==================== branch_cond_stage
branch_cond_stage, register map, names as in the netlist:
Other sequential cells in the stronger gray, the rest of the logic in the fainter gray.
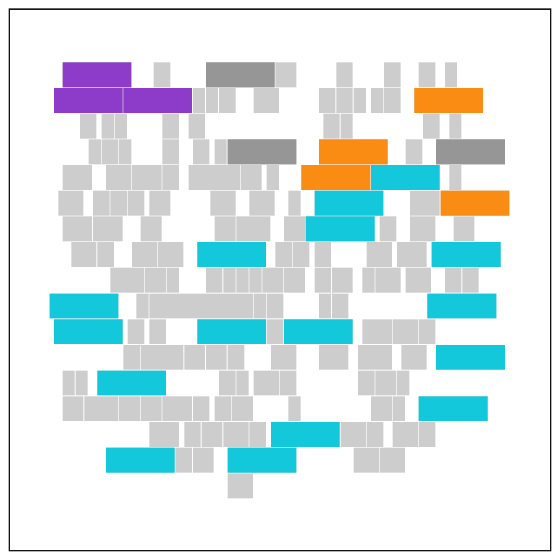

`config.mk`:
```
export PLATFORM = sky130hd
export DESIGN_NAME = branch_cond_stage
export DESIGN_NICKNAME = d
export VERILOG_FILES = /design/src/rtl/branch_cond_stage.sv
export SDC_FILE = /design/constraint.sdc
export NUM_CORES = 1
export LEC_CHECK = 0
export CORE_MARGIN = 4
export CORE_UTILIZATION = 55
export DETAILED_ROUTE_END_ITERATION = 8
export DONT_BUFFER_PORTS = 1
export PLACE_DENSITY_LB_ADDON = 0.1
export SKIP_CTS_REPAIR_TIMING = 1
export SYNTH_ARGS = -nofsm -noshare
export SYNTH_HDL_FRONTEND = slang
export SYNTH_SLANG_ARGS = --single-unit
```
`constraint.sdc`:
```
create_clock -name clk -period 2.8 [get_ports clk]
set_clock_uncertainty 0.2 [all_clocks]
set_input_delay 0.7 -clock clk [delete_from_list [all_inputs] [get_ports clk]]
set_output_delay 0.7 -clock clk [all_outputs]
set_load 0.02 [all_outputs]
```
`src/rtl/branch_cond_stage.sv`:
```
// Registered branch-condition stage: turns comparator flags plus a condition code into a
// taken/not-taken decision behind a one-entry valid/ready pipe register.
module branch_cond_stage #(
   parameter int TAG_W = 4,
   parameter int CNT_W = 16
) (
   input  logic             clk,
   input  logic             rst,
   input  logic             in_valid,
   output logic             in_ready,
   input  logic [2:0]       cmp_flags,
   input  logic [2:0]       cond,
   input  logic [TAG_W-1:0] in_tag,
   output logic             out_valid,
   input  logic             out_ready,
   output logic             out_taken,
   output logic [TAG_W-1:0] out_tag,
   output logic [2:0]       flags_q,
   output logic             err_flags,
   input  logic             clr,
   output logic [CNT_W-1:0] taken_cnt
);

   typedef enum logic [2:0] {
      COND_EQ = 3'b000,
      COND_NE = 3'b001,
      COND_LT = 3'b010,
      COND_GE = 3'b011,
      COND_GT = 3'b100,
      COND_LE = 3'b101,
      COND_AL = 3'b110,
      COND_NV = 3'b111
   } cond_e;

   typedef enum logic {
      EMPTY = 1'b0,
      FULL  = 1'b1
   } pipe_state_e;

   localparam logic [CNT_W-1:0] CNT_MAX = '1;

   pipe_state_e      state_q, state_d;
   logic             taken_q, taken_d;
   logic [TAG_W-1:0] tag_q, tag_d;
   logic [2:0]       last_flags_q, last_flags_d;
   logic             err_q, err_d;
   logic [CNT_W-1:0] cnt_q, cnt_d;

   logic accept;
   logic flags_legal;
   logic cond_hit;
   logic gt, lt, eq;

   assign gt = cmp_flags[0];
   assign lt = cmp_flags[1];
   assign eq = cmp_flags[2];

   // Exactly one of gt/lt/eq may be set; anything else means the comparator misbehaved.
   assign flags_legal = (cmp_flags == 3'b001) || (cmp_flags == 3'b010) || (cmp_flags == 3'b100);

   assign out_valid = (state_q == FULL);
   assign in_ready  = !out_valid || out_ready;
   assign accept    = in_valid && in_ready;

   assign out_taken = taken_q;
   assign out_tag   = tag_q;
   assign flags_q   = last_flags_q;
   assign err_flags = err_q;
   assign taken_cnt = cnt_q;

   always_comb begin
      // NOTE: every combinational output gets a default first so no path can infer a latch.
      cond_hit = 1'b0;
      case (cond_e'(cond))
         COND_EQ: cond_hit = eq;
         COND_NE: cond_hit = !eq;
         COND_LT: cond_hit = lt;
         COND_GE: cond_hit = gt || eq;
         COND_GT: cond_hit = gt;
         COND_LE: cond_hit = lt || eq;
         COND_AL: cond_hit = 1'b1;
         COND_NV: cond_hit = 1'b0;
         default: cond_hit = 1'b0;
      endcase
   end

   always_comb begin
      state_d      = state_q;
      taken_d      = taken_q;
      tag_d        = tag_q;
      last_flags_d = last_flags_q;
      err_d        = err_q;
      cnt_d        = cnt_q;

      case (state_q)
         EMPTY: if (accept) state_d = FULL;
         FULL:  if (out_ready && !accept) state_d = EMPTY;
         default: state_d = EMPTY;
      endcase

      if (accept) begin
         // Illegal flags still flow through so the consumer sees the tag, but never as taken.
         taken_d = flags_legal && cond_hit;
         tag_d   = in_tag;
         if (flags_legal) begin
            last_flags_d = cmp_flags;
         end else begin
            err_d = 1'b1;
         end
         if (taken_d && (cnt_q != CNT_MAX)) begin
            cnt_d = cnt_q + 1'b1;
         end
      end

      if (clr) begin
         cnt_d = '0;
         err_d = 1'b0;
      end
   end

   always_ff @(posedge clk) begin
      // NOTE: sequential state uses non-blocking assignments so all registers update together.
      if (rst) begin
         state_q      <= EMPTY;
         taken_q      <= 1'b0;
         tag_q        <= '0;
         last_flags_q <= 3'b000;
         err_q        <= 1'b0;
         cnt_q        <= '0;
      end else begin
         state_q      <= state_d;
         taken_q      <= taken_d;
         tag_q        <= tag_d;
         last_flags_q <= last_flags_d;
         err_q        <= err_d;
         cnt_q        <= cnt_d;
      end
   end

endmodule

```
==================== meter_frame_scheduler
**src/rtl/meter_frame_scheduler.sv**
```systemverilog
// Caches the latest bar array from each meter channel and, on every frame tick,
// streams one tagged row per channel in ascending order to the display writer.
module meter_frame_scheduler #(
  parameter int unsigned channels = 2,
  parameter int unsigned width    = 32,
  localparam int unsigned ChW     = (channels > 1) ? $clog2(channels) : 1
) (
  input  logic                      clk,
  input  logic                      reset,
  input  logic [channels-1:0]       i_valid,
  output logic [channels-1:0]       i_ready,
  input  logic [channels*width-1:0] i_array,
  input  logic                      i_frame_tick,
  output logic                      o_valid,
  input  logic                      o_ready,
  output logic [width-1:0]          o_array,
  output logic [ChW-1:0]            o_channel,
  output logic                      o_first,
  output logic                      o_stale,
  output logic                      o_frame_done,
  output logic                      o_overrun
);

  localparam logic [ChW-1:0] LastIdx = ChW'(channels - 1);

  typedef enum logic [0:0] {StIdle, StSend} state_e;

  state_e                 state_q, state_d;
  logic [ChW-1:0]         idx_q, idx_d;
  logic [width-1:0]       cache_q [channels];
  logic [width-1:0]       cache_d [channels];
  logic [channels-1:0]    fresh_q, fresh_d;
  logic                   valid_q, valid_d;
  logic [width-1:0]       array_q, array_d;
  logic                   first_q, first_d;
  logic                   stale_q, stale_d;
  logic                   done_q, done_d;
  logic                   overrun_q, overrun_d;
  logic                   load_en;
  logic [ChW-1:0]         load_ch;

  // The cache never refuses an array.
  assign i_ready      = '1;
  assign o_valid      = valid_q;
  assign o_array      = array_q;
  assign o_channel    = idx_q;
  assign o_first      = first_q;
  assign o_stale      = stale_q;
  assign o_frame_done = done_q;
  assign o_overrun    = overrun_q;

  always_comb begin
    state_d   = state_q;
    idx_d     = idx_q;
    cache_d   = cache_q;
    fresh_d   = fresh_q;
    valid_d   = valid_q;
    array_d   = array_q;
    first_d   = first_q;
    stale_d   = stale_q;
    done_d    = 1'b0;
    overrun_d = overrun_q;
    load_en   = 1'b0;
    load_ch   = '0;

    unique case (state_q)
      StIdle: begin
        if (i_frame_tick) begin
          load_en = 1'b1;
          state_d = StSend;
        end
      end
      StSend: begin
        if (i_frame_tick) overrun_d = 1'b1;
        if (valid_q && o_ready) begin
          if (idx_q != LastIdx) begin
            load_en = 1'b1;
            load_ch = idx_q + ChW'(1);
          end else begin
            valid_d = 1'b0;
            done_d  = 1'b1;
            state_d = StIdle;
          end
        end
      end
      default: state_d = StIdle;
    endcase

    // Row takes the pre-capture cache value.
    if (load_en) begin
      valid_d          = 1'b1;
      idx_d            = load_ch;
      first_d          = (load_ch == '0);
      array_d          = cache_q[load_ch];
      stale_d          = !fresh_q[load_ch];
      fresh_d[load_ch] = 1'b0;
    end

    // Applied after the load so a same-edge capture leaves fresh set.
    for (int c = 0; c < int'(channels); c++) begin
      if (i_valid[c]) begin
        cache_d[c] = i_array[c*width +: width];
        fresh_d[c] = 1'b1;
      end
    end
  end

  always_ff @(posedge clk or posedge reset) begin
    if (reset) begin
      state_q   <= StIdle;
      idx_q     <= '0;
      fresh_q   <= '0;
      valid_q   <= 1'b0;
      array_q   <= '0;
      first_q   <= 1'b0;
      stale_q   <= 1'b0;
      done_q    <= 1'b0;
      overrun_q <= 1'b0;
      for (int c = 0; c < int'(channels); c++) cache_q[c] <= '0;
    end else begin
      state_q   <= state_d;
      idx_q     <= idx_d;
      fresh_q   <= fresh_d;
      valid_q   <= valid_d;
      array_q   <= array_d;
      first_q   <= first_d;
      stale_q   <= stale_d;
      done_q    <= done_d;
      overrun_q <= overrun_d;
      cache_q   <= cache_d;
    end
  end

endmodule
```
**config.mk**
```make
export PLATFORM = sky130hd
export DESIGN_NAME = meter_frame_scheduler
export DESIGN_NICKNAME = d
export VERILOG_FILES = /design/src/rtl/meter_frame_scheduler.sv
export SDC_FILE = /design/constraint.sdc
export NUM_CORES = 1
export LEC_CHECK = 0
export CELL_PAD_IN_SITES_DETAIL_PLACEMENT = 0
export CELL_PAD_IN_SITES_GLOBAL_PLACEMENT = 1
export CORE_ASPECT_RATIO = 1.25
export CORE_MARGIN = 4
export CORE_UTILIZATION = 39
export DETAILED_ROUTE_END_ITERATION = 16
export PLACE_DENSITY = 0.8
export RECOVER_POWER = 50
export SKIP_CTS_REPAIR_TIMING = 1
export SYNTH_ARGS = -nofsm -noshare
export SYNTH_HDL_FRONTEND = slang
export SYNTH_SLANG_ARGS = --single-unit
```
**constraint.sdc**
```tcl
create_clock -name clk -period 3.4 [get_ports clk]
set_input_delay 0.34 -clock clk [delete_from_list [all_inputs] [get_ports clk]]
set_output_delay 0.34 -clock clk [all_outputs]
set_load 0.05 [all_outputs]
```

## Gallery

Nets reached from selected ports.
Bar = 20 um.
image #1
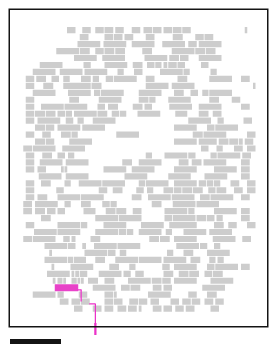
image #2
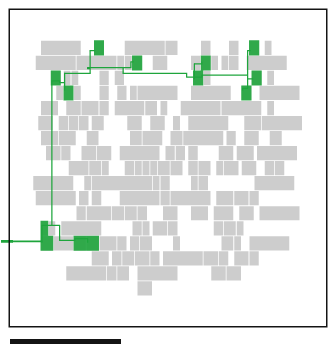
| picture | from |
|---|---|
| image #1 | meter_frame_scheduler |
| image #2 | branch_cond_stage |
The one with the most cells is image #1.
The one with the largest die is image #1.

Key to image #2:
- green: rst (bits 1; direction input; edge left; end cells 13; buffers 0; wire 111 um)

meter_frame_scheduler, M2 wires:
Bar = 20 um.
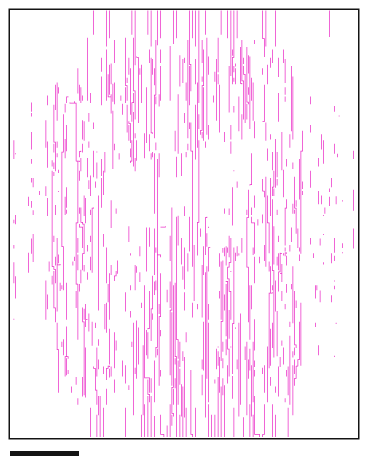
- wire length on this layer: 4600 um
- longest straight run: 54.2 um
- main direction: vertical
- share of all routed wire: 51%
- nets with wire on the layer: 408
Vias: 2593
global routing met2 resource utilization: 0.262

==> flow_summary.ini, meter_frame_scheduler <==
; generated from flow reports
[logic_synthesis]
yosys-stat-area_um2 = 4160

[status]
violated_checks = max-capacitance violations, max-slew violations
run_status = complete, but fails checks

[placement]
globalplace.congestion = 0.717

[die]
floorplan.core_util = 0.406
die_w_um = 100
nWellTaps = 129

[flow_run]
warning_count = 26
maxCapViolations = 3

[power]
power.internal_uw = 2820

[layout]
top_register = cache_q
post-route-cell-area_um2 = 5610
antenna-diode-count = 0
finalCoreUtilization = 0.546

[critical_path]
slowest_cell_on_the_critical_path = clkbuf_1
critical_path_startpoint = i_valid[1]
timing.rr.end = o_array[16]

[final_timing]
final_max_slew_viol_count = 110
finalSetupTns_ns = 0
final_worst_path_cycle_share = 0.604
hold_violations = 0
-- meter_frame_scheduler: through the flow --
stage / total power, uW / worst slack (ns) / hold WS (ns)
after global routing: 4610 / 1.16 / 0.470
after global placement: 3300 / 1.20 / 0.440
final: 4410 / 1.35 / 0.457
after detailed placement: 3320 / 1.18 / 0.444
after CTS: 4460 / 1.43 / 0.411
after floorplan: 2710 / 0.299 / 0.450
-- meter_frame_scheduler: per-layer routing --
metal / up-vias / GRT usage / share of wire / wire length, um
met5: - / 0 / 0 / 0
met4: 0 / 0.0632 / 0.018 / 166
met3: 11 / 0.0384 / 0.055 / 500
met2: 75 / 0.262 / 0.51 / 4600
met1: 1304 / 0.194 / 0.42 / 3790
li1: 1203 / - / - / -
-- meter_frame_scheduler: synth_stat cells (2+ instances only) --
cell        n
dfrtp_1   105
mux2_2     64
a21o_1     35
a22o_1     32
buf_2      10
nor2_1      7
buf_4       4
buf_8       3
buf_6       2
clkbuf_1    2
nand2_1     2
-- meter_frame_scheduler: cells by family after synthesis --
logic type | Yosys count | synth area share
compound gates | 69 | 0.134
buf+inv | 22 | 0.0382
flops | 105 | 0.631
mux | 64 | 0.173
other cells | 1 | 0.000901
simple gates | 17 | 0.0226
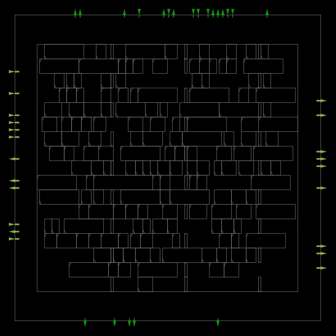
branch_cond_stage: cell placement
non-filler cells in the finished layout: 191
Flop Count: 26
final core area utilization: 0.615
Filler Cell Count: 228

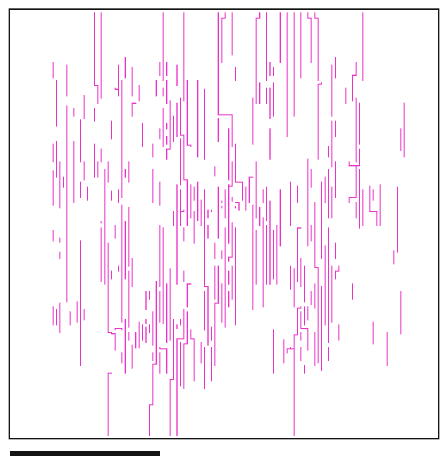
branch_cond_stage: M2 wires
Bar = 20 um.
- share of all routed wire: 45%
- longest straight run: 26.2 um
- nets with wire on the layer: 147
Vias: 1233
global routing met2 resource utilization: 0.294

Notes on 'register map, names as in the netlist' of branch_cond_stage above:
- purple: flags_q (sequential cells 3)
- cyan: taken_cnt (sequential cells 16)
- orange: out_tag (sequential cells 4)
fraction of standard cell area that is sequential: 0.375
footprint of the flip-flops and latches: 520 um^2
power dissipated in sequential cells: 395 uW

==> flow_summary.ini, branch_cond_stage <==
; generated from flow reports
[detailed_routing]
drt_iter0_markers = 35
routed.top_layer = met3
route.detailed.vias_per_inst = 6.46
met3_length_um = 243
drt_drc_violations_left = 0

[layout]
num-nets-final = 180
layout_top_cells = dfxtp_1, a21oi_1, nand2_1
drive_gt1_frac = 0.0613
antenna-diode-count = 0

[logic_synthesis]
cell_with_the_most_instances_after_synthesis = dfxtp_1
synth_cells = 166
ys_types = 34
yosys-stat-cells = 166
async_flop_share = 0
yosys-stat-area_um2 = 1330
synthFlopType = dfxtp_1

[critical_path]
worst_r2r_setup_slack_ns = 0.34
list_of_cells_traversed_by_the_critical_path = nand4_1 -> nor4_1 -> or2_1 -> o311ai_0 -> o41ai_1
slowest_cell_on_the_critical_path = dfxtp_1
start_kind = register
critical_path_fanouts_max = 21

[final_timing]
max_slew_margin = 0.553
maxClockFrequency_ghz = 0.406
final_period_demand_of_the_worst_path_ns = 2.46
finalSetupTns_ns = 0
worst_slack_ns = 0.338
rsz0062_at_grt = false

[global_routing]
grt.total_usage = 0.191
use_met1 = 0.259
grt_util_met3 = 0.0747
largest_net_degree_at_the_start_of_global_routing = 22
antenna_violations_before_repair = 0
grt_first_pass_wirelength_mm = 5.07

[power]
max-vdd-ir-drop_mv = 0.482
power_density_nw_per_um2 = 516
report.power.total_uw = 716

[clocking]
clock_transition_at_the_registers_of_the_reported_paths_ns = 0.15
tritoncts_num_sinks = 26
worstSkewPairLatency_ns = 0.33
ctsHtreeMaxLevel = 1
cts.path.max_buffers = 2

[status]
run_status = completed

[min_path]
min_path_type = input port to register

[die]
die_w_um = 57.2
die_area_um2 = 3270
dieHeight_um = 57.2

[placement]
dpl.cell_count = 187
dp_worst_setup_slack_ns = 0.209
==> branch_cond_stage: cells by family after synthesis <==
kind of cell / share of synthesized area
and+or+nand+nor: 0.310
xor gates and xnor gates: 0.0132
DFF: 0.391
muxes: 0.0151
adders and majority gates: 0.00941
AOI/OAI and AO/OA: 0.210
buffers and inverters: 0.0517
==> branch_cond_stage: area by class of cell <==
type / count / area [um^2]
Clock buffer: 3 / 22.5
Clock inverter: 1 / 30.0
Fill cell: 228 / 868
Inverter: 4 / 15.0
Multi-Input combinational cell: 126 / 741
Sequential cell: 26 / 520
Tap cell: 28 / 35.0
Timing Repair Buffer: 3 / 22.5
==> branch_cond_stage: power breakdown <==
group | internal [uW] | switching [uW]
clock | 145 | 113
sequential | 379 | 15.9
combinational | 19.3 | 43.7
total | 543 | 173
==> branch_cond_stage: worst max path at each step <==
stage                       from             to  slack, ns  cells after the start
global placement         cond[2]  taken_cnt[10]       0.27                      5
detailed placement       cond[2]   taken_cnt[3]       0.21                      5
finish              taken_cnt[3]   taken_cnt[5]       0.34                      5
CTS                 taken_cnt[3]   taken_cnt[5]       0.38                      5
global route        taken_cnt[3]   taken_cnt[5]       0.15                      5
floorplan           cmp_flags[2]  taken_cnt[10]       0.30                      7

==================== jk_bank_sequencer_flat
jk_bank_sequencer_flat, M2 wires:
Bar = 20 um.
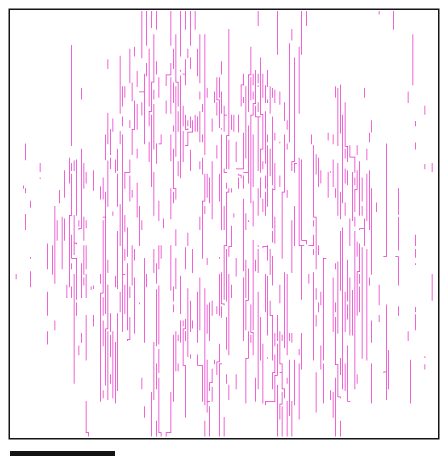

## src/rtl/jk_bank_sequencer_if.sv

```systemverilog
// jk_bank_sequencer_if: command handshake bus into the JK bank sequencer
interface jk_bank_sequencer_if #(
    parameter int WIDTH = 8,
    parameter int CNT_W = 8
);
    logic             cmd_valid;
    logic             cmd_ready;
    logic [1:0]       cmd_op;
    logic [WIDTH-1:0] cmd_mask;
    logic [CNT_W-1:0] cmd_count;

    modport master (
        output cmd_valid, cmd_op, cmd_mask, cmd_count,
        input  cmd_ready
    );

    modport slave (
        input  cmd_valid, cmd_op, cmd_mask, cmd_count,
        output cmd_ready
    );
endinterface

```

## src/rtl/jk_bank_sequencer.sv

```systemverilog
// jk_bank_sequencer: drives one J/K edge per iteration into a JK bank and verifies the read-back Q
module jk_bank_sequencer #(
    parameter int WIDTH = 8,
    parameter int CNT_W = 8
) (
    input  logic                clk,
    input  logic                reset,
    jk_bank_sequencer_if.slave  cmd,
    input  logic [WIDTH-1:0]    q_fb_i,
    output logic [WIDTH-1:0]    j_out_o,
    output logic [WIDTH-1:0]    k_out_o,
    output logic                busy_o,
    output logic                done_o,
    output logic                err_o,
    output logic [WIDTH-1:0]    err_bits_o
);
    typedef enum logic [1:0] {IDLE, DRIVE, CHECK} state_t;

    localparam logic [1:0] OP_HOLD   = 2'b00;
    localparam logic [1:0] OP_CLEAR  = 2'b01;
    localparam logic [1:0] OP_SET    = 2'b10;
    localparam logic [1:0] OP_TOGGLE = 2'b11;

    state_t           state_q, state_d;
    logic [1:0]       op_q, op_d;
    logic [WIDTH-1:0] mask_q, mask_d;
    logic [CNT_W-1:0] iter_q, iter_d;
    logic [WIDTH-1:0] exp_q, exp_d;
    logic [WIDTH-1:0] j_q, j_d, k_q, k_d;
    logic             done_q, done_d, err_q, err_d;
    logic [WIDTH-1:0] err_bits_q, err_bits_d;

    // J is asserted by SET and TOGGLE (op[1]); K by CLEAR and TOGGLE (op[0])
    function automatic logic [WIDTH-1:0] drive_j(input logic [1:0] op, input logic [WIDTH-1:0] m);
        return op[1] ? m : '0;
    endfunction

    function automatic logic [WIDTH-1:0] drive_k(input logic [1:0] op, input logic [WIDTH-1:0] m);
        return op[0] ? m : '0;
    endfunction

    // Bank value one edge after driving op/m onto a bank currently holding q
    function automatic logic [WIDTH-1:0] expect_q(input logic [1:0] op, input logic [WIDTH-1:0] m,
                                                  input logic [WIDTH-1:0] q);
        return op == OP_SET   ? (q | m)  :
               op == OP_CLEAR ? (q & ~m) :
               op == OP_TOGGLE ? (q ^ m) : q;
    endfunction

    assign cmd.cmd_ready = state_q == IDLE;
    assign busy_o        = state_q != IDLE;
    assign j_out_o       = j_q;
    assign k_out_o       = k_q;
    assign done_o        = done_q;
    assign err_o         = err_q;
    assign err_bits_o    = err_bits_q;

    // Next-state: accept in IDLE, pulse J/K for one cycle in DRIVE, verify Q in CHECK
    always_comb begin
        state_d    = state_q;
        op_d       = op_q;
        mask_d     = mask_q;
        iter_d     = iter_q;
        exp_d      = exp_q;
        j_d        = '0;
        k_d        = '0;
        done_d     = 1'b0;
        err_d      = 1'b0;
        err_bits_d = err_bits_q;
        unique case (state_q)
            IDLE: if (cmd.cmd_valid) begin
                op_d    = cmd.cmd_op;
                mask_d  = cmd.cmd_mask;
                iter_d  = (cmd.cmd_op == OP_TOGGLE && cmd.cmd_count != '0) ? cmd.cmd_count : CNT_W'(1);
                exp_d   = expect_q(cmd.cmd_op, cmd.cmd_mask, q_fb_i);
                j_d     = drive_j(cmd.cmd_op, cmd.cmd_mask);
                k_d     = drive_k(cmd.cmd_op, cmd.cmd_mask);
                state_d = DRIVE;
            end
            DRIVE: state_d = CHECK;
            CHECK: if (q_fb_i != exp_q) begin
                err_d      = 1'b1;
                err_bits_d = q_fb_i ^ exp_q;
                done_d     = 1'b1;
                state_d    = IDLE;
            end else if (iter_q > CNT_W'(1)) begin
                iter_d  = iter_q - CNT_W'(1);
                exp_d   = q_fb_i ^ mask_q;
                j_d     = drive_j(op_q, mask_q);
                k_d     = drive_k(op_q, mask_q);
                state_d = DRIVE;
            end else begin
                done_d  = 1'b1;
                state_d = IDLE;
            end
            default: state_d = IDLE;
        endcase
    end

    // State and output registers; reset discards any command in flight
    always_ff @(posedge clk or posedge reset) begin
        if (reset) begin
            state_q    <= IDLE;
            op_q       <= OP_HOLD;
            mask_q     <= '0;
            iter_q     <= '0;
            exp_q      <= '0;
            j_q        <= '0;
            k_q        <= '0;
            done_q     <= 1'b0;
            err_q      <= 1'b0;
            err_bits_q <= '0;
        end else begin
            state_q    <= state_d;
            op_q       <= op_d;
            mask_q     <= mask_d;
            iter_q     <= iter_d;
            exp_q      <= exp_d;
            j_q        <= j_d;
            k_q        <= k_d;
            done_q     <= done_d;
            err_q      <= err_d;
            err_bits_q <= err_bits_d;
        end
    end
endmodule

```

## src/flat_wrapper.sv

```systemverilog
// flat-port wrapper written by rule: the top's interface ports become plain ports
module jk_bank_sequencer_flat 
#(
    parameter int WIDTH = 8,
    parameter int CNT_W = 8
)
  (clk, reset, q_fb_i, j_out_o, k_out_o, busy_o, done_o, err_o, err_bits_o, cmd_cmd_valid, cmd_cmd_op, cmd_cmd_mask, cmd_cmd_count, cmd_cmd_ready);
  jk_bank_sequencer_if #(.WIDTH(WIDTH), .CNT_W(CNT_W)) cmd_i ();
  input  logic clk;
  input  logic reset;
  input  logic [WIDTH-1:0] q_fb_i;
  output logic [WIDTH-1:0] j_out_o;
  output logic [WIDTH-1:0] k_out_o;
  output logic busy_o;
  output logic done_o;
  output logic err_o;
  output logic [WIDTH-1:0] err_bits_o;
  input wire logic [$bits(cmd_i.cmd_valid)-1:0] cmd_cmd_valid;
  input wire logic [$bits(cmd_i.cmd_op)-1:0] cmd_cmd_op;
  input wire logic [$bits(cmd_i.cmd_mask)-1:0] cmd_cmd_mask;
  input wire logic [$bits(cmd_i.cmd_count)-1:0] cmd_cmd_count;
  output wire logic [$bits(cmd_i.cmd_ready)-1:0] cmd_cmd_ready;
  assign cmd_i.cmd_valid = cmd_cmd_valid;
  assign cmd_i.cmd_op = cmd_cmd_op;
  assign cmd_i.cmd_mask = cmd_cmd_mask;
  assign cmd_i.cmd_count = cmd_cmd_count;
  assign cmd_cmd_ready = cmd_i.cmd_ready;
  jk_bank_sequencer #(.WIDTH(WIDTH), .CNT_W(CNT_W)) u_core (.clk(clk), .reset(reset), .cmd(cmd_i), .q_fb_i(q_fb_i), .j_out_o(j_out_o), .k_out_o(k_out_o), .busy_o(busy_o), .done_o(done_o), .err_o(err_o), .err_bits_o(err_bits_o));
endmodule
```

## config.mk

```make
export PLATFORM = sky130hd
export DESIGN_NAME = jk_bank_sequencer_flat
export DESIGN_NICKNAME = d
export VERILOG_FILES = /design/src/rtl/jk_bank_sequencer_if.sv /design/src/rtl/jk_bank_sequencer.sv /design/src/flat_wrapper.sv
export SDC_FILE = /design/constraint.sdc
export NUM_CORES = 1
export LEC_CHECK = 0
export CAP_MARGIN = 15
export CORE_MARGIN = 2
export CORE_UTILIZATION = 50
export CTS_CLUSTER_DIAMETER = 120
export DETAILED_ROUTE_END_ITERATION = 7
export PLACE_DENSITY = 0.77
export SYNTH_ARGS = -nofsm -noshare
export SYNTH_HDL_FRONTEND = slang
export SYNTH_SLANG_ARGS = --single-unit
```

## constraint.sdc

```tcl
create_clock -name clk -period 3.37 [get_ports clk]
set_input_delay 0.337 -clock clk [delete_from_list [all_inputs] [get_ports clk]]
set_output_delay 0.337 -clock clk [all_outputs]
set_load 0.005 [all_outputs]
```

==================== cpa_accumulator_flat
## src/rtl/ai_core_pkg.sv

```systemverilog
// Shared types and defaults for the ai_core dot-product datapath.
// Holds the accumulator FSM states and a signed-overflow helper.
package ai_core_pkg;

  typedef enum logic [1:0] {
    ACC   = 2'd0,
    DRAIN = 2'd1,
    HOLD  = 2'd2
  } acc_state_e;

  localparam int IN_SIZE_DEFAULT   = 16;
  localparam int ACC_SIZE_DEFAULT  = 32;
  localparam int MAX_BEATS_DEFAULT = 256;

  // Two's-complement add overflowed: like-signed operands gave the other sign.
  function automatic logic signed_ovf(input logic a_msb, input logic b_msb, input logic s_msb);
    return (a_msb == b_msb) && (s_msb != a_msb);
  endfunction

endpackage

```

## src/rtl/cpa_accumulator_if.sv

```systemverilog
// Beat input and result output handshakes of the CPA accumulator.
// Signal names keep the block's port names so the bus reads like the port list.
interface cpa_accumulator_if #(
  parameter int IN_SIZE  = 16,
  parameter int ACC_SIZE = 32,
  parameter int CNT_W    = 9
) ();

  logic                clear_i;
  logic                in_valid_i;
  logic                in_ready_o;
  logic [IN_SIZE-1:0]  sum_i;
  logic [IN_SIZE-1:0]  carry_i;
  logic                last_i;
  logic                out_valid_o;
  logic                out_ready_i;
  logic [ACC_SIZE-1:0] acc_o;
  logic [CNT_W-1:0]    beats_o;
  logic                overflow_o;

  modport slave (
    input  clear_i, in_valid_i, sum_i, carry_i, last_i, out_ready_i,
    output in_ready_o, out_valid_o, acc_o, beats_o, overflow_o
  );

  modport master (
    output clear_i, in_valid_i, sum_i, carry_i, last_i, out_ready_i,
    input  in_ready_o, out_valid_o, acc_o, beats_o, overflow_o
  );

endinterface

```

## src/rtl/cpa_n_bit.sv

```systemverilog
// Combinational carry-propagate adder, (a + b) mod 2^WIDTH.
// The carry out of the top bit is deliberately dropped.
module cpa_n_bit #(
  parameter int WIDTH = 16
) (
  input  logic [WIDTH-1:0] a,
  input  logic [WIDTH-1:0] b,
  output logic [WIDTH-1:0] sum
);

  assign sum = a + b;

endmodule

```

## src/rtl/cpa_accumulator.sv

```systemverilog
// Resolves redundant (sum, carry) beats and accumulates them per vector,
// returning the signed total, beat count and sticky overflow on a handshake.
module cpa_accumulator
  import ai_core_pkg::*;
#(
  parameter int IN_SIZE   = IN_SIZE_DEFAULT,
  parameter int ACC_SIZE  = ACC_SIZE_DEFAULT,
  parameter int MAX_BEATS = MAX_BEATS_DEFAULT,
  parameter int CNT_W     = $clog2(MAX_BEATS + 1)
) (
  input  logic                    clk_i,
  input  logic                    rst_ni,
  cpa_accumulator_if.slave        bus
);

  localparam logic [CNT_W-1:0] MAX_CNT = CNT_W'(MAX_BEATS);

  acc_state_e          state_reg;
  logic                s1_valid_reg;
  logic                s1_last_reg;
  logic [ACC_SIZE-1:0] s1_val_reg;
  logic [ACC_SIZE-1:0] acc_reg;
  logic [CNT_W-1:0]    count_reg;
  logic                sticky_reg;
  logic                out_valid_reg;
  logic [ACC_SIZE-1:0] acc_out_reg;
  logic [CNT_W-1:0]    beats_out_reg;
  logic                overflow_out_reg;

  logic [IN_SIZE-1:0]  beat_raw;
  logic [ACC_SIZE-1:0] beat_ext;
  logic [ACC_SIZE-1:0] add_b;
  logic [ACC_SIZE-1:0] acc_sum;
  logic                in_ready;
  logic                accept;
  logic                fold;
  logic                add_ovf;

  cpa_n_bit #(.WIDTH(IN_SIZE)) u_beat_cpa (
    .a   (bus.sum_i),
    .b   (bus.carry_i),
    .sum (beat_raw)
  );

  assign beat_ext = {{(ACC_SIZE - IN_SIZE){beat_raw[IN_SIZE-1]}}, beat_raw};

  assign in_ready = (state_reg == ACC);
  assign accept   = bus.in_valid_i & in_ready;

  // In DRAIN the stage-1 register holds the closing beat, so only fold it then.
  assign fold  = s1_valid_reg & (s1_last_reg | (state_reg == ACC));
  assign add_b = fold ? s1_val_reg : '0;

  cpa_n_bit #(.WIDTH(ACC_SIZE)) u_acc_cpa (
    .a   (acc_reg),
    .b   (add_b),
    .sum (acc_sum)
  );

  assign add_ovf = fold & signed_ovf(acc_reg[ACC_SIZE-1], add_b[ACC_SIZE-1], acc_sum[ACC_SIZE-1]);

  always_ff @(posedge clk_i or negedge rst_ni) begin
    if (!rst_ni) begin
      state_reg        <= ACC;
      s1_valid_reg     <= 1'b0;
      s1_last_reg      <= 1'b0;
      s1_val_reg       <= '0;
      acc_reg          <= '0;
      count_reg        <= '0;
      sticky_reg       <= 1'b0;
      out_valid_reg    <= 1'b0;
      acc_out_reg      <= '0;
      beats_out_reg    <= '0;
      overflow_out_reg <= 1'b0;
    end else if (bus.clear_i) begin
      state_reg     <= ACC;
      s1_valid_reg  <= 1'b0;
      s1_last_reg   <= 1'b0;
      acc_reg       <= '0;
      count_reg     <= '0;
      sticky_reg    <= 1'b0;
      out_valid_reg <= 1'b0;
    end else begin
      if (accept) begin
        s1_valid_reg <= 1'b1;
        s1_val_reg   <= beat_ext;
        s1_last_reg  <= bus.last_i;
      end else begin
        s1_valid_reg <= 1'b0;
        s1_last_reg  <= 1'b0;
      end

      unique case (state_reg)
        ACC: begin
          if (fold) begin
            acc_reg    <= acc_sum;
            sticky_reg <= sticky_reg | add_ovf;
          end
          if (accept) begin
            if (count_reg < MAX_CNT) begin
              count_reg <= count_reg + CNT_W'(1);
            end
            if (bus.last_i) begin
              state_reg <= DRAIN;
            end
          end
        end
        DRAIN: begin
          acc_out_reg      <= acc_sum;
          beats_out_reg    <= count_reg;
          overflow_out_reg <= sticky_reg | add_ovf;
          out_valid_reg    <= 1'b1;
          acc_reg          <= '0;
          count_reg        <= '0;
          sticky_reg       <= 1'b0;
          state_reg        <= HOLD;
        end
        HOLD: begin
          if (bus.out_ready_i) begin
            out_valid_reg <= 1'b0;
            state_reg     <= ACC;
          end
        end
        default: state_reg <= ACC;
      endcase
    end
  end

  assign bus.in_ready_o  = in_ready;
  assign bus.out_valid_o = out_valid_reg;
  assign bus.acc_o       = acc_out_reg;
  assign bus.beats_o     = beats_out_reg;
  assign bus.overflow_o  = overflow_out_reg;

endmodule
```

## src/flat_wrapper.sv

```systemverilog
// flat-port wrapper written by rule: the top's interface ports become plain ports
module cpa_accumulator_flat import ai_core_pkg::*;
#(
  parameter int IN_SIZE   = IN_SIZE_DEFAULT,
  parameter int ACC_SIZE  = ACC_SIZE_DEFAULT,
  parameter int MAX_BEATS = MAX_BEATS_DEFAULT,
  parameter int CNT_W     = $clog2(MAX_BEATS + 1)
)
  (clk_i, rst_ni, bus_clear_i, bus_in_valid_i, bus_sum_i, bus_carry_i, bus_last_i, bus_out_ready_i, bus_in_ready_o, bus_out_valid_o, bus_acc_o, bus_beats_o, bus_overflow_o);
  cpa_accumulator_if #(.IN_SIZE(IN_SIZE), .ACC_SIZE(ACC_SIZE), .CNT_W(CNT_W)) bus_i ();
  input  logic clk_i;
  input  logic rst_ni;
  input wire logic [$bits(bus_i.clear_i)-1:0] bus_clear_i;
  input wire logic [$bits(bus_i.in_valid_i)-1:0] bus_in_valid_i;
  input wire logic [$bits(bus_i.sum_i)-1:0] bus_sum_i;
  input wire logic [$bits(bus_i.carry_i)-1:0] bus_carry_i;
  input wire logic [$bits(bus_i.last_i)-1:0] bus_last_i;
  input wire logic [$bits(bus_i.out_ready_i)-1:0] bus_out_ready_i;
  output wire logic [$bits(bus_i.in_ready_o)-1:0] bus_in_ready_o;
  output wire logic [$bits(bus_i.out_valid_o)-1:0] bus_out_valid_o;
  output wire logic [$bits(bus_i.acc_o)-1:0] bus_acc_o;
  output wire logic [$bits(bus_i.beats_o)-1:0] bus_beats_o;
  output wire logic [$bits(bus_i.overflow_o)-1:0] bus_overflow_o;
  assign bus_i.clear_i = bus_clear_i;
  assign bus_i.in_valid_i = bus_in_valid_i;
  assign bus_i.sum_i = bus_sum_i;
  assign bus_i.carry_i = bus_carry_i;
  assign bus_i.last_i = bus_last_i;
  assign bus_i.out_ready_i = bus_out_ready_i;
  assign bus_in_ready_o = bus_i.in_ready_o;
  assign bus_out_valid_o = bus_i.out_valid_o;
  assign bus_acc_o = bus_i.acc_o;
  assign bus_beats_o = bus_i.beats_o;
  assign bus_overflow_o = bus_i.overflow_o;
  cpa_accumulator #(.IN_SIZE(IN_SIZE), .ACC_SIZE(ACC_SIZE), .MAX_BEATS(MAX_BEATS), .CNT_W(CNT_W)) u_core (.clk_i(clk_i), .rst_ni(rst_ni), .bus(bus_i));
endmodule
```

## config.mk

```make
export PLATFORM = sky130hd
export DESIGN_NAME = cpa_accumulator_flat
export DESIGN_NICKNAME = d
export VERILOG_FILES = /design/src/rtl/ai_core_pkg.sv /design/src/rtl/cpa_accumulator_if.sv /design/src/rtl/cpa_n_bit.sv /design/src/rtl/cpa_accumulator.sv /design/src/flat_wrapper.sv
export SDC_FILE = /design/constraint.sdc
export NUM_CORES = 1
export LEC_CHECK = 0
export CORE_MARGIN = 10
export CORE_UTILIZATION = 56
export DETAILED_ROUTE_END_ITERATION = 12
export PLACE_DENSITY_LB_ADDON = 0.05
export REMOVE_ABC_BUFFERS = 1
export SETUP_SLACK_MARGIN = 0.5
export SKIP_LAST_GASP = 1
export SYNTH_ARGS = -nofsm -noshare
export SYNTH_HDL_FRONTEND = slang
export SYNTH_SLANG_ARGS = --single-unit
```

## constraint.sdc

```tcl
create_clock -name clk_i -period 4.2 [get_ports clk_i]
set_input_delay 0.63 -clock clk_i [delete_from_list [all_inputs] [get_ports clk_i]]
set_output_delay 0.63 -clock clk_i [all_outputs]
set_load 0.02 [all_outputs]
```

==================== cfu_arbiter
**src/rtl/cfu_arbiter.sv**
```systemverilog
// cfu_arbiter: shares one CFU datapath between two requesters.
//   Port 0 (CPU pipeline) and port 1 (auxiliary master) issue commands over
//   valid/ready. A round-robin grant picks one command at a time. The operands
//   are latched and the CFU gets a one-cycle enable pulse. The result comes back
//   to the winning port over a valid/ready response channel. A timeout aborts
//   a command whose CFU stays stalled too long.
// Ports:
//   clk_i, rst_i                      clock, async active-high reset
//   reqN_valid_i/reqN_ready_o         command handshake (ready is combinational)
//   reqN_funct3_i/funct7_i/src1/src2  command payload
//   rspN_valid_o/rspN_ready_i         response handshake
//   rspN_rslt_o/rspN_err_o            registered result and timeout flag
//   cfu_en_o, cfu_funct*_o, cfu_src*_o  enable pulse and held operands to the CFU
//   cfu_stall_i, cfu_rslt_i           CFU busy and result
module cfu_arbiter #(
    parameter int unsigned TIMEOUT = 256
) (
    input  logic        clk_i,
    input  logic        rst_i,
    input  logic        req0_valid_i,
    output logic        req0_ready_o,
    input  logic [2:0]  req0_funct3_i,
    input  logic [6:0]  req0_funct7_i,
    input  logic [31:0] req0_src1_i,
    input  logic [31:0] req0_src2_i,
    output logic        rsp0_valid_o,
    input  logic        rsp0_ready_i,
    output logic [31:0] rsp0_rslt_o,
    output logic        rsp0_err_o,
    input  logic        req1_valid_i,
    output logic        req1_ready_o,
    input  logic [2:0]  req1_funct3_i,
    input  logic [6:0]  req1_funct7_i,
    input  logic [31:0] req1_src1_i,
    input  logic [31:0] req1_src2_i,
    output logic        rsp1_valid_o,
    input  logic        rsp1_ready_i,
    output logic [31:0] rsp1_rslt_o,
    output logic        rsp1_err_o,
    output logic        cfu_en_o,
    output logic [2:0]  cfu_funct3_o,
    output logic [6:0]  cfu_funct7_o,
    output logic [31:0] cfu_src1_o,
    output logic [31:0] cfu_src2_o,
    input  logic        cfu_stall_i,
    input  logic [31:0] cfu_rslt_i
);

    localparam int unsigned CW = $clog2(TIMEOUT + 1);

    typedef enum logic [1:0] {IDLE, ISSUE, WAIT, RESP} state_t;

    state_t          state;
    state_t          state_nxt;
    logic            last_grant;
    logic            owner;
    logic [CW-1:0]   cnt;
    logic            grant;
    logic            req_hs;
    logic            rsp_hs;
    logic            done;
    logic            timeout;

    // Round-robin: a lone requester wins; on contention the port not served last wins.
    always_comb begin
        grant = req1_valid_i;
        if (req0_valid_i && req1_valid_i) begin
            grant = ~last_grant;
        end
    end

    assign req0_ready_o = (state == IDLE) && req0_valid_i && !grant;
    assign req1_ready_o = (state == IDLE) && req1_valid_i && grant;
    assign req_hs       = req0_ready_o || req1_ready_o;
    assign rsp_hs       = owner ? (rsp1_valid_o && rsp1_ready_i)
                                : (rsp0_valid_o && rsp0_ready_i);

    // Stall release wins over the timeout when both happen in the same cycle.
    assign done    = ((state == ISSUE) || (state == WAIT)) && !cfu_stall_i;
    assign timeout = (state == WAIT) && cfu_stall_i && (cnt == CW'(TIMEOUT - 1));

    // State register.
    always_ff @(posedge clk_i or posedge rst_i) begin
        if (rst_i) begin
            state <= IDLE;
        end else begin
            state <= state_nxt;
        end
    end

    // Next-state logic.
    always_comb begin
        state_nxt = state;
        case (state)
            IDLE:  if (req_hs) state_nxt = ISSUE;
            ISSUE: state_nxt = done ? RESP : WAIT;
            WAIT:  if (done || timeout) state_nxt = RESP;
            RESP:  if (rsp_hs) state_nxt = IDLE;
            default: state_nxt = IDLE;
        endcase
    end

    // Datapath: operand latch, enable pulse, stall counter and response registers.
    always_ff @(posedge clk_i or posedge rst_i) begin
        if (rst_i) begin
            last_grant   <= 1'b1;
            owner        <= 1'b0;
            cnt          <= '0;
            cfu_en_o     <= 1'b0;
            cfu_funct3_o <= '0;
            cfu_funct7_o <= '0;
            cfu_src1_o   <= '0;
            cfu_src2_o   <= '0;
            rsp0_valid_o <= 1'b0;
            rsp0_rslt_o  <= '0;
            rsp0_err_o   <= 1'b0;
            rsp1_valid_o <= 1'b0;
            rsp1_rslt_o  <= '0;
            rsp1_err_o   <= 1'b0;
        end else begin
            cfu_en_o <= (state == IDLE) && req_hs;

            if ((state == IDLE) && req_hs) begin
                cfu_funct3_o <= grant ? req1_funct3_i : req0_funct3_i;
                cfu_funct7_o <= grant ? req1_funct7_i : req0_funct7_i;
                cfu_src1_o   <= grant ? req1_src1_i   : req0_src1_i;
                cfu_src2_o   <= grant ? req1_src2_i   : req0_src2_i;
                owner        <= grant;
                last_grant   <= grant;
                cnt          <= '0;
            end

            // The ISSUE cycle counts as the first stalled cycle.
            if ((state == ISSUE) && cfu_stall_i) begin
                cnt <= CW'(1);
            end else if ((state == WAIT) && cfu_stall_i && !timeout) begin
                cnt <= cnt + CW'(1);
            end

            if (done || timeout) begin
                if (owner) begin
                    rsp1_valid_o <= 1'b1;
                    rsp1_rslt_o  <= done ? cfu_rslt_i : 32'h0;
                    rsp1_err_o   <= timeout;
                end else begin
                    rsp0_valid_o <= 1'b1;
                    rsp0_rslt_o  <= done ? cfu_rslt_i : 32'h0;
                    rsp0_err_o   <= timeout;
                end
            end

            if ((state == RESP) && rsp_hs) begin
                rsp0_valid_o <= 1'b0;
                rsp1_valid_o <= 1'b0;
            end
        end
    end

endmodule

```
**config.mk**
```make
export PLATFORM = sky130hd
export DESIGN_NAME = cfu_arbiter
export DESIGN_NICKNAME = d
export VERILOG_FILES = /design/src/rtl/cfu_arbiter.sv
export SDC_FILE = /design/constraint.sdc
export NUM_CORES = 1
export LEC_CHECK = 0
export CORE_UTILIZATION = 41
export CTS_BUF_LIST = sky130_fd_sc_hd__clkbuf_8 sky130_fd_sc_hd__clkbuf_16
export DETAILED_ROUTE_END_ITERATION = 16
export GPL_ROUTABILITY_DRIVEN = 0
export HOLD_SLACK_MARGIN = 0.12
export PLACE_DENSITY = 0.82
export RECOVER_POWER = 50
export SETUP_SLACK_MARGIN = 0.05
export SLEW_MARGIN = 20
export SYNTH_ARGS = -nofsm -noshare
export SYNTH_HDL_FRONTEND = slang
export SYNTH_SLANG_ARGS = --single-unit
export TNS_END_PERCENT = 1
```
**constraint.sdc**
```tcl
create_clock -name clk_i -period 7.2 [get_ports clk_i]
set_clock_uncertainty 0.2 [all_clocks]
set_input_delay 1.44 -clock clk_i [delete_from_list [all_inputs] [get_ports clk_i]]
set_output_delay 1.44 -clock clk_i [all_outputs]
set_load 0.01 [all_outputs]
```
cfu_arbiter, nets reached from selected ports:
Bar = 50 um.
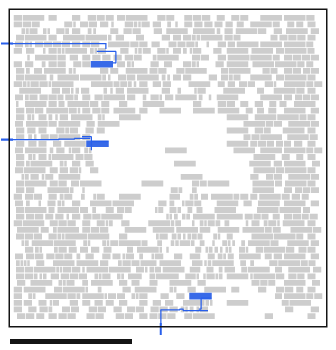
- blue: cfu_funct3_o (bits 3; direction output; edge 2 left, 1 bottom; end cells 3; buffers 3; wire 140 um)
number of placed I/O pins: 332
number of port buffers: 331

==> flow_summary.ini, cfu_arbiter <==
; generated from flow reports
[critical_path]
list_of_cells_traversed_by_the_critical_path = dlygate4sd3_1 -> clkinvlp_2 -> buf_4
slowest_cell_on_the_critical_path = clkinvlp_2
rr_worst_depth = 9
worst_setup_path_end_kind = asynchronous set/reset pin

[placement]
detailedPlacementHpwl_mm = 14.8

[layout]
regArea_um2 = 3910
final.fill_count = 1239
antenna-diode-count = 1
logic_area_um2 = 2530
sh_comb_area = 0.237
seq-cell-share = 0.366
clk_share = 0.0517
multiInputCombCellCount = 370

[detailed_routing]
wl_per_cell_um = 18.2
vias = 5709

[logic_synthesis]
netlist_top_cells_area = dfrtp_1, mux2i_1, a22o_1
synth.cellmix.simpleShare = 0.0741
synth-compound-area-share = 0.169
synth_sequential_area_ratio = 0.584
synthFlopType = dfrtp_1
synthesized_flop_and_latch_total = 156
ys_sh_adder = 0.0131

[power]
switching_share = 0.349
clock_power_share = 0.196
power_top_consumer = combinational cells

[global_routing]
first_global_vias = 5715
antenna_violations_before_repair = 1

[die]
die_w_um = 130
nWellTaps = 216
floorplan.core_util = 0.421
row_cnt = 46
die_area_um2 = 16800

[flow_run]
maxCapViolations = 3
warning_count = 30

[status]
run_status = complete, but fails checks
violated_checks = max-capacitance violations, max-slew violations

[clocking]
root_buffer = clkbuf_16

[final_timing]
final_max_slew_viol_count = 162
final_worst_path_cycle_share = 0.708
[cfu_arbiter: cells in the final DEF (no fill, tap or decap), types with 7 or more instances in the layout]
master / Yosys / layout
clkdlybuf4s50_1: 0 / 263
dfrtp_1: 155 / 155
nand2_1: 87 / 87
mux2i_1: 78 / 78
dlygate4sd3_1: 0 / 68
a22o_1: 67 / 67
o21ai_1: 40 / 40
o21ai_0: 40 / 40
clkbuf_16: 0 / 17
inv_1: 10 / 11
nand3_1: 10 / 10
ha_1: 7 / 7
buf_4: 4 / 7
[cfu_arbiter: per-layer routing]
layer / wire (um) / global-route usage / vias to the layer above
met3: 2110 / 0.0955 / 23
met4: 342 / 0.0780 / 0
met2: 10000 / 0.414 / 230
li1: - / - / 2709
met5: 0 / 0.0118 / -
met1: 8040 / 0.285 / 2747
[cfu_arbiter: path summary, 6_finish.rpt]
kind,from,to
max in group clk_i,req0_valid_i,req0_ready_o
max,rst_i,rsp0_rslt_o[24]
min in group asynchronous,rst_i,cfu_src2_o[12]
min,cfu_funct7_o[0],cfu_funct7_o[0]
min reg2reg,cfu_funct7_o[0],cfu_funct7_o[0]
max reg2reg,cnt[0],rsp1_valid_o
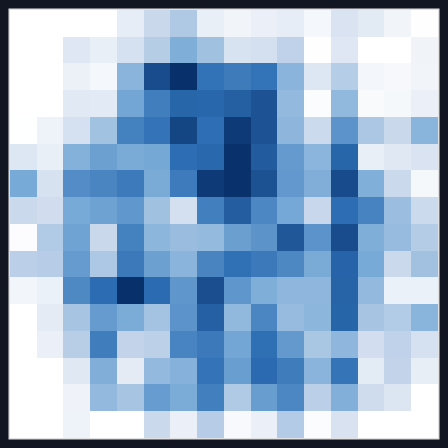
jk_bank_sequencer_flat: routed metal per tile
The die is cut into 16 by 16 equal tiles; white is low, dark blue is high, scaled to the fullest tile. Values are wire area over tile area, all layers added.
- fullest tile: 0.39
- densest ninth of the die: middle
- tiles over half the peak: 34%
- nearly empty tiles: 12%
- mean over tiles: 0.15
final routed wire length divided by cell count: 15.4 um
Vias: 2236
final wirelength: 6.28 mm

## Picture notes: 'M2 wires' of jk_bank_sequencer_flat
- nets with wire on the layer: 320
- share of all routed wire: 48%
- main direction: vertical
- wire length on this layer: 3040 um
global routing met2 resource utilization: 0.356

==> flow_summary.ini, jk_bank_sequencer_flat <==
; generated from flow reports
[final_timing]
clock-skew-final_ns = 0.00724
worst_slew_pin_slew_ns = 0.768
hold_violations = 0
final_worst_path_cycle_share = 0.682
finalSetupTns_ns = 0
final_max_slew_viol_count = 0
max_slew_margin = 0.487
rsz0062_at_grt = false

[logic_synthesis]
common_cells = dfrtp_1, inv_1, nand2_1
synthesized_flop_and_latch_total = 54
ys_types = 43
synth_cells = 278
floorplan.nets = 325

[status]
run_status = completed

[min_path]
min_path_type = input port to asynchronous set/reset pin

[layout]
antenna-diode-count = 0

[critical_path]
critical_path_startpoint = u_core.iter_q[0]
list_of_cells_traversed_by_the_critical_path = inv_1 -> ha_1 -> or2_1 -> a31oi_1 -> nor3b_4 -> buf_4 -> nor2_4 -> a211o_1
worst_setup_path_end_kind = register
startpoint_of_the_lowest_slack_register_to_register_path = u_core.iter_q[0]
worst_r2r_setup_slack_ns = 1.07
setup.worst_path.class = register to register

[die]
row_cnt = 28
ios = 57
core_region_area_um2 = 5850

[global_routing]
grt_first_pass_wirelength_mm = 10.4
largest_net_degree_at_the_start_of_global_routing = 29

[placement]
dpl.cell_count = 399
globalplace.congestion = 0.920

[power]
p_leak_uw = 0.00169
report.power.total_uw = 1880
max-vdd-ir-drop_mv = 0.245

[detailed_routing]
drt_drc_violations_left = 0

[clocking]
clock_tree_from_tritoncts = yes
[jk_bank_sequencer_flat: worst max-delay path, delay by kind of cell, from the launching register on]
kind                     cells  cell delay, ns
AND/OR/NAND/NOR              3            0.68
AND-OR/OR-AND                2            0.51
flip-flops                   1            0.43
buffers and inverters        2            0.33
adder cells (fa/ha/maj)      1            0.23
[jk_bank_sequencer_flat: power by group]
part	total, uW	switching [uW]	leakage [uW]	internal, uW
clock	368	202	0.0000482	166
combinational	607	277	0.000960	330
sequential	907	118	0.000685	789
[jk_bank_sequencer_flat: layout make-up]
cell class	instances	area, um^2
Clock inverter	1	5.00
Tap cell	75	93.8
Inverter	31	116
Timing Repair Buffer	60	591
Multi-Input combinational cell	179	1440
Clock buffer	7	86.3
Sequential cell	54	1350
Fill cell	465	2170
[jk_bank_sequencer_flat: kinds of logic after synthesis]
kind of cell | share of synthesized area
compound gates | 0.163
xor+xnor | 0.0518
fa+ha+maj | 0.0753
buf+inv | 0.0681
flops | 0.452
mux | 0.0673
simple gates | 0.123
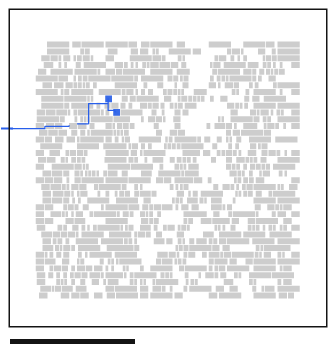
cpa_accumulator_flat: nets reached from selected ports
Bar = 50 um.
- blue: bus_out_ready_i (bits 1; direction input; edge left; end cells 2; buffers 1; wire 53.7 um)
number of port buffers: 81
number of placed I/O pins: 82

==> flow_summary.ini, cpa_accumulator_flat <==
; generated from flow reports
[critical_path]
cp_num_buf_inv = 1
list_of_cells_traversed_by_the_critical_path = o21bai_4 -> and3_1 -> ha_2 -> inv_1 -> fa_1 -> nor2b_2 -> o31a_2 -> a21oi_1 -> a21o_2 -> a211oi_4 -> o22ai_1 -> a221oi_2 -> o21ai_1 -> a21o_1
worst_setup_path_end_kind = register
start_kind = register
slowest_cell_on_the_critical_path = dfrtp_2

[final_timing]
max_slew_margin = 0.229
final_max_slew_viol_count = 0
finalHoldWorstSlack_ns = 0.430
final_period_demand_of_the_worst_path_ns = 3.49
maxClockFrequency_ghz = 0.287

[logic_synthesis]
ys_sh_adder = 0.0670
synthMuxAreaShare = 0.0263
synthFlopType = dfrtp_1
synth.cellmix.simpleShare = 0.196
synth_area_per_cell_um2 = 8.84

[power]
power_top_consumer = sequential cells
power_density_nw_per_um2 = 344
clock_power_share = 0.352

[layout]
seq_cell_count = 105
clk_share = 0.0433
post-route-cell-area_um2 = 7740
final.signal_inverter_count = 19
multiInputCombCellCount = 563
logic_area_um2 = 3590
final.fill_count = 827

[min_path]
min_path_type = input port to asynchronous set/reset pin

[status]
run_status = completed

[flow_run]
warning_count = 26
maxCapViolations = 0

[die]
core_region_area_um2 = 11000

[global_routing]
use_met1 = 0.257

[detailed_routing]
route.detailed.vias_per_inst = 5.84

[clocking]
ctsHtreeMaxLevel = 3
root_buffer = clkbuf_16

[placement]
detailedPlacementHpwl_mm = 11.6
cpa_accumulator_flat: cell usage in the layout, fill, tap and decap left out, types with 5 or more instances in the layout:
cell type	n
xor2_1	21
a211oi_1	7
clkbuf_16	9
nand2_1	110
a22o_1	6
clkdlybuf4s50_1	80
o21ai_0	87
nand3_1	19
o21ai_1	6
inv_1	19
xnor2_1	24
dfrtp_1	102
or3_1	8
nor2_1	41
or2_2	9
buf_4	18
mux2_2	10
a21o_1	15
and2_1	5
a21oi_1	30
nor3_1	24
nand4_1	5
and3_1	23
a31oi_1	7
ha_1	30
cpa_accumulator_flat: final timing paths:
path	depth (start not counted)	start	to
setup reg to reg	14	u_core.state_reg[0]	u_core.acc_reg[28]
setup / recovery	14	u_core.state_reg[0]	u_core.acc_reg[28]
hold / removal	1	rst_ni	u_core.bus.acc_o[2]
min in group clk_i	2	u_core.bus.acc_o[29]	u_core.bus.acc_o[29]
hold reg to reg	2	u_core.bus.acc_o[29]	u_core.bus.acc_o[29]
max in group asynchronous	2	rst_ni	u_core.state_reg[0]

==> gallery <==
Cell placement.
picture 1
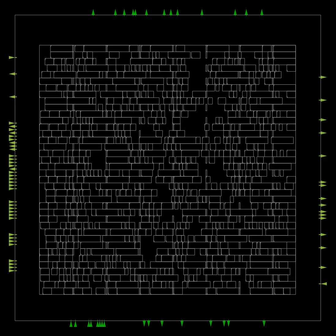
picture 2
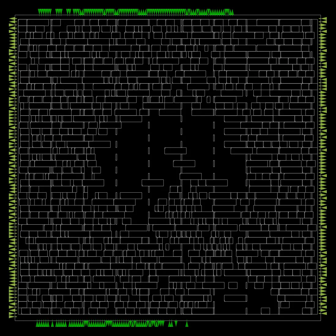
picture 3
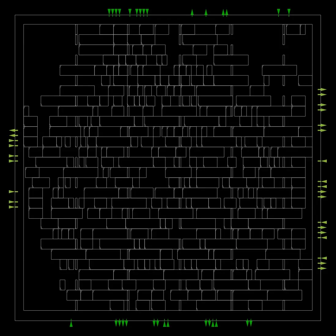
picture 1: cpa_accumulator_flat
picture 3: jk_bank_sequencer_flat
picture 2: cfu_arbiter
The one with the fewest sequential cells is picture 3.
The one with the most sequential cells is picture 2.


==================== lsu
lsu, M2 wires:
Bar = 20 um.
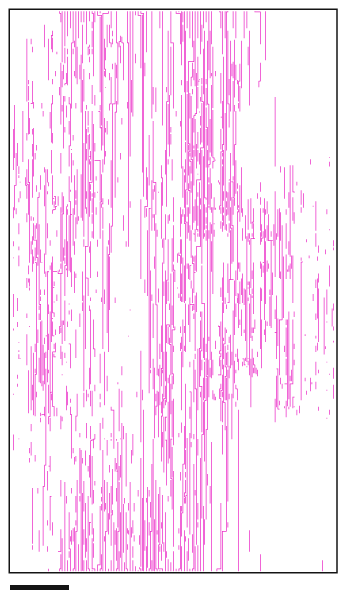

===== config.mk =====
export PLATFORM = sky130hd
export DESIGN_NAME = lsu
export DESIGN_NICKNAME = d
export VERILOG_FILES = /design/src/rtl/lsu_pkg.sv /design/src/rtl/lsu_lane.sv /design/src/rtl/lsu.sv
export SDC_FILE = /design/constraint.sdc
export NUM_CORES = 1
export LEC_CHECK = 0
export CAP_MARGIN = 10
export CORE_ASPECT_RATIO = 1.75
export CORE_MARGIN = 2
export CORE_UTILIZATION = 28
export DETAILED_ROUTE_END_ITERATION = 16
export PLACE_DENSITY = 0.59
export SLEW_MARGIN = 15
export SYNTH_ARGS = -nofsm -noshare
export SYNTH_HDL_FRONTEND = slang
export SYNTH_SLANG_ARGS = --single-unit

===== constraint.sdc =====
create_clock -name clk_i -period 4.03 [get_ports clk_i]
set_input_delay 0.6045 -clock clk_i [delete_from_list [all_inputs] [get_ports clk_i]]
set_output_delay 0.6045 -clock clk_i [all_outputs]
set_load 0.03 [all_outputs]

===== src/rtl/lsu_pkg.sv =====
// lsu_pkg: shared encodings, FSM state and access-size helpers for the load/store unit
package lsu_pkg;

  localparam int XLEN = 32;

  localparam logic [2:0] DRAM_RD_NONE = 3'd0;
  localparam logic [2:0] DRAM_RD_B    = 3'd1;
  localparam logic [2:0] DRAM_RD_H    = 3'd2;
  localparam logic [2:0] DRAM_RD_W    = 3'd3;
  localparam logic [2:0] DRAM_RD_BU   = 3'd4;
  localparam logic [2:0] DRAM_RD_HU   = 3'd5;

  localparam logic [1:0] DRAM_WR_B = 2'd0;
  localparam logic [1:0] DRAM_WR_H = 2'd1;
  localparam logic [1:0] DRAM_WR_W = 2'd2;

  typedef enum logic [1:0] {IDLE, BUS, RESP} lsu_state_t;
  typedef enum logic [1:0] {SZ_B, SZ_H, SZ_W} size_t;

  // Unknown load encodings fall back to a full-word access
  function automatic size_t rd_size(input logic [2:0] sel);
    return (sel == DRAM_RD_B || sel == DRAM_RD_BU) ? SZ_B :
           (sel == DRAM_RD_H || sel == DRAM_RD_HU) ? SZ_H : SZ_W;
  endfunction

  function automatic size_t wr_size(input logic [1:0] sel);
    return sel == DRAM_WR_B ? SZ_B : sel == DRAM_WR_H ? SZ_H : SZ_W;
  endfunction

  function automatic logic misaligned(input size_t sz, input logic [1:0] off);
    return (sz == SZ_H && off[0]) || (sz == SZ_W && off != 2'b00);
  endfunction

endpackage


===== src/rtl/lsu_lane.sv =====
// lsu_lane: byte-enable/store-data lane replication and load-data alignment
module lsu_lane
  import lsu_pkg::*;
(
  input  size_t            size_i,
  input  logic [1:0]       off_i,
  input  logic [XLEN-1:0]  wd_i,
  input  logic [XLEN-1:0]  rdata_i,
  output logic [3:0]       be_o,
  output logic [XLEN-1:0]  wdata_o,
  output logic [XLEN-1:0]  rdata_o
);

  // Lane steering; upper bits of shifted read data are left for wb to extend
  always_comb begin
    be_o    = size_i == SZ_B ? 4'(4'b0001 << off_i) :
              size_i == SZ_H ? (off_i[1] ? 4'b1100 : 4'b0011) : 4'b1111;
    wdata_o = size_i == SZ_B ? {4{wd_i[7:0]}} :
              size_i == SZ_H ? {2{wd_i[15:0]}} : wd_i;
    rdata_o = size_i == SZ_B ? rdata_i >> {off_i, 3'b000} :
              size_i == SZ_H ? rdata_i >> {off_i[1], 4'b0000} : rdata_i;
  end

endmodule


===== src/rtl/lsu.sv =====
// lsu: single-access load/store unit with ready/ack bus handshake and misalignment detection
module lsu
  import lsu_pkg::*;
(
  input  logic             clk_i,
  input  logic             rst_n_i,
  input  logic             req_valid_i,
  output logic             req_ready_o,
  input  logic             req_wr_i,
  input  logic [2:0]       req_rd_sel_i,
  input  logic [1:0]       req_wr_sel_i,
  input  logic [XLEN-1:0]  req_addr_i,
  input  logic [XLEN-1:0]  req_wr_data_i,
  output logic             bus_req_o,
  output logic             bus_we_o,
  output logic [XLEN-1:0]  bus_addr_o,
  output logic [3:0]       bus_be_o,
  output logic [XLEN-1:0]  bus_wdata_o,
  input  logic             bus_ack_i,
  input  logic [XLEN-1:0]  bus_rdata_i,
  output logic             rsp_valid_o,
  output logic             misalign_o,
  output logic [2:0]       dram_rd_sel_o,
  output logic [XLEN-1:0]  dram_rd_data_o
);

  lsu_state_t       state_q, state_d;
  size_t            op_size_q, op_size_d, req_size, lane_size;
  logic             op_wr_q, op_wr_d;
  logic [2:0]       op_sel_q, op_sel_d;
  logic [1:0]       op_off_q, op_off_d, lane_off;
  logic             accept, req_mis;
  logic             bus_req_q, bus_req_d, bus_we_q, bus_we_d;
  logic [XLEN-1:0]  bus_addr_q, bus_addr_d, bus_wdata_q, bus_wdata_d;
  logic [3:0]       bus_be_q, bus_be_d;
  logic             rsp_valid_q, rsp_valid_d, misalign_q, misalign_d;
  logic [2:0]       dram_rd_sel_q, dram_rd_sel_d;
  logic [XLEN-1:0]  dram_rd_data_q, dram_rd_data_d;
  logic [3:0]       lane_be;
  logic [XLEN-1:0]  lane_wdata, lane_rdata;

  // Request decode; the lane uses the live request in IDLE and the latched one afterwards
  always_comb begin
    accept    = state_q == IDLE && req_valid_i;
    req_size  = req_wr_i ? wr_size(req_wr_sel_i) : rd_size(req_rd_sel_i);
    req_mis   = misaligned(req_size, req_addr_i[1:0]);
    lane_size = state_q == IDLE ? req_size : op_size_q;
    lane_off  = state_q == IDLE ? req_addr_i[1:0] : op_off_q;
  end

  lsu_lane u_lane (
    .size_i  (lane_size),
    .off_i   (lane_off),
    .wd_i    (req_wr_data_i),
    .rdata_i (bus_rdata_i),
    .be_o    (lane_be),
    .wdata_o (lane_wdata),
    .rdata_o (lane_rdata)
  );

  // State register
  always_ff @(posedge clk_i or negedge rst_n_i)
    if (!rst_n_i) state_q <= IDLE;
    else state_q <= state_d;

  // Next state: misaligned requests skip the bus and respond directly
  always_comb begin
    state_d = state_q;
    case (state_q)
      IDLE:    state_d = accept ? (req_mis ? RESP : BUS) : IDLE;
      BUS:     state_d = bus_ack_i ? RESP : BUS;
      default: state_d = IDLE;
    endcase
  end

  // Output/next-register values; bus fields load on an aligned accept, results on entry to RESP
  always_comb begin
    op_wr_d        = op_wr_q;
    op_sel_d       = op_sel_q;
    op_off_d       = op_off_q;
    op_size_d      = op_size_q;
    bus_addr_d     = bus_addr_q;
    bus_be_d       = bus_be_q;
    bus_wdata_d    = bus_wdata_q;
    dram_rd_sel_d  = dram_rd_sel_q;
    dram_rd_data_d = dram_rd_data_q;
    bus_req_d      = state_d == BUS;
    bus_we_d       = state_d == BUS && (accept ? req_wr_i : op_wr_q);
    rsp_valid_d    = state_d == RESP;
    misalign_d     = accept && req_mis;
    if (accept && !req_mis) begin
      op_wr_d     = req_wr_i;
      op_sel_d    = req_rd_sel_i;
      op_off_d    = req_addr_i[1:0];
      op_size_d   = req_size;
      bus_addr_d  = {req_addr_i[XLEN-1:2], 2'b00};
      bus_be_d    = lane_be;
      bus_wdata_d = req_wr_i ? lane_wdata : '0;
    end
    if (accept && req_mis) begin
      dram_rd_sel_d  = DRAM_RD_NONE;
      dram_rd_data_d = '0;
    end
    if (state_q == BUS && bus_ack_i) begin
      dram_rd_sel_d  = op_wr_q ? DRAM_RD_NONE : op_sel_q;
      dram_rd_data_d = op_wr_q ? '0 : lane_rdata;
    end
  end

  // Registered outputs and latched request; reset drops the bus request immediately
  always_ff @(posedge clk_i or negedge rst_n_i)
    if (!rst_n_i) begin
      op_wr_q        <= 1'b0;
      op_sel_q       <= DRAM_RD_NONE;
      op_off_q       <= 2'b00;
      op_size_q      <= SZ_W;
      bus_req_q      <= 1'b0;
      bus_we_q       <= 1'b0;
      bus_addr_q     <= '0;
      bus_be_q       <= 4'b0000;
      bus_wdata_q    <= '0;
      rsp_valid_q    <= 1'b0;
      misalign_q     <= 1'b0;
      dram_rd_sel_q  <= DRAM_RD_NONE;
      dram_rd_data_q <= '0;
    end else begin
      op_wr_q        <= op_wr_d;
      op_sel_q       <= op_sel_d;
      op_off_q       <= op_off_d;
      op_size_q      <= op_size_d;
      bus_req_q      <= bus_req_d;
      bus_we_q       <= bus_we_d;
      bus_addr_q     <= bus_addr_d;
      bus_be_q       <= bus_be_d;
      bus_wdata_q    <= bus_wdata_d;
      rsp_valid_q    <= rsp_valid_d;
      misalign_q     <= misalign_d;
      dram_rd_sel_q  <= dram_rd_sel_d;
      dram_rd_data_q <= dram_rd_data_d;
    end

  // Port drive
  always_comb begin
    req_ready_o    = state_q == IDLE;
    bus_req_o      = bus_req_q;
    bus_we_o       = bus_we_q;
    bus_addr_o     = bus_addr_q;
    bus_be_o       = bus_be_q;
    bus_wdata_o    = bus_wdata_q;
    rsp_valid_o    = rsp_valid_q;
    misalign_o     = misalign_q;
    dram_rd_sel_o  = dram_rd_sel_q;
    dram_rd_data_o = dram_rd_data_q;
  end

endmodule


==================== spi_reg_slave
`src/rtl/spi_reg_slave.sv`:
```
// spi_reg_slave: SPI mode-0 responder that turns framed SPI transactions into
// single-word register-bus reads and writes. SPI pins are oversampled in clk.
// Frame: ss_n falls, then W bit, addr[AW-1:0], data[DW-1:0], MSB first.
// Ports:
//   clk, rstn                         system clock, async active-low reset
//   spi_sck, spi_ss_n, spi_mosi       SPI inputs (asynchronous to clk)
//   spi_miso                          SPI output, 0 when not shifting read data
//   reg_req, reg_we, reg_addr,
//   reg_wdata, reg_rdata, reg_ack     register-bus request/ack handshake
//   err_abort, err_late               one-cycle error pulses
module spi_reg_slave #(
  parameter int unsigned AW = 8,
  parameter int unsigned DW = 32
) (
  input  logic          clk,
  input  logic          rstn,
  input  logic          spi_sck,
  input  logic          spi_ss_n,
  input  logic          spi_mosi,
  output logic          spi_miso,
  output logic          reg_req,
  output logic          reg_we,
  output logic [AW-1:0] reg_addr,
  output logic [DW-1:0] reg_wdata,
  input  logic [DW-1:0] reg_rdata,
  input  logic          reg_ack,
  output logic          err_abort,
  output logic          err_late
);

  localparam int unsigned CW = $clog2(AW + DW + 1);
  localparam logic [CW-1:0] HDR_LAST  = CW'(AW);
  localparam logic [CW-1:0] DATA_LAST = CW'(DW - 1);

  typedef enum logic [2:0] {IDLE, HDR, DATA, WR_REQ, DONE} state_t;
  state_t state, state_nxt;

  logic [1:0]    sck_sync, ss_sync, mosi_sync;
  logic          sck_prev, ss_prev;
  logic          sck_rise, sck_fall, ss_fall, ss_high, mosi_s;
  logic [CW-1:0] bit_cnt;
  logic [AW:0]   hdr_sr, hdr_nxt;
  logic [DW-1:0] data_sr, data_nxt;
  logic          is_wr, rd_got, late, pend, mine;
  logic          frame_start, abort, hdr_shift, hdr_done, data_rise, data_done;
  logic          miso_shift, rd_deadline, rd_issue, wr_issue, capture;

  // Synchronisers; ss_n resets high so no false frame start after reset.
  always_ff @(posedge clk or negedge rstn) begin
    if (!rstn) begin
      sck_sync  <= '0;
      ss_sync   <= '1;
      mosi_sync <= '0;
      sck_prev  <= 1'b0;
      ss_prev   <= 1'b1;
    end else begin
      sck_sync  <= {sck_sync[0], spi_sck};
      ss_sync   <= {ss_sync[0], spi_ss_n};
      mosi_sync <= {mosi_sync[0], spi_mosi};
      sck_prev  <= sck_sync[1];
      ss_prev   <= ss_sync[1];
    end
  end

  assign sck_rise = sck_sync[1] & ~sck_prev;
  assign sck_fall = ~sck_sync[1] & sck_prev;
  assign ss_fall  = ~ss_sync[1] & ss_prev;
  assign ss_high  = ss_sync[1];
  assign mosi_s   = mosi_sync[1];
  assign hdr_nxt  = {hdr_sr[AW-1:0], mosi_s};
  assign data_nxt = {data_sr[DW-2:0], mosi_s};

  always_ff @(posedge clk or negedge rstn) begin
    if (!rstn) state <= IDLE;
    else       state <= state_nxt;
  end

  always_comb begin
    state_nxt = state;
    unique case (state)
      IDLE:    if (frame_start) state_nxt = HDR;
      HDR:     if (abort) state_nxt = IDLE;
               else if (hdr_done) state_nxt = DATA;
      DATA:    if (abort) state_nxt = IDLE;
               else if (data_done) state_nxt = is_wr ? WR_REQ : DONE;
      WR_REQ:  if (reg_req && reg_ack && mine) state_nxt = DONE;
      DONE:    if (ss_high) state_nxt = IDLE;
      default: state_nxt = IDLE;
    endcase
  end

  // Per-state strobes; ss_n high takes priority over any SCK edge.
  always_comb begin
    frame_start = 1'b0;
    abort       = 1'b0;
    hdr_shift   = 1'b0;
    hdr_done    = 1'b0;
    data_rise   = 1'b0;
    data_done   = 1'b0;
    miso_shift  = 1'b0;
    rd_deadline = 1'b0;
    unique case (state)
      IDLE: frame_start = ss_fall;
      HDR: begin
        if (ss_high) abort = 1'b1;
        else if (sck_rise) begin
          hdr_shift = 1'b1;
          hdr_done  = (bit_cnt == HDR_LAST);
        end
      end
      DATA: begin
        if (ss_high) abort = 1'b1;
        else begin
          if (sck_rise) begin
            data_rise = 1'b1;
            data_done = (bit_cnt == DATA_LAST);
          end
          if (sck_fall && !is_wr) begin
            miso_shift  = 1'b1;
            rd_deadline = (bit_cnt == '0);
          end
        end
      end
      default: ;
    endcase
    rd_issue = hdr_done & ~hdr_nxt[AW];
    wr_issue = data_done & is_wr;
    capture  = reg_req & reg_ack & mine & (state == DATA) & ~is_wr &
               ~late & ~rd_got & ~miso_shift;
  end

  always_ff @(posedge clk or negedge rstn) begin
    if (!rstn) begin
      bit_cnt   <= '0;
      hdr_sr    <= '0;
      data_sr   <= '0;
      is_wr     <= 1'b0;
      rd_got    <= 1'b0;
      late      <= 1'b0;
      pend      <= 1'b0;
      mine      <= 1'b0;
      spi_miso  <= 1'b0;
      reg_req   <= 1'b0;
      reg_we    <= 1'b0;
      reg_addr  <= '0;
      reg_wdata <= '0;
      err_abort <= 1'b0;
      err_late  <= 1'b0;
    end else begin
      err_abort <= abort;
      err_late  <= rd_deadline & ~rd_got;

      if (frame_start) begin
        bit_cnt <= '0;
        late    <= 1'b0;
        rd_got  <= 1'b0;
      end else if (hdr_shift) begin
        hdr_sr  <= hdr_nxt;
        bit_cnt <= hdr_done ? '0 : bit_cnt + CW'(1);
        if (hdr_done) is_wr <= hdr_nxt[AW];
      end else if (data_rise) begin
        bit_cnt <= bit_cnt + CW'(1);
      end
      if (rd_deadline && !rd_got) late <= 1'b1;

      // One shift register: shifts MOSI in for writes, read data out for reads.
      if (data_rise && is_wr)  data_sr <= data_nxt;
      else if (miso_shift)     data_sr <= {data_sr[DW-2:0], 1'b0};
      else if (capture)        data_sr <= reg_rdata;
      if (capture) rd_got <= 1'b1;

      if (state != DATA || is_wr) spi_miso <= 1'b0;
      else if (miso_shift)        spi_miso <= rd_got & data_sr[DW-1];

      // A request raised while an older one (from an aborted frame) is still
      // outstanding is parked in pend and issued once the bus is free.
      if (reg_req && reg_ack) begin
        reg_req <= 1'b0;
        mine    <= 1'b0;
      end else if (!reg_req && (rd_issue || wr_issue || pend) && !abort) begin
        reg_req  <= 1'b1;
        mine     <= 1'b1;
        pend     <= 1'b0;
        reg_we   <= is_wr & ~rd_issue;
        reg_addr <= rd_issue ? hdr_nxt[AW-1:0] : hdr_sr[AW-1:0];
        if (is_wr && !rd_issue) reg_wdata <= wr_issue ? data_nxt : data_sr;
      end else if (rd_issue || wr_issue) begin
        pend <= 1'b1;
      end
      if (abort || frame_start) begin
        pend <= 1'b0;
        mine <= 1'b0;
      end
      if (data_done && !is_wr) pend <= 1'b0;
    end
  end

endmodule

```
`config.mk`:
```
export PLATFORM = sky130hd
export DESIGN_NAME = spi_reg_slave
export DESIGN_NICKNAME = d
export VERILOG_FILES = /design/src/rtl/spi_reg_slave.sv
export SDC_FILE = /design/constraint.sdc
export NUM_CORES = 1
export LEC_CHECK = 0
export CAP_MARGIN = 20
export CORE_MARGIN = 4
export CORE_UTILIZATION = 45
export DETAILED_ROUTE_END_ITERATION = 10
export PLACE_DENSITY = 0.69
export SLEW_MARGIN = 10
export SYNTH_ARGS = -nofsm -noshare
export SYNTH_HDL_FRONTEND = slang
export SYNTH_SLANG_ARGS = --single-unit
```
`constraint.sdc`:
```
create_clock -name clk -period 7.5 [get_ports clk]
set_clock_uncertainty 0.15 [all_clocks]
set_input_delay 1.875 -clock clk [delete_from_list [all_inputs] [get_ports clk]]
set_output_delay 1.875 -clock clk [all_outputs]
set_load 0.05 [all_outputs]
```
==================== divider
===== config.mk =====
export PLATFORM = sky130hd
export DESIGN_NAME = divider
export DESIGN_NICKNAME = d
export VERILOG_FILES = /design/src/rtl/cpu_core_params.sv /design/src/rtl/divider_params.sv /design/src/rtl/divider_step.sv /design/src/rtl/divider.sv
export SDC_FILE = /design/constraint.sdc
export NUM_CORES = 1
export LEC_CHECK = 0
export ABC_AREA = 0
export CAP_MARGIN = 20
export CORE_AREA = 2 2 153 155
export DETAILED_ROUTE_END_ITERATION = 8
export DIE_AREA = 0 0 155 157
export GPL_TIMING_DRIVEN = 0
export PLACE_DENSITY = 0.81
export SYNTH_ARGS = -nofsm -noshare
export SYNTH_HDL_FRONTEND = slang
export SYNTH_SLANG_ARGS = --single-unit

===== constraint.sdc =====
create_clock -name clock -period 3.6 [get_ports clock]
set_input_delay 0.72 -clock clock [delete_from_list [all_inputs] [get_ports clock]]
set_output_delay 0.72 -clock clock [all_outputs]
set_load 0.05 [all_outputs]

===== src/rtl/cpu_core_params.sv =====
// Core-wide data types shared by the CPU execution units.
package cpu_core_params;

    typedef logic [31:0] CpuData;

endpackage


===== src/rtl/divider_params.sv =====
// Types, constants and helpers for the iterative integer divider.
package divider_params;

    import cpu_core_params::CpuData;

    localparam int DIV_ITERATIONS = 32;
    localparam int DIV_COUNT_W    = 6;

    typedef enum logic [1:0] {
        IDLE = 2'd0,
        CALC = 2'd1,
        DONE = 2'd2
    } div_state_e;

    // Quotient lands in LO, remainder in HI.
    typedef struct packed {
        CpuData quotient;
        CpuData remainder;
    } DivideResultData;

    function automatic CpuData magnitude(input CpuData value, input logic is_signed);
        return (is_signed && value[31]) ? -value : value;
    endfunction

endpackage


===== src/rtl/divider_step.sv =====
// One radix-2 restoring division step: shift in the next dividend bit,
// trial-subtract the divisor, keep the difference if it did not borrow.
module divider_step (
    input  logic [32:0] rem_in,
    input  logic [31:0] quo_in,
    input  logic [31:0] divisor,
    output logic [32:0] rem_out,
    output logic [31:0] quo_out
);

    logic [32:0] shifted;
    logic [33:0] trial;
    logic        fits;

    assign shifted = {rem_in[31:0], quo_in[31]};
    assign trial   = {1'b0, shifted} - {2'b00, divisor};
    // A set top bit means the partial remainder already exceeds any 32-bit divisor.
    assign fits    = rem_in[32] | ~trial[33];

    assign rem_out = fits ? trial[32:0] : shifted;
    assign quo_out = {quo_in[30:0], fits};

endmodule


===== src/rtl/divider.sv =====
// Multi-cycle 32-bit DIV/DIVU unit: valid/ready operand and result handshakes,
// fixed 33-edge latency, flush abandons the operation without touching result.
module divider
    import cpu_core_params::*;
    import divider_params::*;
(
    input  logic            clock,
    input  logic            reset,
    input  logic            in_valid,
    output logic            in_ready,
    input  CpuData          input1,
    input  CpuData          input2,
    input  logic            is_signed,
    input  logic            flush,
    output logic            out_valid,
    input  logic            out_ready,
    output DivideResultData result
);

    div_state_e             state_reg, state_next;
    logic [DIV_COUNT_W-1:0] count_reg;
    logic [32:0]            rem_reg;
    CpuData                 quo_reg;
    CpuData                 divisor_reg;
    CpuData                 dividend_reg;
    logic                   sign_a_reg, sign_b_reg, signed_reg, div_zero_reg;
    DivideResultData        result_reg, result_next;

    logic        accept, finish, count_done;
    logic [32:0] step_rem;
    CpuData      step_quo;

    assign count_done = (count_reg == DIV_COUNT_W'(DIV_ITERATIONS));

    divider_step u_step (
        .rem_in  (rem_reg),
        .quo_in  (quo_reg),
        .divisor (divisor_reg),
        .rem_out (step_rem),
        .quo_out (step_quo)
    );

    always_comb begin
        state_next = state_reg;
        accept     = 1'b0;
        finish     = 1'b0;
        case (state_reg)
            IDLE: if (in_valid) begin
                state_next = CALC;
                accept     = 1'b1;
            end
            CALC: if (count_done) begin
                state_next = DONE;
                finish     = 1'b1;
            end
            DONE: if (out_ready) state_next = IDLE;
            default: state_next = IDLE;
        endcase
        if (flush) begin
            state_next = IDLE;
            accept     = 1'b0;
            finish     = 1'b0;
        end
    end

    // Divide-by-zero bypasses sign fix-up so the remainder is the raw dividend.
    always_comb begin
        result_next.quotient  = (signed_reg && (sign_a_reg ^ sign_b_reg)) ? -quo_reg : quo_reg;
        result_next.remainder = (signed_reg && sign_a_reg) ? -rem_reg[31:0] : rem_reg[31:0];
        if (div_zero_reg) begin
            result_next.quotient  = '1;
            result_next.remainder = dividend_reg;
        end
    end

    always_ff @(posedge clock or negedge reset) begin
        if (!reset) begin
            state_reg    <= IDLE;
            count_reg    <= '0;
            rem_reg      <= '0;
            quo_reg      <= '0;
            divisor_reg  <= '0;
            dividend_reg <= '0;
            sign_a_reg   <= 1'b0;
            sign_b_reg   <= 1'b0;
            signed_reg   <= 1'b0;
            div_zero_reg <= 1'b0;
            result_reg   <= '0;
        end else begin
            state_reg <= state_next;
            if (accept) begin
                count_reg    <= '0;
                rem_reg      <= '0;
                quo_reg      <= magnitude(input1, is_signed);
                divisor_reg  <= magnitude(input2, is_signed);
                dividend_reg <= input1;
                sign_a_reg   <= input1[31];
                sign_b_reg   <= input2[31];
                signed_reg   <= is_signed;
                div_zero_reg <= (input2 == '0);
            end else if (state_reg == CALC && !count_done) begin
                count_reg <= count_reg + DIV_COUNT_W'(1);
                rem_reg   <= step_rem;
                quo_reg   <= step_quo;
            end
            if (finish) result_reg <= result_next;
        end
    end

    assign in_ready  = (state_reg == IDLE);
    assign out_valid = (state_reg == DONE);
    assign result    = result_reg;

endmodule


==================== recirculacion_retorno
## config.mk

```make
export PLATFORM = sky130hd
export DESIGN_NAME = recirculacion_retorno
export DESIGN_NICKNAME = d
export VERILOG_FILES = /design/src/rtl/recirculacion_retorno_pkg.sv /design/src/rtl/recirculacion_retorno_fifo_recirc.sv /design/src/rtl/recirculacion_retorno.sv
export SDC_FILE = /design/constraint.sdc
export NUM_CORES = 1
export LEC_CHECK = 0
export ABC_CLOCK_PERIOD_IN_PS = 4800
export CAP_MARGIN = 30
export CORE_ASPECT_RATIO = 0.9
export CORE_MARGIN = 2
export CORE_UTILIZATION = 50
export DETAILED_ROUTE_END_ITERATION = 10
export PLACE_DENSITY = 0.76
export SETUP_SLACK_MARGIN = 0.2
export SLEW_MARGIN = 20
export SYNTH_ARGS = -nofsm -noshare
export SYNTH_HDL_FRONTEND = slang
export SYNTH_SLANG_ARGS = --single-unit
```

## constraint.sdc

```tcl
create_clock -name clk -period 4.8 [get_ports clk]
set_input_delay 0.96 -clock clk [delete_from_list [all_inputs] [get_ports clk]]
set_output_delay 0.96 -clock clk [all_outputs]
set_load 0.03 [all_outputs]
```

## src/rtl/recirculacion_retorno_pkg.sv

```systemverilog
// Shared types for the recirculation return path: lane/word layout and FSM states.
package recirculacion_retorno_pkg;

   localparam int LANES  = 4;
   localparam int LANE_W = 8;

   typedef struct packed {
      logic              valid;
      logic [LANE_W-1:0] data;
   } lane_t;

   // Lane 0 sits in the least significant 9 bits.
   typedef lane_t [LANES-1:0] word_t;

   localparam int WORD_W = $bits(word_t);

   typedef enum logic [1:0] {
      PASS   = 2'd0,
      RECIRC = 2'd1,
      REPLAY = 2'd2
   } state_e;

   function automatic logic word_valid(input word_t w);
      logic v;
      v = 1'b0;
      for (int i = 0; i < LANES; i++) v |= w[i].valid;
      return v;
   endfunction

endpackage

```

## src/rtl/recirculacion_retorno_fifo_recirc.sv

```systemverilog
// Replay FIFO (fifo_recirc): DEPTH words of WORD_W bits, registered pointers, no fall-through.
module recirculacion_retorno_fifo_recirc
   import recirculacion_retorno_pkg::*;
#(
   parameter int DEPTH = 4,
   parameter int AW    = 2
) (
   input  logic        clk,
   input  logic        reset_L,
   input  logic        push,
   input  word_t       wr_word,
   input  logic        pop,
   output word_t       rd_word,
   output logic [AW:0] count,
   output logic [AW:0] count_nxt,
   output logic        full,
   output logic        empty
);

   word_t         mem_q [DEPTH];
   logic [AW-1:0] wr_ptr_q, wr_ptr_d;
   logic [AW-1:0] rd_ptr_q, rd_ptr_d;
   logic [AW:0]   count_q, count_d;
   logic          do_push, do_pop;

   assign full    = (count_q == (AW+1)'(DEPTH));
   assign empty   = (count_q == '0);
   assign do_pop  = pop && !empty;
   // A pop on the same edge frees the slot, so a full FIFO may still accept.
   assign do_push = push && (!full || do_pop);

   // NOTE: every always_comb output gets a default first so no latch is inferred.
   always_comb begin
      wr_ptr_d = wr_ptr_q;
      rd_ptr_d = rd_ptr_q;
      count_d  = count_q;
      if (do_push) wr_ptr_d = wr_ptr_q + AW'(1);
      if (do_pop)  rd_ptr_d = rd_ptr_q + AW'(1);
      unique case ({do_push, do_pop})
         2'b10:   count_d = count_q + (AW+1)'(1);
         2'b01:   count_d = count_q - (AW+1)'(1);
         default: count_d = count_q;
      endcase
   end

   // NOTE: sequential state uses non-blocking assignments only.
   always_ff @(posedge clk or negedge reset_L) begin
      if (!reset_L) begin
         wr_ptr_q <= '0;
         rd_ptr_q <= '0;
         count_q  <= '0;
      end else begin
         wr_ptr_q <= wr_ptr_d;
         rd_ptr_q <= rd_ptr_d;
         count_q  <= count_d;
      end
   end

   // NOTE: storage is not reset; emptiness is tracked by count_q, so stale words are never read out.
   always_ff @(posedge clk) begin
      if (do_push) mem_q[wr_ptr_q] <= wr_word;
   end

   assign rd_word   = mem_q[rd_ptr_q];
   assign count     = count_q;
   assign count_nxt = count_d;

endmodule

```

## src/rtl/recirculacion_retorno.sv

```systemverilog
// Return end of the recirculation loop: buffers bounced words and replays them ahead of new stimulus.
// Optional statistics ports are enabled with `define RECIRC_STATS_EN.
module recirculacion_retorno
   import recirculacion_retorno_pkg::*;
#(
   parameter int DEPTH = 4,
   parameter int AW    = 2
) (
   input  logic         clk,
   input  logic         reset_L,
   input  logic [7:0]   data_0in,
   input  logic [7:0]   data_1in,
   input  logic [7:0]   data_2in,
   input  logic [7:0]   data_3in,
   input  logic         valid_0in,
   input  logic         valid_1in,
   input  logic         valid_2in,
   input  logic         valid_3in,
   output logic         ready_in,
   input  logic [7:0]   data_0rp,
   input  logic [7:0]   data_1rp,
   input  logic [7:0]   data_2rp,
   input  logic [7:0]   data_3rp,
   input  logic         valid_0rp,
   input  logic         valid_1rp,
   input  logic         valid_2rp,
   input  logic         valid_3rp,
   input  logic         IDLE_OUT,
   output logic [7:0]   data_0ps,
   output logic [7:0]   data_1ps,
   output logic [7:0]   data_2ps,
   output logic [7:0]   data_3ps,
   output logic         valid_0ps,
   output logic         valid_1ps,
   output logic         valid_2ps,
   output logic         valid_3ps,
`ifdef RECIRC_STATS_EN
   output logic [15:0]  recirc_total,
   output logic [AW:0]  max_count,
`endif
   output logic [AW:0]  fifo_count,
   output logic         overflow_err
);

   localparam logic [AW:0] RESERVE_LIM = (AW+1)'(DEPTH - 1);

   word_t       in_word, rp_word, rd_word;
   word_t       ps_q, ps_d;
   state_e      state_q, state_d, mode;
   logic        push, pop, pop_ok, push_wr;
   logic        fifo_full, fifo_empty;
   logic [AW:0] count_nxt;
   logic        overflow_err_q, overflow_err_d;

   assign in_word = {{valid_3in, data_3in}, {valid_2in, data_2in},
                     {valid_1in, data_1in}, {valid_0in, data_0in}};
   assign rp_word = {{valid_3rp, data_3rp}, {valid_2rp, data_2rp},
                     {valid_1rp, data_1rp}, {valid_0rp, data_0rp}};
   assign push    = word_valid(rp_word);
   assign pop_ok  = pop && !fifo_empty;
   assign push_wr = push && (!fifo_full || pop_ok);

   recirculacion_retorno_fifo_recirc #(
      .DEPTH (DEPTH),
      .AW    (AW)
   ) u_fifo_recirc (
      .clk       (clk),
      .reset_L   (reset_L),
      .push      (push),
      .wr_word   (rp_word),
      .pop       (pop),
      .rd_word   (rd_word),
      .count     (fifo_count),
      .count_nxt (count_nxt),
      .full      (fifo_full),
      .empty     (fifo_empty)
   );

   // state_q records whether the FIFO holds words; IDLE_OUT is applied live so a
   // rising IDLE_OUT switches to replay in the same cycle and nothing new slips ahead.
   always_comb begin
      state_d = PASS;
      if (count_nxt != '0) state_d = IDLE_OUT ? REPLAY : RECIRC;
   end

   always_comb begin
      mode           = state_q;
      ready_in       = 1'b0;
      pop            = 1'b0;
      ps_d           = '0;
      overflow_err_d = overflow_err_q | (push && fifo_full && !pop_ok);
      if (state_q != PASS) mode = IDLE_OUT ? REPLAY : RECIRC;
      unique case (mode)
         PASS: begin
            ready_in = 1'b1;
            if (word_valid(in_word)) ps_d = in_word;
         end
         RECIRC: begin
            ready_in = (fifo_count < RESERVE_LIM);
            if (ready_in && word_valid(in_word)) ps_d = in_word;
         end
         REPLAY: begin
            pop  = 1'b1;
            ps_d = rd_word;
         end
         default: ;
      endcase
   end

   always_ff @(posedge clk or negedge reset_L) begin
      if (!reset_L) begin
         state_q        <= PASS;
         ps_q           <= '0;
         overflow_err_q <= 1'b0;
      end else begin
         state_q        <= state_d;
         ps_q           <= ps_d;
         overflow_err_q <= overflow_err_d;
      end
   end

   assign {valid_3ps, data_3ps, valid_2ps, data_2ps,
           valid_1ps, data_1ps, valid_0ps, data_0ps} = ps_q;
   assign overflow_err = overflow_err_q;

`ifdef RECIRC_STATS_EN
   logic [15:0] recirc_total_q, recirc_total_d;
   logic [AW:0] max_count_q, max_count_d;

   always_comb begin
      recirc_total_d = recirc_total_q;
      if (push_wr && recirc_total_q != 16'hFFFF) recirc_total_d = recirc_total_q + 16'd1;
      max_count_d = (count_nxt > max_count_q) ? count_nxt : max_count_q;
   end

   always_ff @(posedge clk or negedge reset_L) begin
      if (!reset_L) begin
         recirc_total_q <= '0;
         max_count_q    <= '0;
      end else begin
         recirc_total_q <= recirc_total_d;
         max_count_q    <= max_count_d;
      end
   end

   assign recirc_total = recirc_total_q;
   assign max_count    = max_count_q;
`else
   logic unused_push_wr;
   assign unused_push_wr = push_wr;
`endif

endmodule

```

spi_reg_slave, M2 wires:
Bar = 20 um.
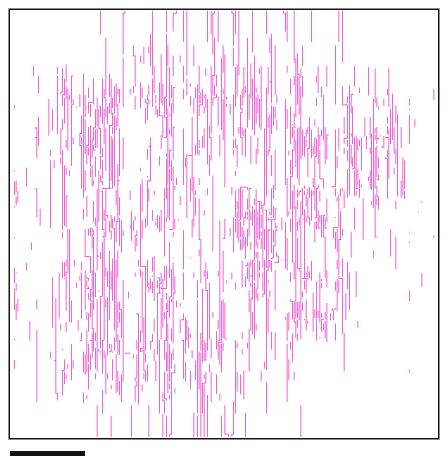
- wire length on this layer: 5760 um
- longest straight run: 35.4 um
- share of all routed wire: 48%
- main direction: vertical
Vias: 4070
final wirelength: 12.0 mm
global routing met2 resource utilization: 0.306

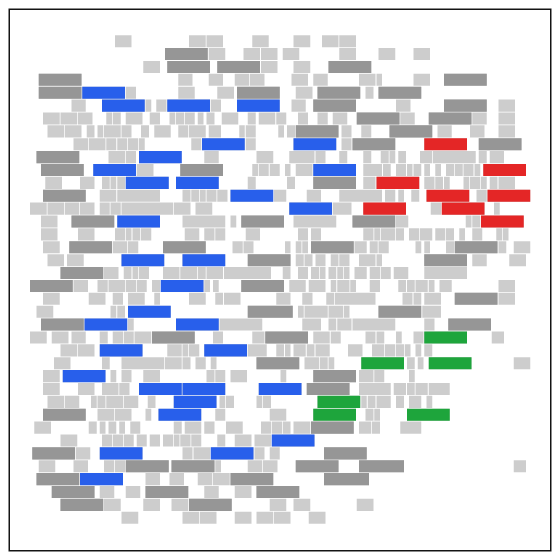
spi_reg_slave: register map, names as in the netlist
Other sequential cells in the stronger gray, the rest of the logic in the fainter gray.
- red: hdr_sr (sequential cells 8)
- blue: data_sr (sequential cells 32)
- green: bit_cnt (sequential cells 6)
- not colored: 61
power dissipated in sequential cells: 582 uW
final core area utilization: 0.574
fraction of standard cell area that is sequential: 0.427
footprint of the flip-flops and latches: 2680 um^2

==> flow_summary.ini, spi_reg_slave <==
; generated from flow reports
[critical_path]
worst_setup_path_end_kind = register
start_kind = input port
critical_path_fanouts_max = 33

[layout]
num-clock-buffers = 9
largestClassByArea = registers
layout_top_cells = dfrtp_1, clkdlybuf4s50_1, a31oi_1
drive_gt1_frac = 0.0721

[die]
floorplan.core_util = 0.463
nWellTaps = 140
die_w_um = 114
ios = 83

[final_timing]
hold_violations = 0
max_slew_margin = 0.407
finalHoldWorstSlack_ns = 0.203
finalSetupViolations = 0
worst_slew_pin_slew_ns = 0.889

[logic_synthesis]
synth_cells = 489
ys_types = 52
yosys_warn_count = 0
floorplan.nets = 529
async_flop_share = 1.00

[detailed_routing]
drt_drc_violations_left = 0
route.met2.wl_mm = 5.76
routed.top_layer = met4
wl_per_cell_um = 17.3

[flow_run]
maxCapViolations = 0
warning_count = 27

[clocking]
tritoncts.num_buffers = 9
post_cts_hold_buffer_count = 0
cts_repair_resize_count = 0
ctsHtreeMaxLevel = 3

[min_path]
hold_depth = 0

[power]
power.share.combinational = 0.031
max-vdd-ir-drop_mv = 0.153
power_density_nw_per_um2 = 176
seq_power_share = 0.529

[placement]
buffer_ports.inserted = 82

[status]
run_status = completed

[global_routing]
grt.total_usage = 0.193
gr-total-overflow = 0
spi_reg_slave: logic make-up after synthesis:
| kind of cell | synth area share |
|---|---|
| mux | 0.0707 |
| flops | 0.530 |
| simple gates | 0.145 |
| buf+inv | 0.0458 |
| xor+xnor | 0.00346 |
| fa+ha+maj | 0.00495 |
| compound gates | 0.200 |
spi_reg_slave: per-stage QoR:
stage	cells	power (uW)	instance area [um^2]	setup WS, ns	utilization
finish	695	1100	6270	3.76	0.574
global route	695	1130	6270	3.71	0.574
CTS	694	1110	6240	3.78	0.571
detailed placement	678	629	5940	3.42	0.543
global placement	678	629	5940	3.43	0.543
floorplan	489	595	5060	4.26	-
spi_reg_slave: synthesized netlist by cell type, types with 8 or more instances:
master,instances,area (um^2)
inv_1,15,56.3
a31oi_1,43,269
nor2_1,39,146
and3_1,36,225
nand3_1,8,40.0
o21ai_0,16,80.1
o2bb2ai_1,32,280
nor3_1,10,50.1
buf_2,8,40.0
nand2_1,19,71.3
clkbuf_1,28,105
a21oi_1,38,190
mux2i_1,32,320
dfrtp_1,104,2600
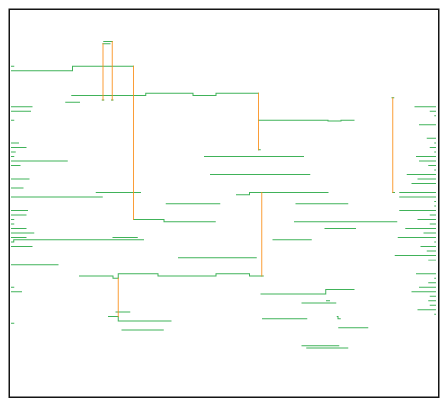
recirculacion_retorno: signal wires by layer
Two of the layers only.
- green: M3 (wire length 897 um)
- orange: M4 (wire length 163 um)
final wirelength: 13.5 mm
final routed wire length divided by cell count: 20.5 um
total routing usage reported by global routing: 0.192

==> flow_summary.ini, recirculacion_retorno <==
; generated from flow reports
[detailed_routing]
firstDrtPassIters = 4
vias = 3523
drt_drc_violations_left = 0
drt_iter0_markers = 394

[clocking]
clock_transition_at_the_registers_of_the_reported_paths_ns = 0.06
clock_tree_from_tritoncts = yes
ctsHtreeMaxLevel = 4
tritoncts_num_sinks = 190
root_buffer = clkbuf_16
worstSkewPairLatency_ns = 0.43

[final_timing]
finalSetupTns_ns = 0

[layout]
post-route-cell-area_um2 = 9130
antenna-diode-count = 0
non_clock_buffer_count = 122
final.fill_count = 934
area_share_nonclk_buffers = 0.143
regArea_um2 = 5480
layout_top_cells = edfxtp_1, clkdlybuf4s50_1, dfrtp_1
seq_cell_count = 190
largestClassByArea = registers
area.growth.synth_to_final_pct = 29.7
seq-cell-share = 0.600

[power]
seq_power_share = 0.430
max-vdd-ir-drop_mv = 0.329
power_density_nw_per_um2 = 696
p_sw_uw = 1990

[logic_synthesis]
yosys-stat-area_um2 = 7040
cell_with_the_most_instances_after_synthesis = edfxtp_1
prevailing_logic_family_in_the_synthesized_netlist = multiplexers
summed_instance_area_of_the_synthesized_netlist_um2 = 7040
synth.largest_area_cell = edfxtp_1
synthesized_flop_and_latch_total = 190
synth_cells = 324
ys_sh_adder = 0.0117

[critical_path]
crit_path_frequent_cell = clkdlybuf4s50_1
start_kind = input port
timing.critical_path.max_delay_family = buffers and inverters
slowest_cell_on_the_critical_path = clkdlybuf4s50_1
cp_slowest_stage_delay_ns = 0.70

[placement]
detailedPlacementHpwl_mm = 7.87
dpl.cell_count = 620
globalplace.congestion = 0.697

[global_routing]
grt_first_pass_wirelength_mm = 20.4

[die]
die_w_um = 129
core_region_area_um2 = 13900
dieHeight_um = 117

[status]
run_status = completed
recirculacion_retorno: layer usage:
layer,GRT usage,share of wire
met3,0.0678,0.066
met2,0.303,0.50
met5,0,0
met1,0.253,0.43
met4,0.0616,0.012
recirculacion_retorno: state kept, by name (all words and copies together) (netlist names):
register                cells
u_fifo_recirc.rd_ptr_q      2
data_0ps                    8
u_fifo_recirc.count         3
valid_2ps                   1
valid_1ps                   1
valid_3ps                   1
data_1ps                    8
data_3ps                    8
overflow_err                1
state_q                     2
valid_0ps                   1
u_fifo_recirc.mem_q       144
data_2ps                    8
u_fifo_recirc.wr_ptr_q      2
recirculacion_retorno: final timing paths:
path | startpoint | end | slack [ns] | cells past startpoint
max | IDLE_OUT | ready_in | 1.17 | 4
min | overflow_err | overflow_err | 0.51 | 1
max reg2reg | state_q[1] | state_q[1] | 2.23 | 9
min reg2reg | overflow_err | overflow_err | 0.51 | 1
max in group asynchronous | reset_L | u_fifo_recirc.rd_ptr_q[1] | 3.68 | 2
min in group asynchronous | reset_L | data_1ps[5] | 0.55 | 1
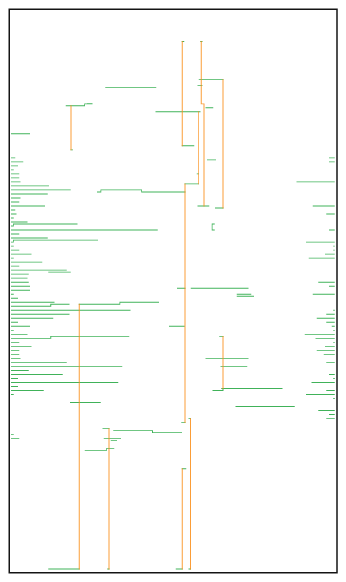
lsu: signal wires by layer
Two of the layers only.
- orange: M4 (wire length 496 um)
- green: M3 (wire length 1050 um)
final routed wire length divided by cell count: 19.1 um
final wirelength: 19.7 mm
total routing usage reported by global routing: 0.188

About 'M2 wires' of lsu:
- longest straight run: 76.2 um
- wire length on this layer: 11000 um
global routing met2 resource utilization: 0.353
Vias: 5201

==> flow_summary.ini, lsu <==
; generated from flow reports
[status]
run_status = completed

[final_timing]
hold_violations = 0
finalHoldWorstSlack_ns = 0.341
worst_slew_pin_slew_ns = 0.934
max_slew_margin = 0.377
finalSetupViolations = 0

[layout]
num-nets-final = 879
regArea_um2 = 2880
sh_comb_area = 0.290

[placement]
detailedPlacementHpwl_mm = 14.4

[critical_path]
worst_setup_path_end_kind = register
cp_num_buf_inv = 2
startpoint_of_the_lowest_slack_register_to_register_path = state_q[1]

[logic_synthesis]
synthDominantCellAreaShare = 0.512
yosys-stat-cells = 571
common_cells = nand2_1, dfrtp_1, o21ai_0
ys_sh_adder = 0
synth_cells = 571

[power]
p_leak_uw = 0.00376

[flow_run]
warning_count = 26

[clocking]
ctsHtreeMaxLevel = 4

[die]
row_cnt = 68
==> lsu: flip-flops by register name, summed over array words and instances (netlist names) <==
register and cells:
op_off_q 2, bus_req_o 1, bus_we_o 1, op_sel_q 3, dram_rd_sel_o 3, bus_wdata_o 32
bus_be_o 4, rsp_valid_o 1, op_size_q 2, op_wr_q 1, state_q 2, dram_rd_data_o 32
bus_addr_o 30, misalign_o 1
==> lsu: cells in the final DEF (no fill, tap or decap), types with 4 or more instances in the layout <==
cell type and instances:
a211oi_1 13, a21oi_1 9, a221o_1 19, a222oi_1 8, a22o_1 11, a32o_1 12, and2_1 16, and3_1 14
buf_4 15, clkbuf_16 17, clkdlybuf4s50_1 210, clkinv_2 5, clkinvlp_4 4, dfrtp_1 114, inv_1 8, mux2i_1 16
nand2_1 156, nand3_1 15, nand3b_1 4, nor2_1 10, o21ai_0 26, o31ai_1 16
==> lsu: routing by layer <==
layer | part of all wire | GRT usage | up-vias
li1 | - | - | 2469
met1 | 0.36 | 0.198 | 2542
met2 | 0.56 | 0.353 | 165
met3 | 0.053 | 0.0480 | 25
met4 | 0.025 | 0.0779 | 0
met5 | 0 | 0 | -
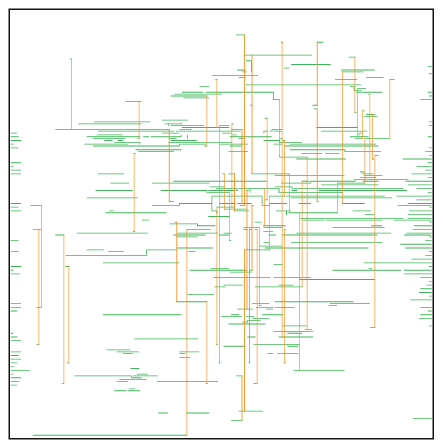
divider: signal wires by layer
Two of the layers only.
- green: M3 (wire length 3120 um)
- orange: M4 (wire length 1800 um)
total routing usage reported by global routing: 0.319
final routed wire length divided by cell count: 18.7 um
final wirelength: 38.8 mm

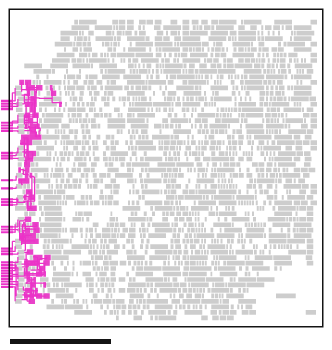
divider: nets reached from selected ports
Bar = 50 um.
- magenta: input2 (bits 32; direction input; edge left; end cells 70; buffers 32; wire 777 um)
number of placed I/O pins: 136
number of port buffers: 135

==> flow_summary.ini, divider <==
; generated from flow reports
[layout]
num-nets-final = 1880

[global_routing]
first_global_vias = 11978
largest_net_degree_at_the_start_of_global_routing = 105

[power]
switching_share = 0.435
power_top_consumer = combinational cells
power_density_nw_per_um2 = 772
combinational_power_uw = 5750
clock_power_share = 0.220
power_sequential_uw = 3620
power_clock_uw = 2640
p_leak_uw = 0.00671

[logic_synthesis]
floorplan.nets = 1719
cell_with_the_most_instances_after_synthesis = nand2_1
yosys-stat-cells = 1610
ys_types = 68
yosys_warn_count = 0
summed_instance_area_of_the_synthesized_netlist_um2 = 12900
synth_sequential_area_ratio = 0.395
async_flop_share = 1.00
common_cells = nand2_1, dfrtp_1, o21ai_0
synth.cellmix.simpleShare = 0.218

[flow_run]
maxCapViolations = 0

[critical_path]
crit_path_end = quo_reg[0]
timing.rr.end = quo_reg[0]
rr_worst_depth = 10
startpoint_of_the_lowest_slack_register_to_register_path = rem_reg[5]
critical_path_fanouts_max = 10
worst_r2r_setup_slack_ns = 0.24
cp_slowest_stage_delay_ns = 0.49
required_worst_endpoint_ns = 3.96

[final_timing]
final_worst_path_cycle_share = 0.933
worst_slack_ns = 0.239
worst_slew_pin_slew_ns = 0.951
final_period_demand_of_the_worst_path_ns = 3.36
clock-skew-final_ns = 0.0163

[clocking]
tritoncts_num_sinks = 204
worstSkewPairLatency_ns = 0.53
clock_tree_from_tritoncts = yes
ctsHtreeMaxLevel = 1
tritoncts.num_buffers = 23

[detailed_routing]
vias = 12506
route.detailed.vias_per_inst = 6.03
drt_iter0_markers = 1148
drt_drc_violations_left = 0

[status]
run_status = completed

[placement]
globalplace.congestion = 0.961
dp_worst_setup_slack_ns = -0.163

[die]
row_cnt = 55
die_w_um = 155
die_area_um2 = 24300
dieHeight_um = 157
[divider: through the flow]
step	hold slack, ns	cell area (um^2)	instances	total power, uW
finish	0.229	15500	2073	12000
floorplan	0.424	12900	1610	7560
detailed placement	0.461	14700	2032	9250
CTS	0.265	15500	2073	11900
global placement	0.454	14600	2030	9090
global route	0.289	15500	2072	12800
[divider: layer usage]
metal / global-route usage / routed length (um) / vias to the layer above
met5: 0 / 0 / -
met4: 0.145 / 1800 / 0
met3: 0.0421 / 3120 / 119
met2: 0.531 / 18100 / 582
met1: 0.418 / 15800 / 5880
li1: - / - / 5925
[divider: final cells by class]
type / instances / area (um^2)
diodes: 1 / 2.50
plain buffers: 92 / 362
clock buffers: 31 / 646
clock inverters: 10 / 206
fillers: 1829 / 6960
inverters: 57 / 214
multi-input cells: 1256 / 7260
flip-flops and latches: 204 / 5100
well taps: 285 / 357
repair buffers: 137 / 1390
[divider: placed cells by master, fill, tap and decap left out, types with 29 or more instances in the layout]
cell	count
xor2_1	70
a31oi_1	38
dfrtp_1	204
o21ai_0	149
clkdlybuf4s50_1	134
nor2_1	147
xnor2_1	69
inv_1	57
clkbuf_1	84
ha_1	38
a21oi_1	142
o31ai_1	29
nor3_1	32
nand2_1	304

==================== note_detector
<file path="config.mk">
export PLATFORM = sky130hd
export DESIGN_NAME = note_detector
export DESIGN_NICKNAME = d
export VERILOG_FILES = /design/src/rtl/note_detector_pkg.sv /design/src/rtl/note_detector_classifier.sv /design/src/rtl/note_detector.sv
export SDC_FILE = /design/constraint.sdc
export NUM_CORES = 1
export LEC_CHECK = 0
export CAP_MARGIN = 20
export CELL_PAD_IN_SITES_DETAIL_PLACEMENT = 1
export CELL_PAD_IN_SITES_GLOBAL_PLACEMENT = 1
export CORE_MARGIN = 4
export CORE_UTILIZATION = 46
export CTS_CLUSTER_DIAMETER = 120
export DETAILED_ROUTE_END_ITERATION = 8
export HOLD_SLACK_MARGIN = 0.1
export PLACE_DENSITY = 0.88
export RECOVER_POWER = 50
export SLEW_MARGIN = 20
export SYNTH_ARGS = -nofsm -noshare
export SYNTH_HDL_FRONTEND = slang
export SYNTH_SLANG_ARGS = --single-unit
</file>
<file path="constraint.sdc">
create_clock -name CLK -period 9.95 [get_ports CLK]
set_clock_uncertainty 0.1 [all_clocks]
set_input_delay 1.4925 -clock CLK [delete_from_list [all_inputs] [get_ports CLK]]
set_output_delay 1.4925 -clock CLK [all_outputs]
set_load 0.05 [all_outputs]
</file>
<file path="src/rtl/note_detector_pkg.sv">
// Shared note codes, FSM state encodings and period thresholds for the note detector.
package note_detector_pkg;

    typedef logic [3:0] note_t;

    localparam note_t NOTE_NONE = 4'd0;
    localparam note_t NOTE_C4   = 4'd1;
    localparam note_t NOTE_D    = 4'd2;
    localparam note_t NOTE_E    = 4'd3;
    localparam note_t NOTE_F    = 4'd4;
    localparam note_t NOTE_G    = 4'd5;
    localparam note_t NOTE_A    = 4'd6;
    localparam note_t NOTE_B    = 4'd7;
    localparam note_t NOTE_C5   = 4'd8;

    // Period bounds in 100 MHz cycles; every *_HI is exclusive except C4_MAX.
    localparam logic [19:0] THR_C5_LO  = 20'd185380;
    localparam logic [19:0] THR_C5_HI  = 20'd196796;
    localparam logic [19:0] THR_B_HI   = 20'd214876;
    localparam logic [19:0] THR_A_HI   = 20'd241188;
    localparam logic [19:0] THR_G_HI   = 20'd270723;
    localparam logic [19:0] THR_F_HI   = 20'd294857;
    localparam logic [19:0] THR_E_HI   = 20'd321950;
    localparam logic [19:0] THR_D_HI   = 20'd361378;
    localparam logic [19:0] THR_C4_MAX = 20'd393693;

    localparam logic [1:0] ST_IDLE   = 2'd0;
    localparam logic [1:0] ST_ARM    = 2'd1;
    localparam logic [1:0] ST_LOCKED = 2'd2;

    // Led[7] is C4 and Led[0] is C5, so the lit bit walks down as the code rises.
    function automatic logic [7:0] noteToLed(input note_t code);
        logic [7:0] led;
        led = 8'h00;
        if (code >= NOTE_C4 && code <= NOTE_C5) begin
            led = 8'h80 >> (code - NOTE_C4);
        end
        return led;
    endfunction

endpackage

</file>
<file path="src/rtl/note_detector_classifier.sv">
// Combinational map from a measured period to a note code (NOTE_NONE when out of range).
module period_classifier
    import note_detector_pkg::*;
#(
    parameter int unsigned SHIFT = 0
) (
    input  logic [19:0] period_i,
    output note_t       class_o
);

    // SHIFT scales every bound down together for designs clocked slower than 100 MHz.
    localparam logic [19:0] C5_LO  = THR_C5_LO  >> SHIFT;
    localparam logic [19:0] C5_HI  = THR_C5_HI  >> SHIFT;
    localparam logic [19:0] B_HI   = THR_B_HI   >> SHIFT;
    localparam logic [19:0] A_HI   = THR_A_HI   >> SHIFT;
    localparam logic [19:0] G_HI   = THR_G_HI   >> SHIFT;
    localparam logic [19:0] F_HI   = THR_F_HI   >> SHIFT;
    localparam logic [19:0] E_HI   = THR_E_HI   >> SHIFT;
    localparam logic [19:0] D_HI   = THR_D_HI   >> SHIFT;
    localparam logic [19:0] C4_MAX = THR_C4_MAX >> SHIFT;

    always_comb begin
        class_o = NOTE_NONE;
        if (period_i < C5_LO) begin
            class_o = NOTE_NONE;
        end else if (period_i < C5_HI) begin
            class_o = NOTE_C5;
        end else if (period_i < B_HI) begin
            class_o = NOTE_B;
        end else if (period_i < A_HI) begin
            class_o = NOTE_A;
        end else if (period_i < G_HI) begin
            class_o = NOTE_G;
        end else if (period_i < F_HI) begin
            class_o = NOTE_F;
        end else if (period_i < E_HI) begin
            class_o = NOTE_E;
        end else if (period_i < D_HI) begin
            class_o = NOTE_D;
        end else if (period_i <= C4_MAX) begin
            class_o = NOTE_C4;
        end
    end

endmodule

</file>
<file path="src/rtl/note_detector.sv">
// Measures the period of an asynchronous square wave and reports the locked musical note.
module note_detector
    import note_detector_pkg::*;
#(
    parameter int unsigned TIMEOUT_CYCLES = 524288,
    parameter int unsigned MATCH_COUNT    = 2,
    parameter int unsigned CLASS_SHIFT    = 0
) (
    input  logic        CLK,
    input  logic        RESET,
    input  logic        FREQ_IN,
    output logic [3:0]  note,
    output logic        valid,
    output logic [7:0]  Led,
    output logic [19:0] period
);

    localparam logic [19:0] TIMEOUT_VAL = 20'(TIMEOUT_CYCLES);
    localparam logic [7:0]  MATCH_VAL   = 8'(MATCH_COUNT);

    logic        sync1_q, sync2_q, syncPrev_q;
    logic [1:0]  state_q, state_d;
    logic [19:0] count_q, count_d;
    logic [7:0]  matchCnt_q, matchCnt_d;
    note_t       lastClass_q, lastClass_d;
    note_t       note_q, note_d;
    logic        valid_q, valid_d;
    logic [7:0]  led_q, led_d;
    logic [19:0] period_q, period_d;
    logic        riseEdge;
    note_t       periodClass;

    period_classifier #(.SHIFT(CLASS_SHIFT)) u_classifier (
        .period_i (count_q),
        .class_o  (periodClass)
    );

    assign riseEdge = sync2_q & ~syncPrev_q;

    // An edge always wins over a timeout landing in the same cycle.
    always_comb begin
        state_d     = state_q;
        count_d     = count_q;
        matchCnt_d  = matchCnt_q;
        lastClass_d = lastClass_q;
        note_d      = note_q;
        valid_d     = valid_q;
        led_d       = led_q;
        period_d    = period_q;
        if (riseEdge) begin
            count_d = 20'd1;
            if (state_q == ST_IDLE) begin
                state_d     = ST_ARM;
                matchCnt_d  = 8'd0;
                lastClass_d = NOTE_NONE;
            end else begin
                period_d    = count_q;
                lastClass_d = periodClass;
                if (periodClass == NOTE_NONE) begin
                    // A junk period drops the lock at once rather than holding a stale note.
                    state_d    = ST_ARM;
                    matchCnt_d = 8'd0;
                    note_d     = NOTE_NONE;
                    valid_d    = 1'b0;
                    led_d      = 8'h00;
                end else if (!(state_q == ST_LOCKED && periodClass == lastClass_q)) begin
                    matchCnt_d = (periodClass == lastClass_q) ? matchCnt_q + 8'd1 : 8'd1;
                    if (matchCnt_d >= MATCH_VAL) begin
                        state_d = ST_LOCKED;
                        note_d  = periodClass;
                        valid_d = 1'b1;
                        led_d   = noteToLed(periodClass);
                    end else begin
                        state_d = ST_ARM;
                    end
                end
            end
        end else if (state_q != ST_IDLE) begin
            if (count_q >= TIMEOUT_VAL) begin
                state_d     = ST_IDLE;
                count_d     = 20'd0;
                matchCnt_d  = 8'd0;
                lastClass_d = NOTE_NONE;
                note_d      = NOTE_NONE;
                valid_d     = 1'b0;
                led_d       = 8'h00;
            end else begin
                count_d = count_q + 20'd1;
            end
        end
    end

    always_ff @(posedge CLK) begin
        if (RESET) begin
            sync1_q     <= 1'b0;
            sync2_q     <= 1'b0;
            syncPrev_q  <= 1'b0;
            state_q     <= ST_IDLE;
            count_q     <= 20'd0;
            matchCnt_q  <= 8'd0;
            lastClass_q <= NOTE_NONE;
            note_q      <= NOTE_NONE;
            valid_q     <= 1'b0;
            led_q       <= 8'h00;
            period_q    <= 20'd0;
        end else begin
            sync1_q     <= FREQ_IN;
            sync2_q     <= sync1_q;
            syncPrev_q  <= sync2_q;
            state_q     <= state_d;
            count_q     <= count_d;
            matchCnt_q  <= matchCnt_d;
            lastClass_q <= lastClass_d;
            note_q      <= note_d;
            valid_q     <= valid_d;
            led_q       <= led_d;
            period_q    <= period_d;
        end
    end

    assign note   = note_q;
    assign valid  = valid_q;
    assign Led    = led_q;
    assign period = period_q;

endmodule

</file>
==================== sw_led_io_ctrl
$ cat config.mk
export PLATFORM = sky130hd
export DESIGN_NAME = sw_led_io_ctrl
export DESIGN_NICKNAME = d
export VERILOG_FILES = /design/src/rtl/io_pkg.sv /design/src/rtl/io_sync_2ff.sv /design/src/rtl/sw_led_io_ctrl.sv
export SDC_FILE = /design/constraint.sdc
export NUM_CORES = 1
export LEC_CHECK = 0
export ABC_AREA = 1
export CELL_PAD_IN_SITES_DETAIL_PLACEMENT = 1
export CELL_PAD_IN_SITES_GLOBAL_PLACEMENT = 1
export CORE_ASPECT_RATIO = 1.5
export CORE_MARGIN = 5
export CORE_UTILIZATION = 40
export DETAILED_ROUTE_END_ITERATION = 16
export PLACE_DENSITY = 0.9
export SETUP_SLACK_MARGIN = 0.15
export SLEW_MARGIN = 15
export SYNTH_ARGS = -nofsm -noshare
export SYNTH_HDL_FRONTEND = slang
export SYNTH_HIERARCHICAL = 1
export SYNTH_SLANG_ARGS = --single-unit
$ cat constraint.sdc
create_clock -name clk -period 3.2 [get_ports clk]
set_input_delay 0.48 -clock clk [delete_from_list [all_inputs] [get_ports clk]]
set_output_delay 0.48 -clock clk [all_outputs]
set_load 0.01 [all_outputs]
$ cat src/rtl/io_pkg.sv
// io_pkg: shared widths, I/O address select bit and debounce FSM states for the board I/O stage
package io_pkg;
    localparam int SW_W       = 8;
    localparam int LED_W      = 8;
    localparam int IO_SEL_BIT = 8;
    localparam int ADDR_W     = 13;
    typedef enum logic {IDLE, COUNT} state_t;
endpackage

$ cat src/rtl/io_sync_2ff.sv
// io_sync_2ff: two-flop synchroniser for asynchronous inputs, sync active-high reset to 0
module io_sync_2ff #(
    parameter int W = 8
) (
    input  logic         clk,
    input  logic         rst,
    input  logic [W-1:0] d,
    output logic [W-1:0] q
);
    logic [W-1:0] meta;
    always_ff @(posedge clk) begin
        if (rst) begin
            meta <= '0;
            q    <= '0;
        end else begin
            meta <= d;
            q    <= meta;
        end
    end
endmodule

$ cat src/rtl/sw_led_io_ctrl.sv
// sw_led_io_ctrl: switch synchronise/debounce, LED register and sticky change flag on the I/O path.
// Optional SW_EDGE_LATCH_EN adds sw_rise, sticky per-bit rising edges of sw_stable.
module sw_led_io_ctrl
    import io_pkg::*;
#(
    parameter int DEBOUNCE_CYCLES = 50000,
    parameter int CNT_W           = 16
) (
    input  logic              clk,
    input  logic              rst,
    input  logic [SW_W-1:0]   sw_pad,
    input  logic [ADDR_W-1:0] addr,
    input  logic              mem_wr,
    input  logic              mem_rd,
    input  logic [LED_W-1:0]  wr_data,
    output logic [SW_W-1:0]   sw_stable,
    output logic              sw_changed,
    output logic [LED_W-1:0]  led_pad
`ifdef SW_EDGE_LATCH_EN
    ,
    output logic [SW_W-1:0]   sw_rise
`endif
);
    localparam logic [CNT_W-1:0] LAST = CNT_W'(DEBOUNCE_CYCLES - 1);

    logic [SW_W-1:0]  sw_sync, cand;
    logic [CNT_W-1:0] cnt;
    state_t           state;
    logic             io_wr, io_rd, upd, unused_addr;

    io_sync_2ff #(.W(SW_W)) u_sync (.clk(clk), .rst(rst), .d(sw_pad), .q(sw_sync));

    assign io_wr       = mem_wr & ~mem_rd & addr[IO_SEL_BIT];
    assign io_rd       = mem_rd & ~mem_wr & addr[IO_SEL_BIT];
    assign unused_addr = ^{addr[ADDR_W-1:IO_SEL_BIT+1], addr[IO_SEL_BIT-1:0]};
    // Same condition under which the FSM commits cand to sw_stable
    assign upd = (state == COUNT) && (sw_sync != sw_stable) && (sw_sync == cand) && (cnt == LAST);

    always_ff @(posedge clk) begin
        if (rst) begin
            state     <= IDLE;
            cand      <= '0;
            cnt       <= '0;
            sw_stable <= '0;
        end else if (state == IDLE) begin
            if (sw_sync != sw_stable) begin
                state <= COUNT;
                cand  <= sw_sync;
                cnt   <= '0;
            end
        end else if (sw_sync == sw_stable) begin
            state <= IDLE;
        end else if (sw_sync != cand) begin
            cand <= sw_sync;
            cnt  <= '0;
        end else if (cnt == LAST) begin
            sw_stable <= cand;
            state     <= IDLE;
        end else begin
            cnt <= cnt + CNT_W'(1);
        end
    end

    always_ff @(posedge clk) begin
        if (rst) begin
            sw_changed <= 1'b0;
            led_pad    <= '0;
        end else begin
            sw_changed <= upd | (sw_changed & ~io_rd);
            led_pad    <= io_wr ? wr_data : led_pad;
        end
    end

`ifdef SW_EDGE_LATCH_EN
    always_ff @(posedge clk) begin
        if (rst) sw_rise <= '0;
        else     sw_rise <= (upd ? (cand & ~sw_stable) : '0) | (sw_rise & ~{SW_W{io_rd}});
    end
`endif
endmodule


==> notes/layouts.md <==
Pictures saved along the way, in no particular order.

M2 wires.
Bar = 20 um.
panel A
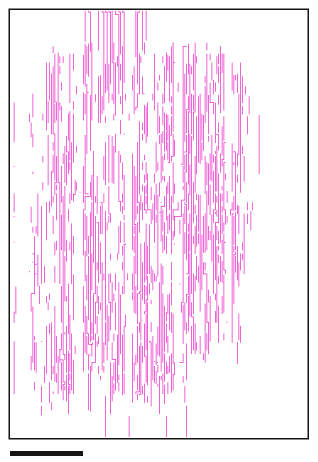
panel B
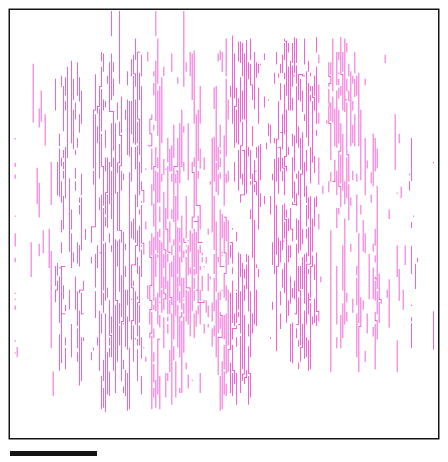
Panel A comes from sw_led_io_ctrl.
Panel B comes from note_detector.

note_detector, signal wires by layer:
Two of the layers only.
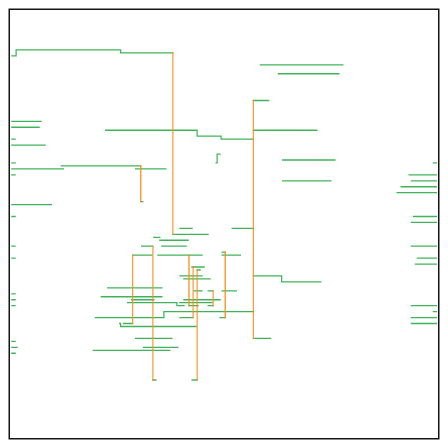
- green: M3 (wire length 552 um)
- orange: M4 (wire length 217 um)
final wirelength: 10.5 mm
total routing usage reported by global routing: 0.229
final routed wire length divided by cell count: 18.1 um

==> flow_summary.ini, note_detector <==
; generated from flow reports
[status]
run_status = complete, but fails checks
violated_checks = max-capacitance violations, max-slew violations

[placement]
dpl-instance-area_um2 = 4060
dpl.cell_count = 564

[final_timing]
final_max_slew_viol_count = 51
worst_slack_ns = 5.18
rsz0062_at_grt = false
maxClockFrequency_ghz = 0.209

[flow_run]
maxCapViolations = 1
warning_count = 30

[die]
nWellTaps = 102
die_w_um = 97.9

[logic_synthesis]
synthDominantCellAreaShare = 0.377
synthesized_flop_and_latch_total = 70
async_flop_share = 0
prevailing_logic_family_in_the_synthesized_netlist = simple AND/OR/NAND/NOR gates
yosys_warn_count = 0

[power]
report.power.total_uw = 561
power_clock_uw = 264
clock_power_share = 0.470
p_leak_uw = 0.00150

[detailed_routing]
drt_iter0_markers = 225

[global_routing]
antenna_violations_before_repair = 0
first_global_vias = 3604

[critical_path]
setup.worst_path.class = input port to register
cp_slowest_stage_delay_ns = 1.34
list_of_cells_traversed_by_the_critical_path = dlygate4sd3_1 -> clkbuf_1 -> nand2b_1 -> a21boi_1 -> o21ai_0

[layout]
final-instance-count-excl-fill = 580
post-route-cell-area_um2 = 4290

[min_path]
hold_depth = 1
note_detector: metal layers:
metal	GRT usage	routed length [um]	vias to the layer above
met5	0	0	-
met4	0.0745	216	0
met3	0.0600	552	25
met2	0.384	5140	114
met1	0.286	4580	1733
li1	-	-	1668
note_detector: synthesized netlist by cell type (3+ instances only):
| master | count |
|---|---|
| a2111oi_0 | 3 |
| a211oi_1 | 5 |
| a21oi_1 | 32 |
| a22oi_1 | 5 |
| a31oi_1 | 3 |
| a41oi_1 | 3 |
| and2_1 | 4 |
| and3_1 | 7 |
| and4_1 | 3 |
| buf_1 | 4 |
| buf_2 | 4 |
| clkbuf_1 | 24 |
| dfxtp_1 | 70 |
| ha_1 | 5 |
| inv_1 | 12 |
| mux2i_1 | 13 |
| nand2_1 | 65 |
| nand2b_1 | 18 |
| nand3_1 | 14 |
| nand3b_1 | 4 |
| nand4_1 | 12 |
| nor2_1 | 37 |
| nor2b_1 | 6 |
| nor3_1 | 15 |
| nor4_1 | 6 |
| o211ai_1 | 7 |
| o21a_1 | 3 |
| o21ai_0 | 10 |
| o31ai_1 | 3 |
| or3_1 | 5 |
| or4_1 | 3 |
| xnor2_1 | 3 |
| xor2_1 | 14 |
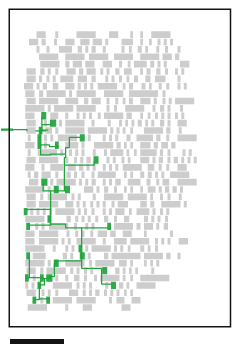
sw_led_io_ctrl: nets reached from selected ports
Bar = 20 um.
- green: rst (bits 1; direction input; edge left; end cells 27; buffers 2; wire 236 um)
number of placed I/O pins: 50
number of port buffers: 37

==> flow_summary.ini, sw_led_io_ctrl <==
; generated from flow reports
[logic_synthesis]
yosys-stat-area_um2 = 3030
floorplan.nets = 489
synth-compound-area-share = 0.0550
ys_types = 33

[detailed_routing]
postRouteWirelength_mm = 8.76
vias = 2924

[final_timing]
finalHoldWorstSlack_ns = 0.406
final_max_slew_viol_count = 0
final_worst_path_cycle_share = 0.643
finalSetupTns_ns = 0

[power]
seq_power_share = 0.411
power.share.combinational = 0.126
p_leak_uw = 0.00163

[layout]
multiInputCombCellCount = 307
regArea_um2 = 1160
area.growth.synth_to_final_pct = 21.8
num-clock-buffers = 11
num-nets-final = 527
antenna-diode-count = 0
final.signal_inverter_count = 78

[global_routing]
antenna_violations_before_repair = 0

[clocking]
worstSkewPairLatency_ns = 0.35
root_buffer = clkbuf_8

[critical_path]
start_kind = register
slowest_cell_on_the_critical_path = dfxtp_1
setup.worst_path.class = register to register
list_of_cells_traversed_by_the_critical_path = ha_1 -> nand2_2 -> nor2_4 -> nand3_2 -> nor2_4 -> nand3_4 -> nand2_4 -> inv_1 -> nor2_1 -> nor2_1
required_worst_endpoint_ns = 3.44
worst_r2r_setup_slack_ns = 1.14
critical_path_fanouts_max = 18

[min_path]
worst_hold_path.endpoint = u_sync/q[5]
min_path_type = register to register

[die]
die_area_um2 = 9440

[placement]
dp_worst_setup_slack_ns = 0.977

[status]
run_status = completed
[sw_led_io_ctrl: flip-flops by register name (all words and copies together) (netlist names)]
| signal | cells |
|---|---|
| sw_stable | 8 |
| cand | 8 |
| state | 1 |
| u_sync/meta | 8 |
| sw_changed | 1 |
| cnt | 16 |
| u_sync/q | 8 |
| led_pad | 8 |
[sw_led_io_ctrl: synthesized netlist by cell type (all sizes together)]
cell type / count / area share
dfxtp: 58 / 0.38
a21oi: 14 / 0.024
clkbuf: 1 / 0.0012
nor3b: 1 / 0.0062
nand2: 114 / 0.15
xor2: 3 / 0.0087
o21ai: 14 / 0.023
nand4: 2 / 0.0041
nor2: 104 / 0.15
o211ai: 2 / 0.0050
inv: 76 / 0.094
xnor2: 3 / 0.0087
nand3: 39 / 0.091
buf: 11 / 0.033
o31ai: 1 / 0.0025
ha: 1 / 0.0041
clkinv: 2 / 0.0025
nor3: 9 / 0.015
[sw_led_io_ctrl: layer usage]
metal	share of wire	track usage	up-vias	routed length (um)
met1	0.37	0.198	1401	3280
met5	0	0	-	0
met4	0.027	0.108	0	233
met2	0.57	0.398	53	4990
met3	0.029	0.0378	22	252
li1	-	-	1448	-


==> gallery <==
Nets reached from selected ports.
Plate I
Bar = 20 um.
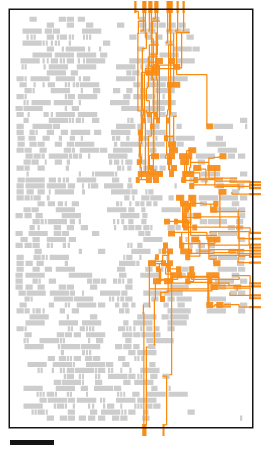
Plate II
Bar = 20 um.
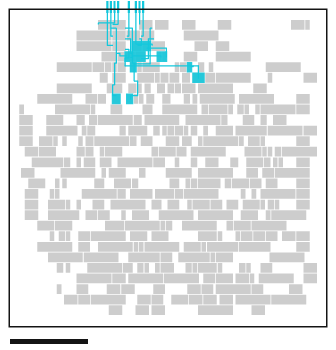
Plate III
Bar = 20 um.
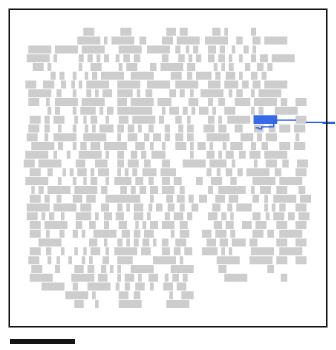
Plate IV
Bar = 20 um.
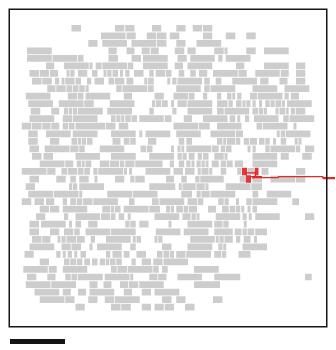
Plate V
Bar = 50 um.
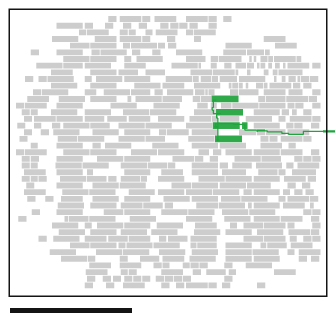
Of these, most cells: Plate I
Of these, fewest cells: Plate II
| picture | from |
|---|---|
| Plate I | lsu |
| Plate IV | spi_reg_slave |
| Plate III | note_detector |
| Plate V | recirculacion_retorno |
| Plate II | jk_bank_sequencer_flat |

Key to Plate II:
- cyan: cmd_cmd_count (bits 8; direction input; edge top; end cells 11; buffers 8; wire 183 um)


==> notes/layouts.md <==
Pictures saved along the way, in no particular order.

Register map, names as in the netlist.
Other sequential cells in the stronger gray, the rest of the logic in the fainter gray.
(a)
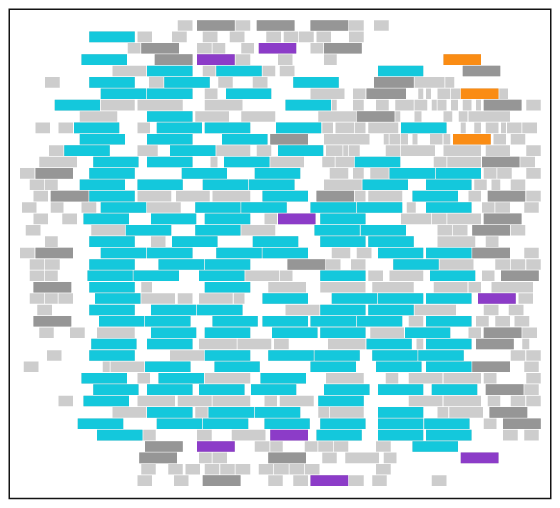
(b)
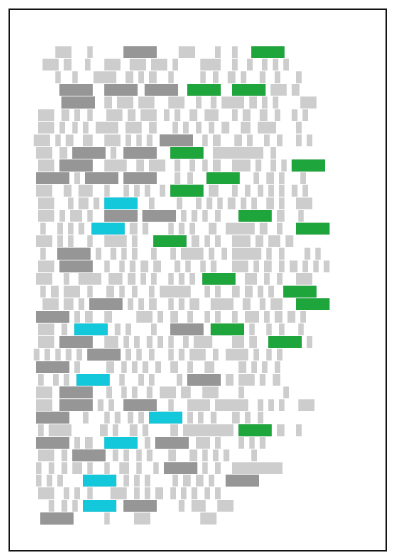
(c)
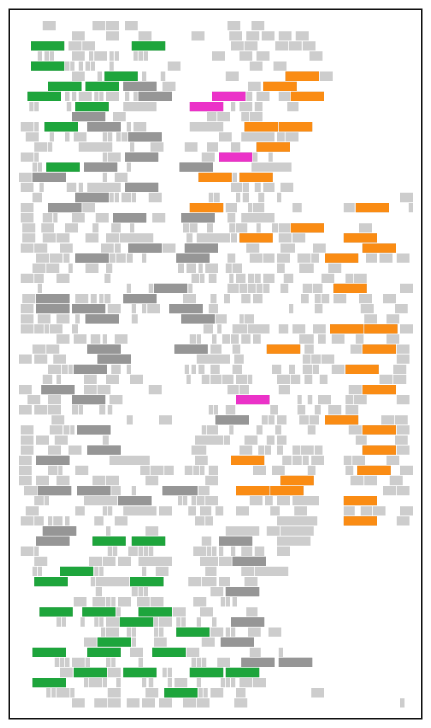
(d)
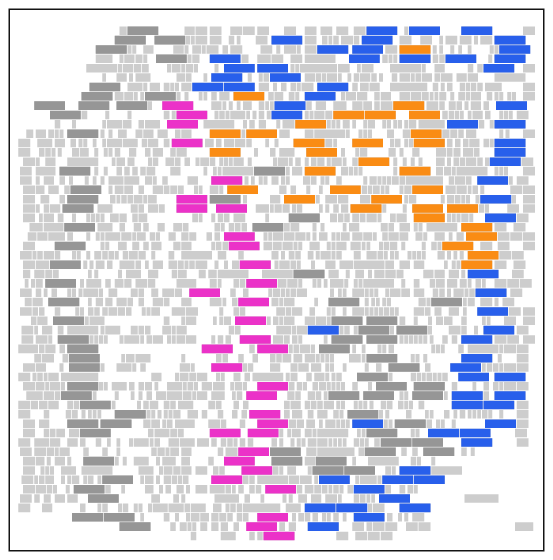
(e)
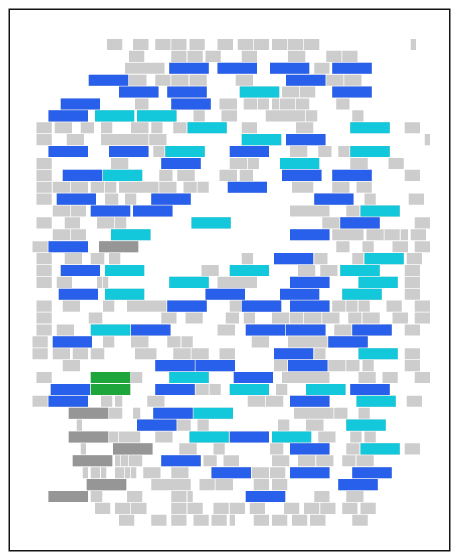
(f)
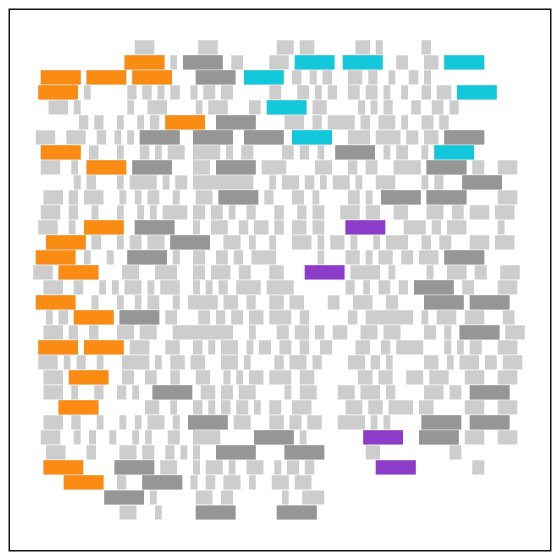
The one with the fewest sequential cells is (b).
The one with the most cells is (d).
- sw_led_io_ctrl = (b)
- recirculacion_retorno = (a)
- note_detector = (f)
- lsu = (c)
- divider = (d)
- meter_frame_scheduler = (e)

Key to (e):
- blue: cache_q (sequential cells 64; where all over the die)
- cyan: o_array (sequential cells 32)
- green: fresh_q (sequential cells 2)

Power is estimated from default activity; no workload was simulated.
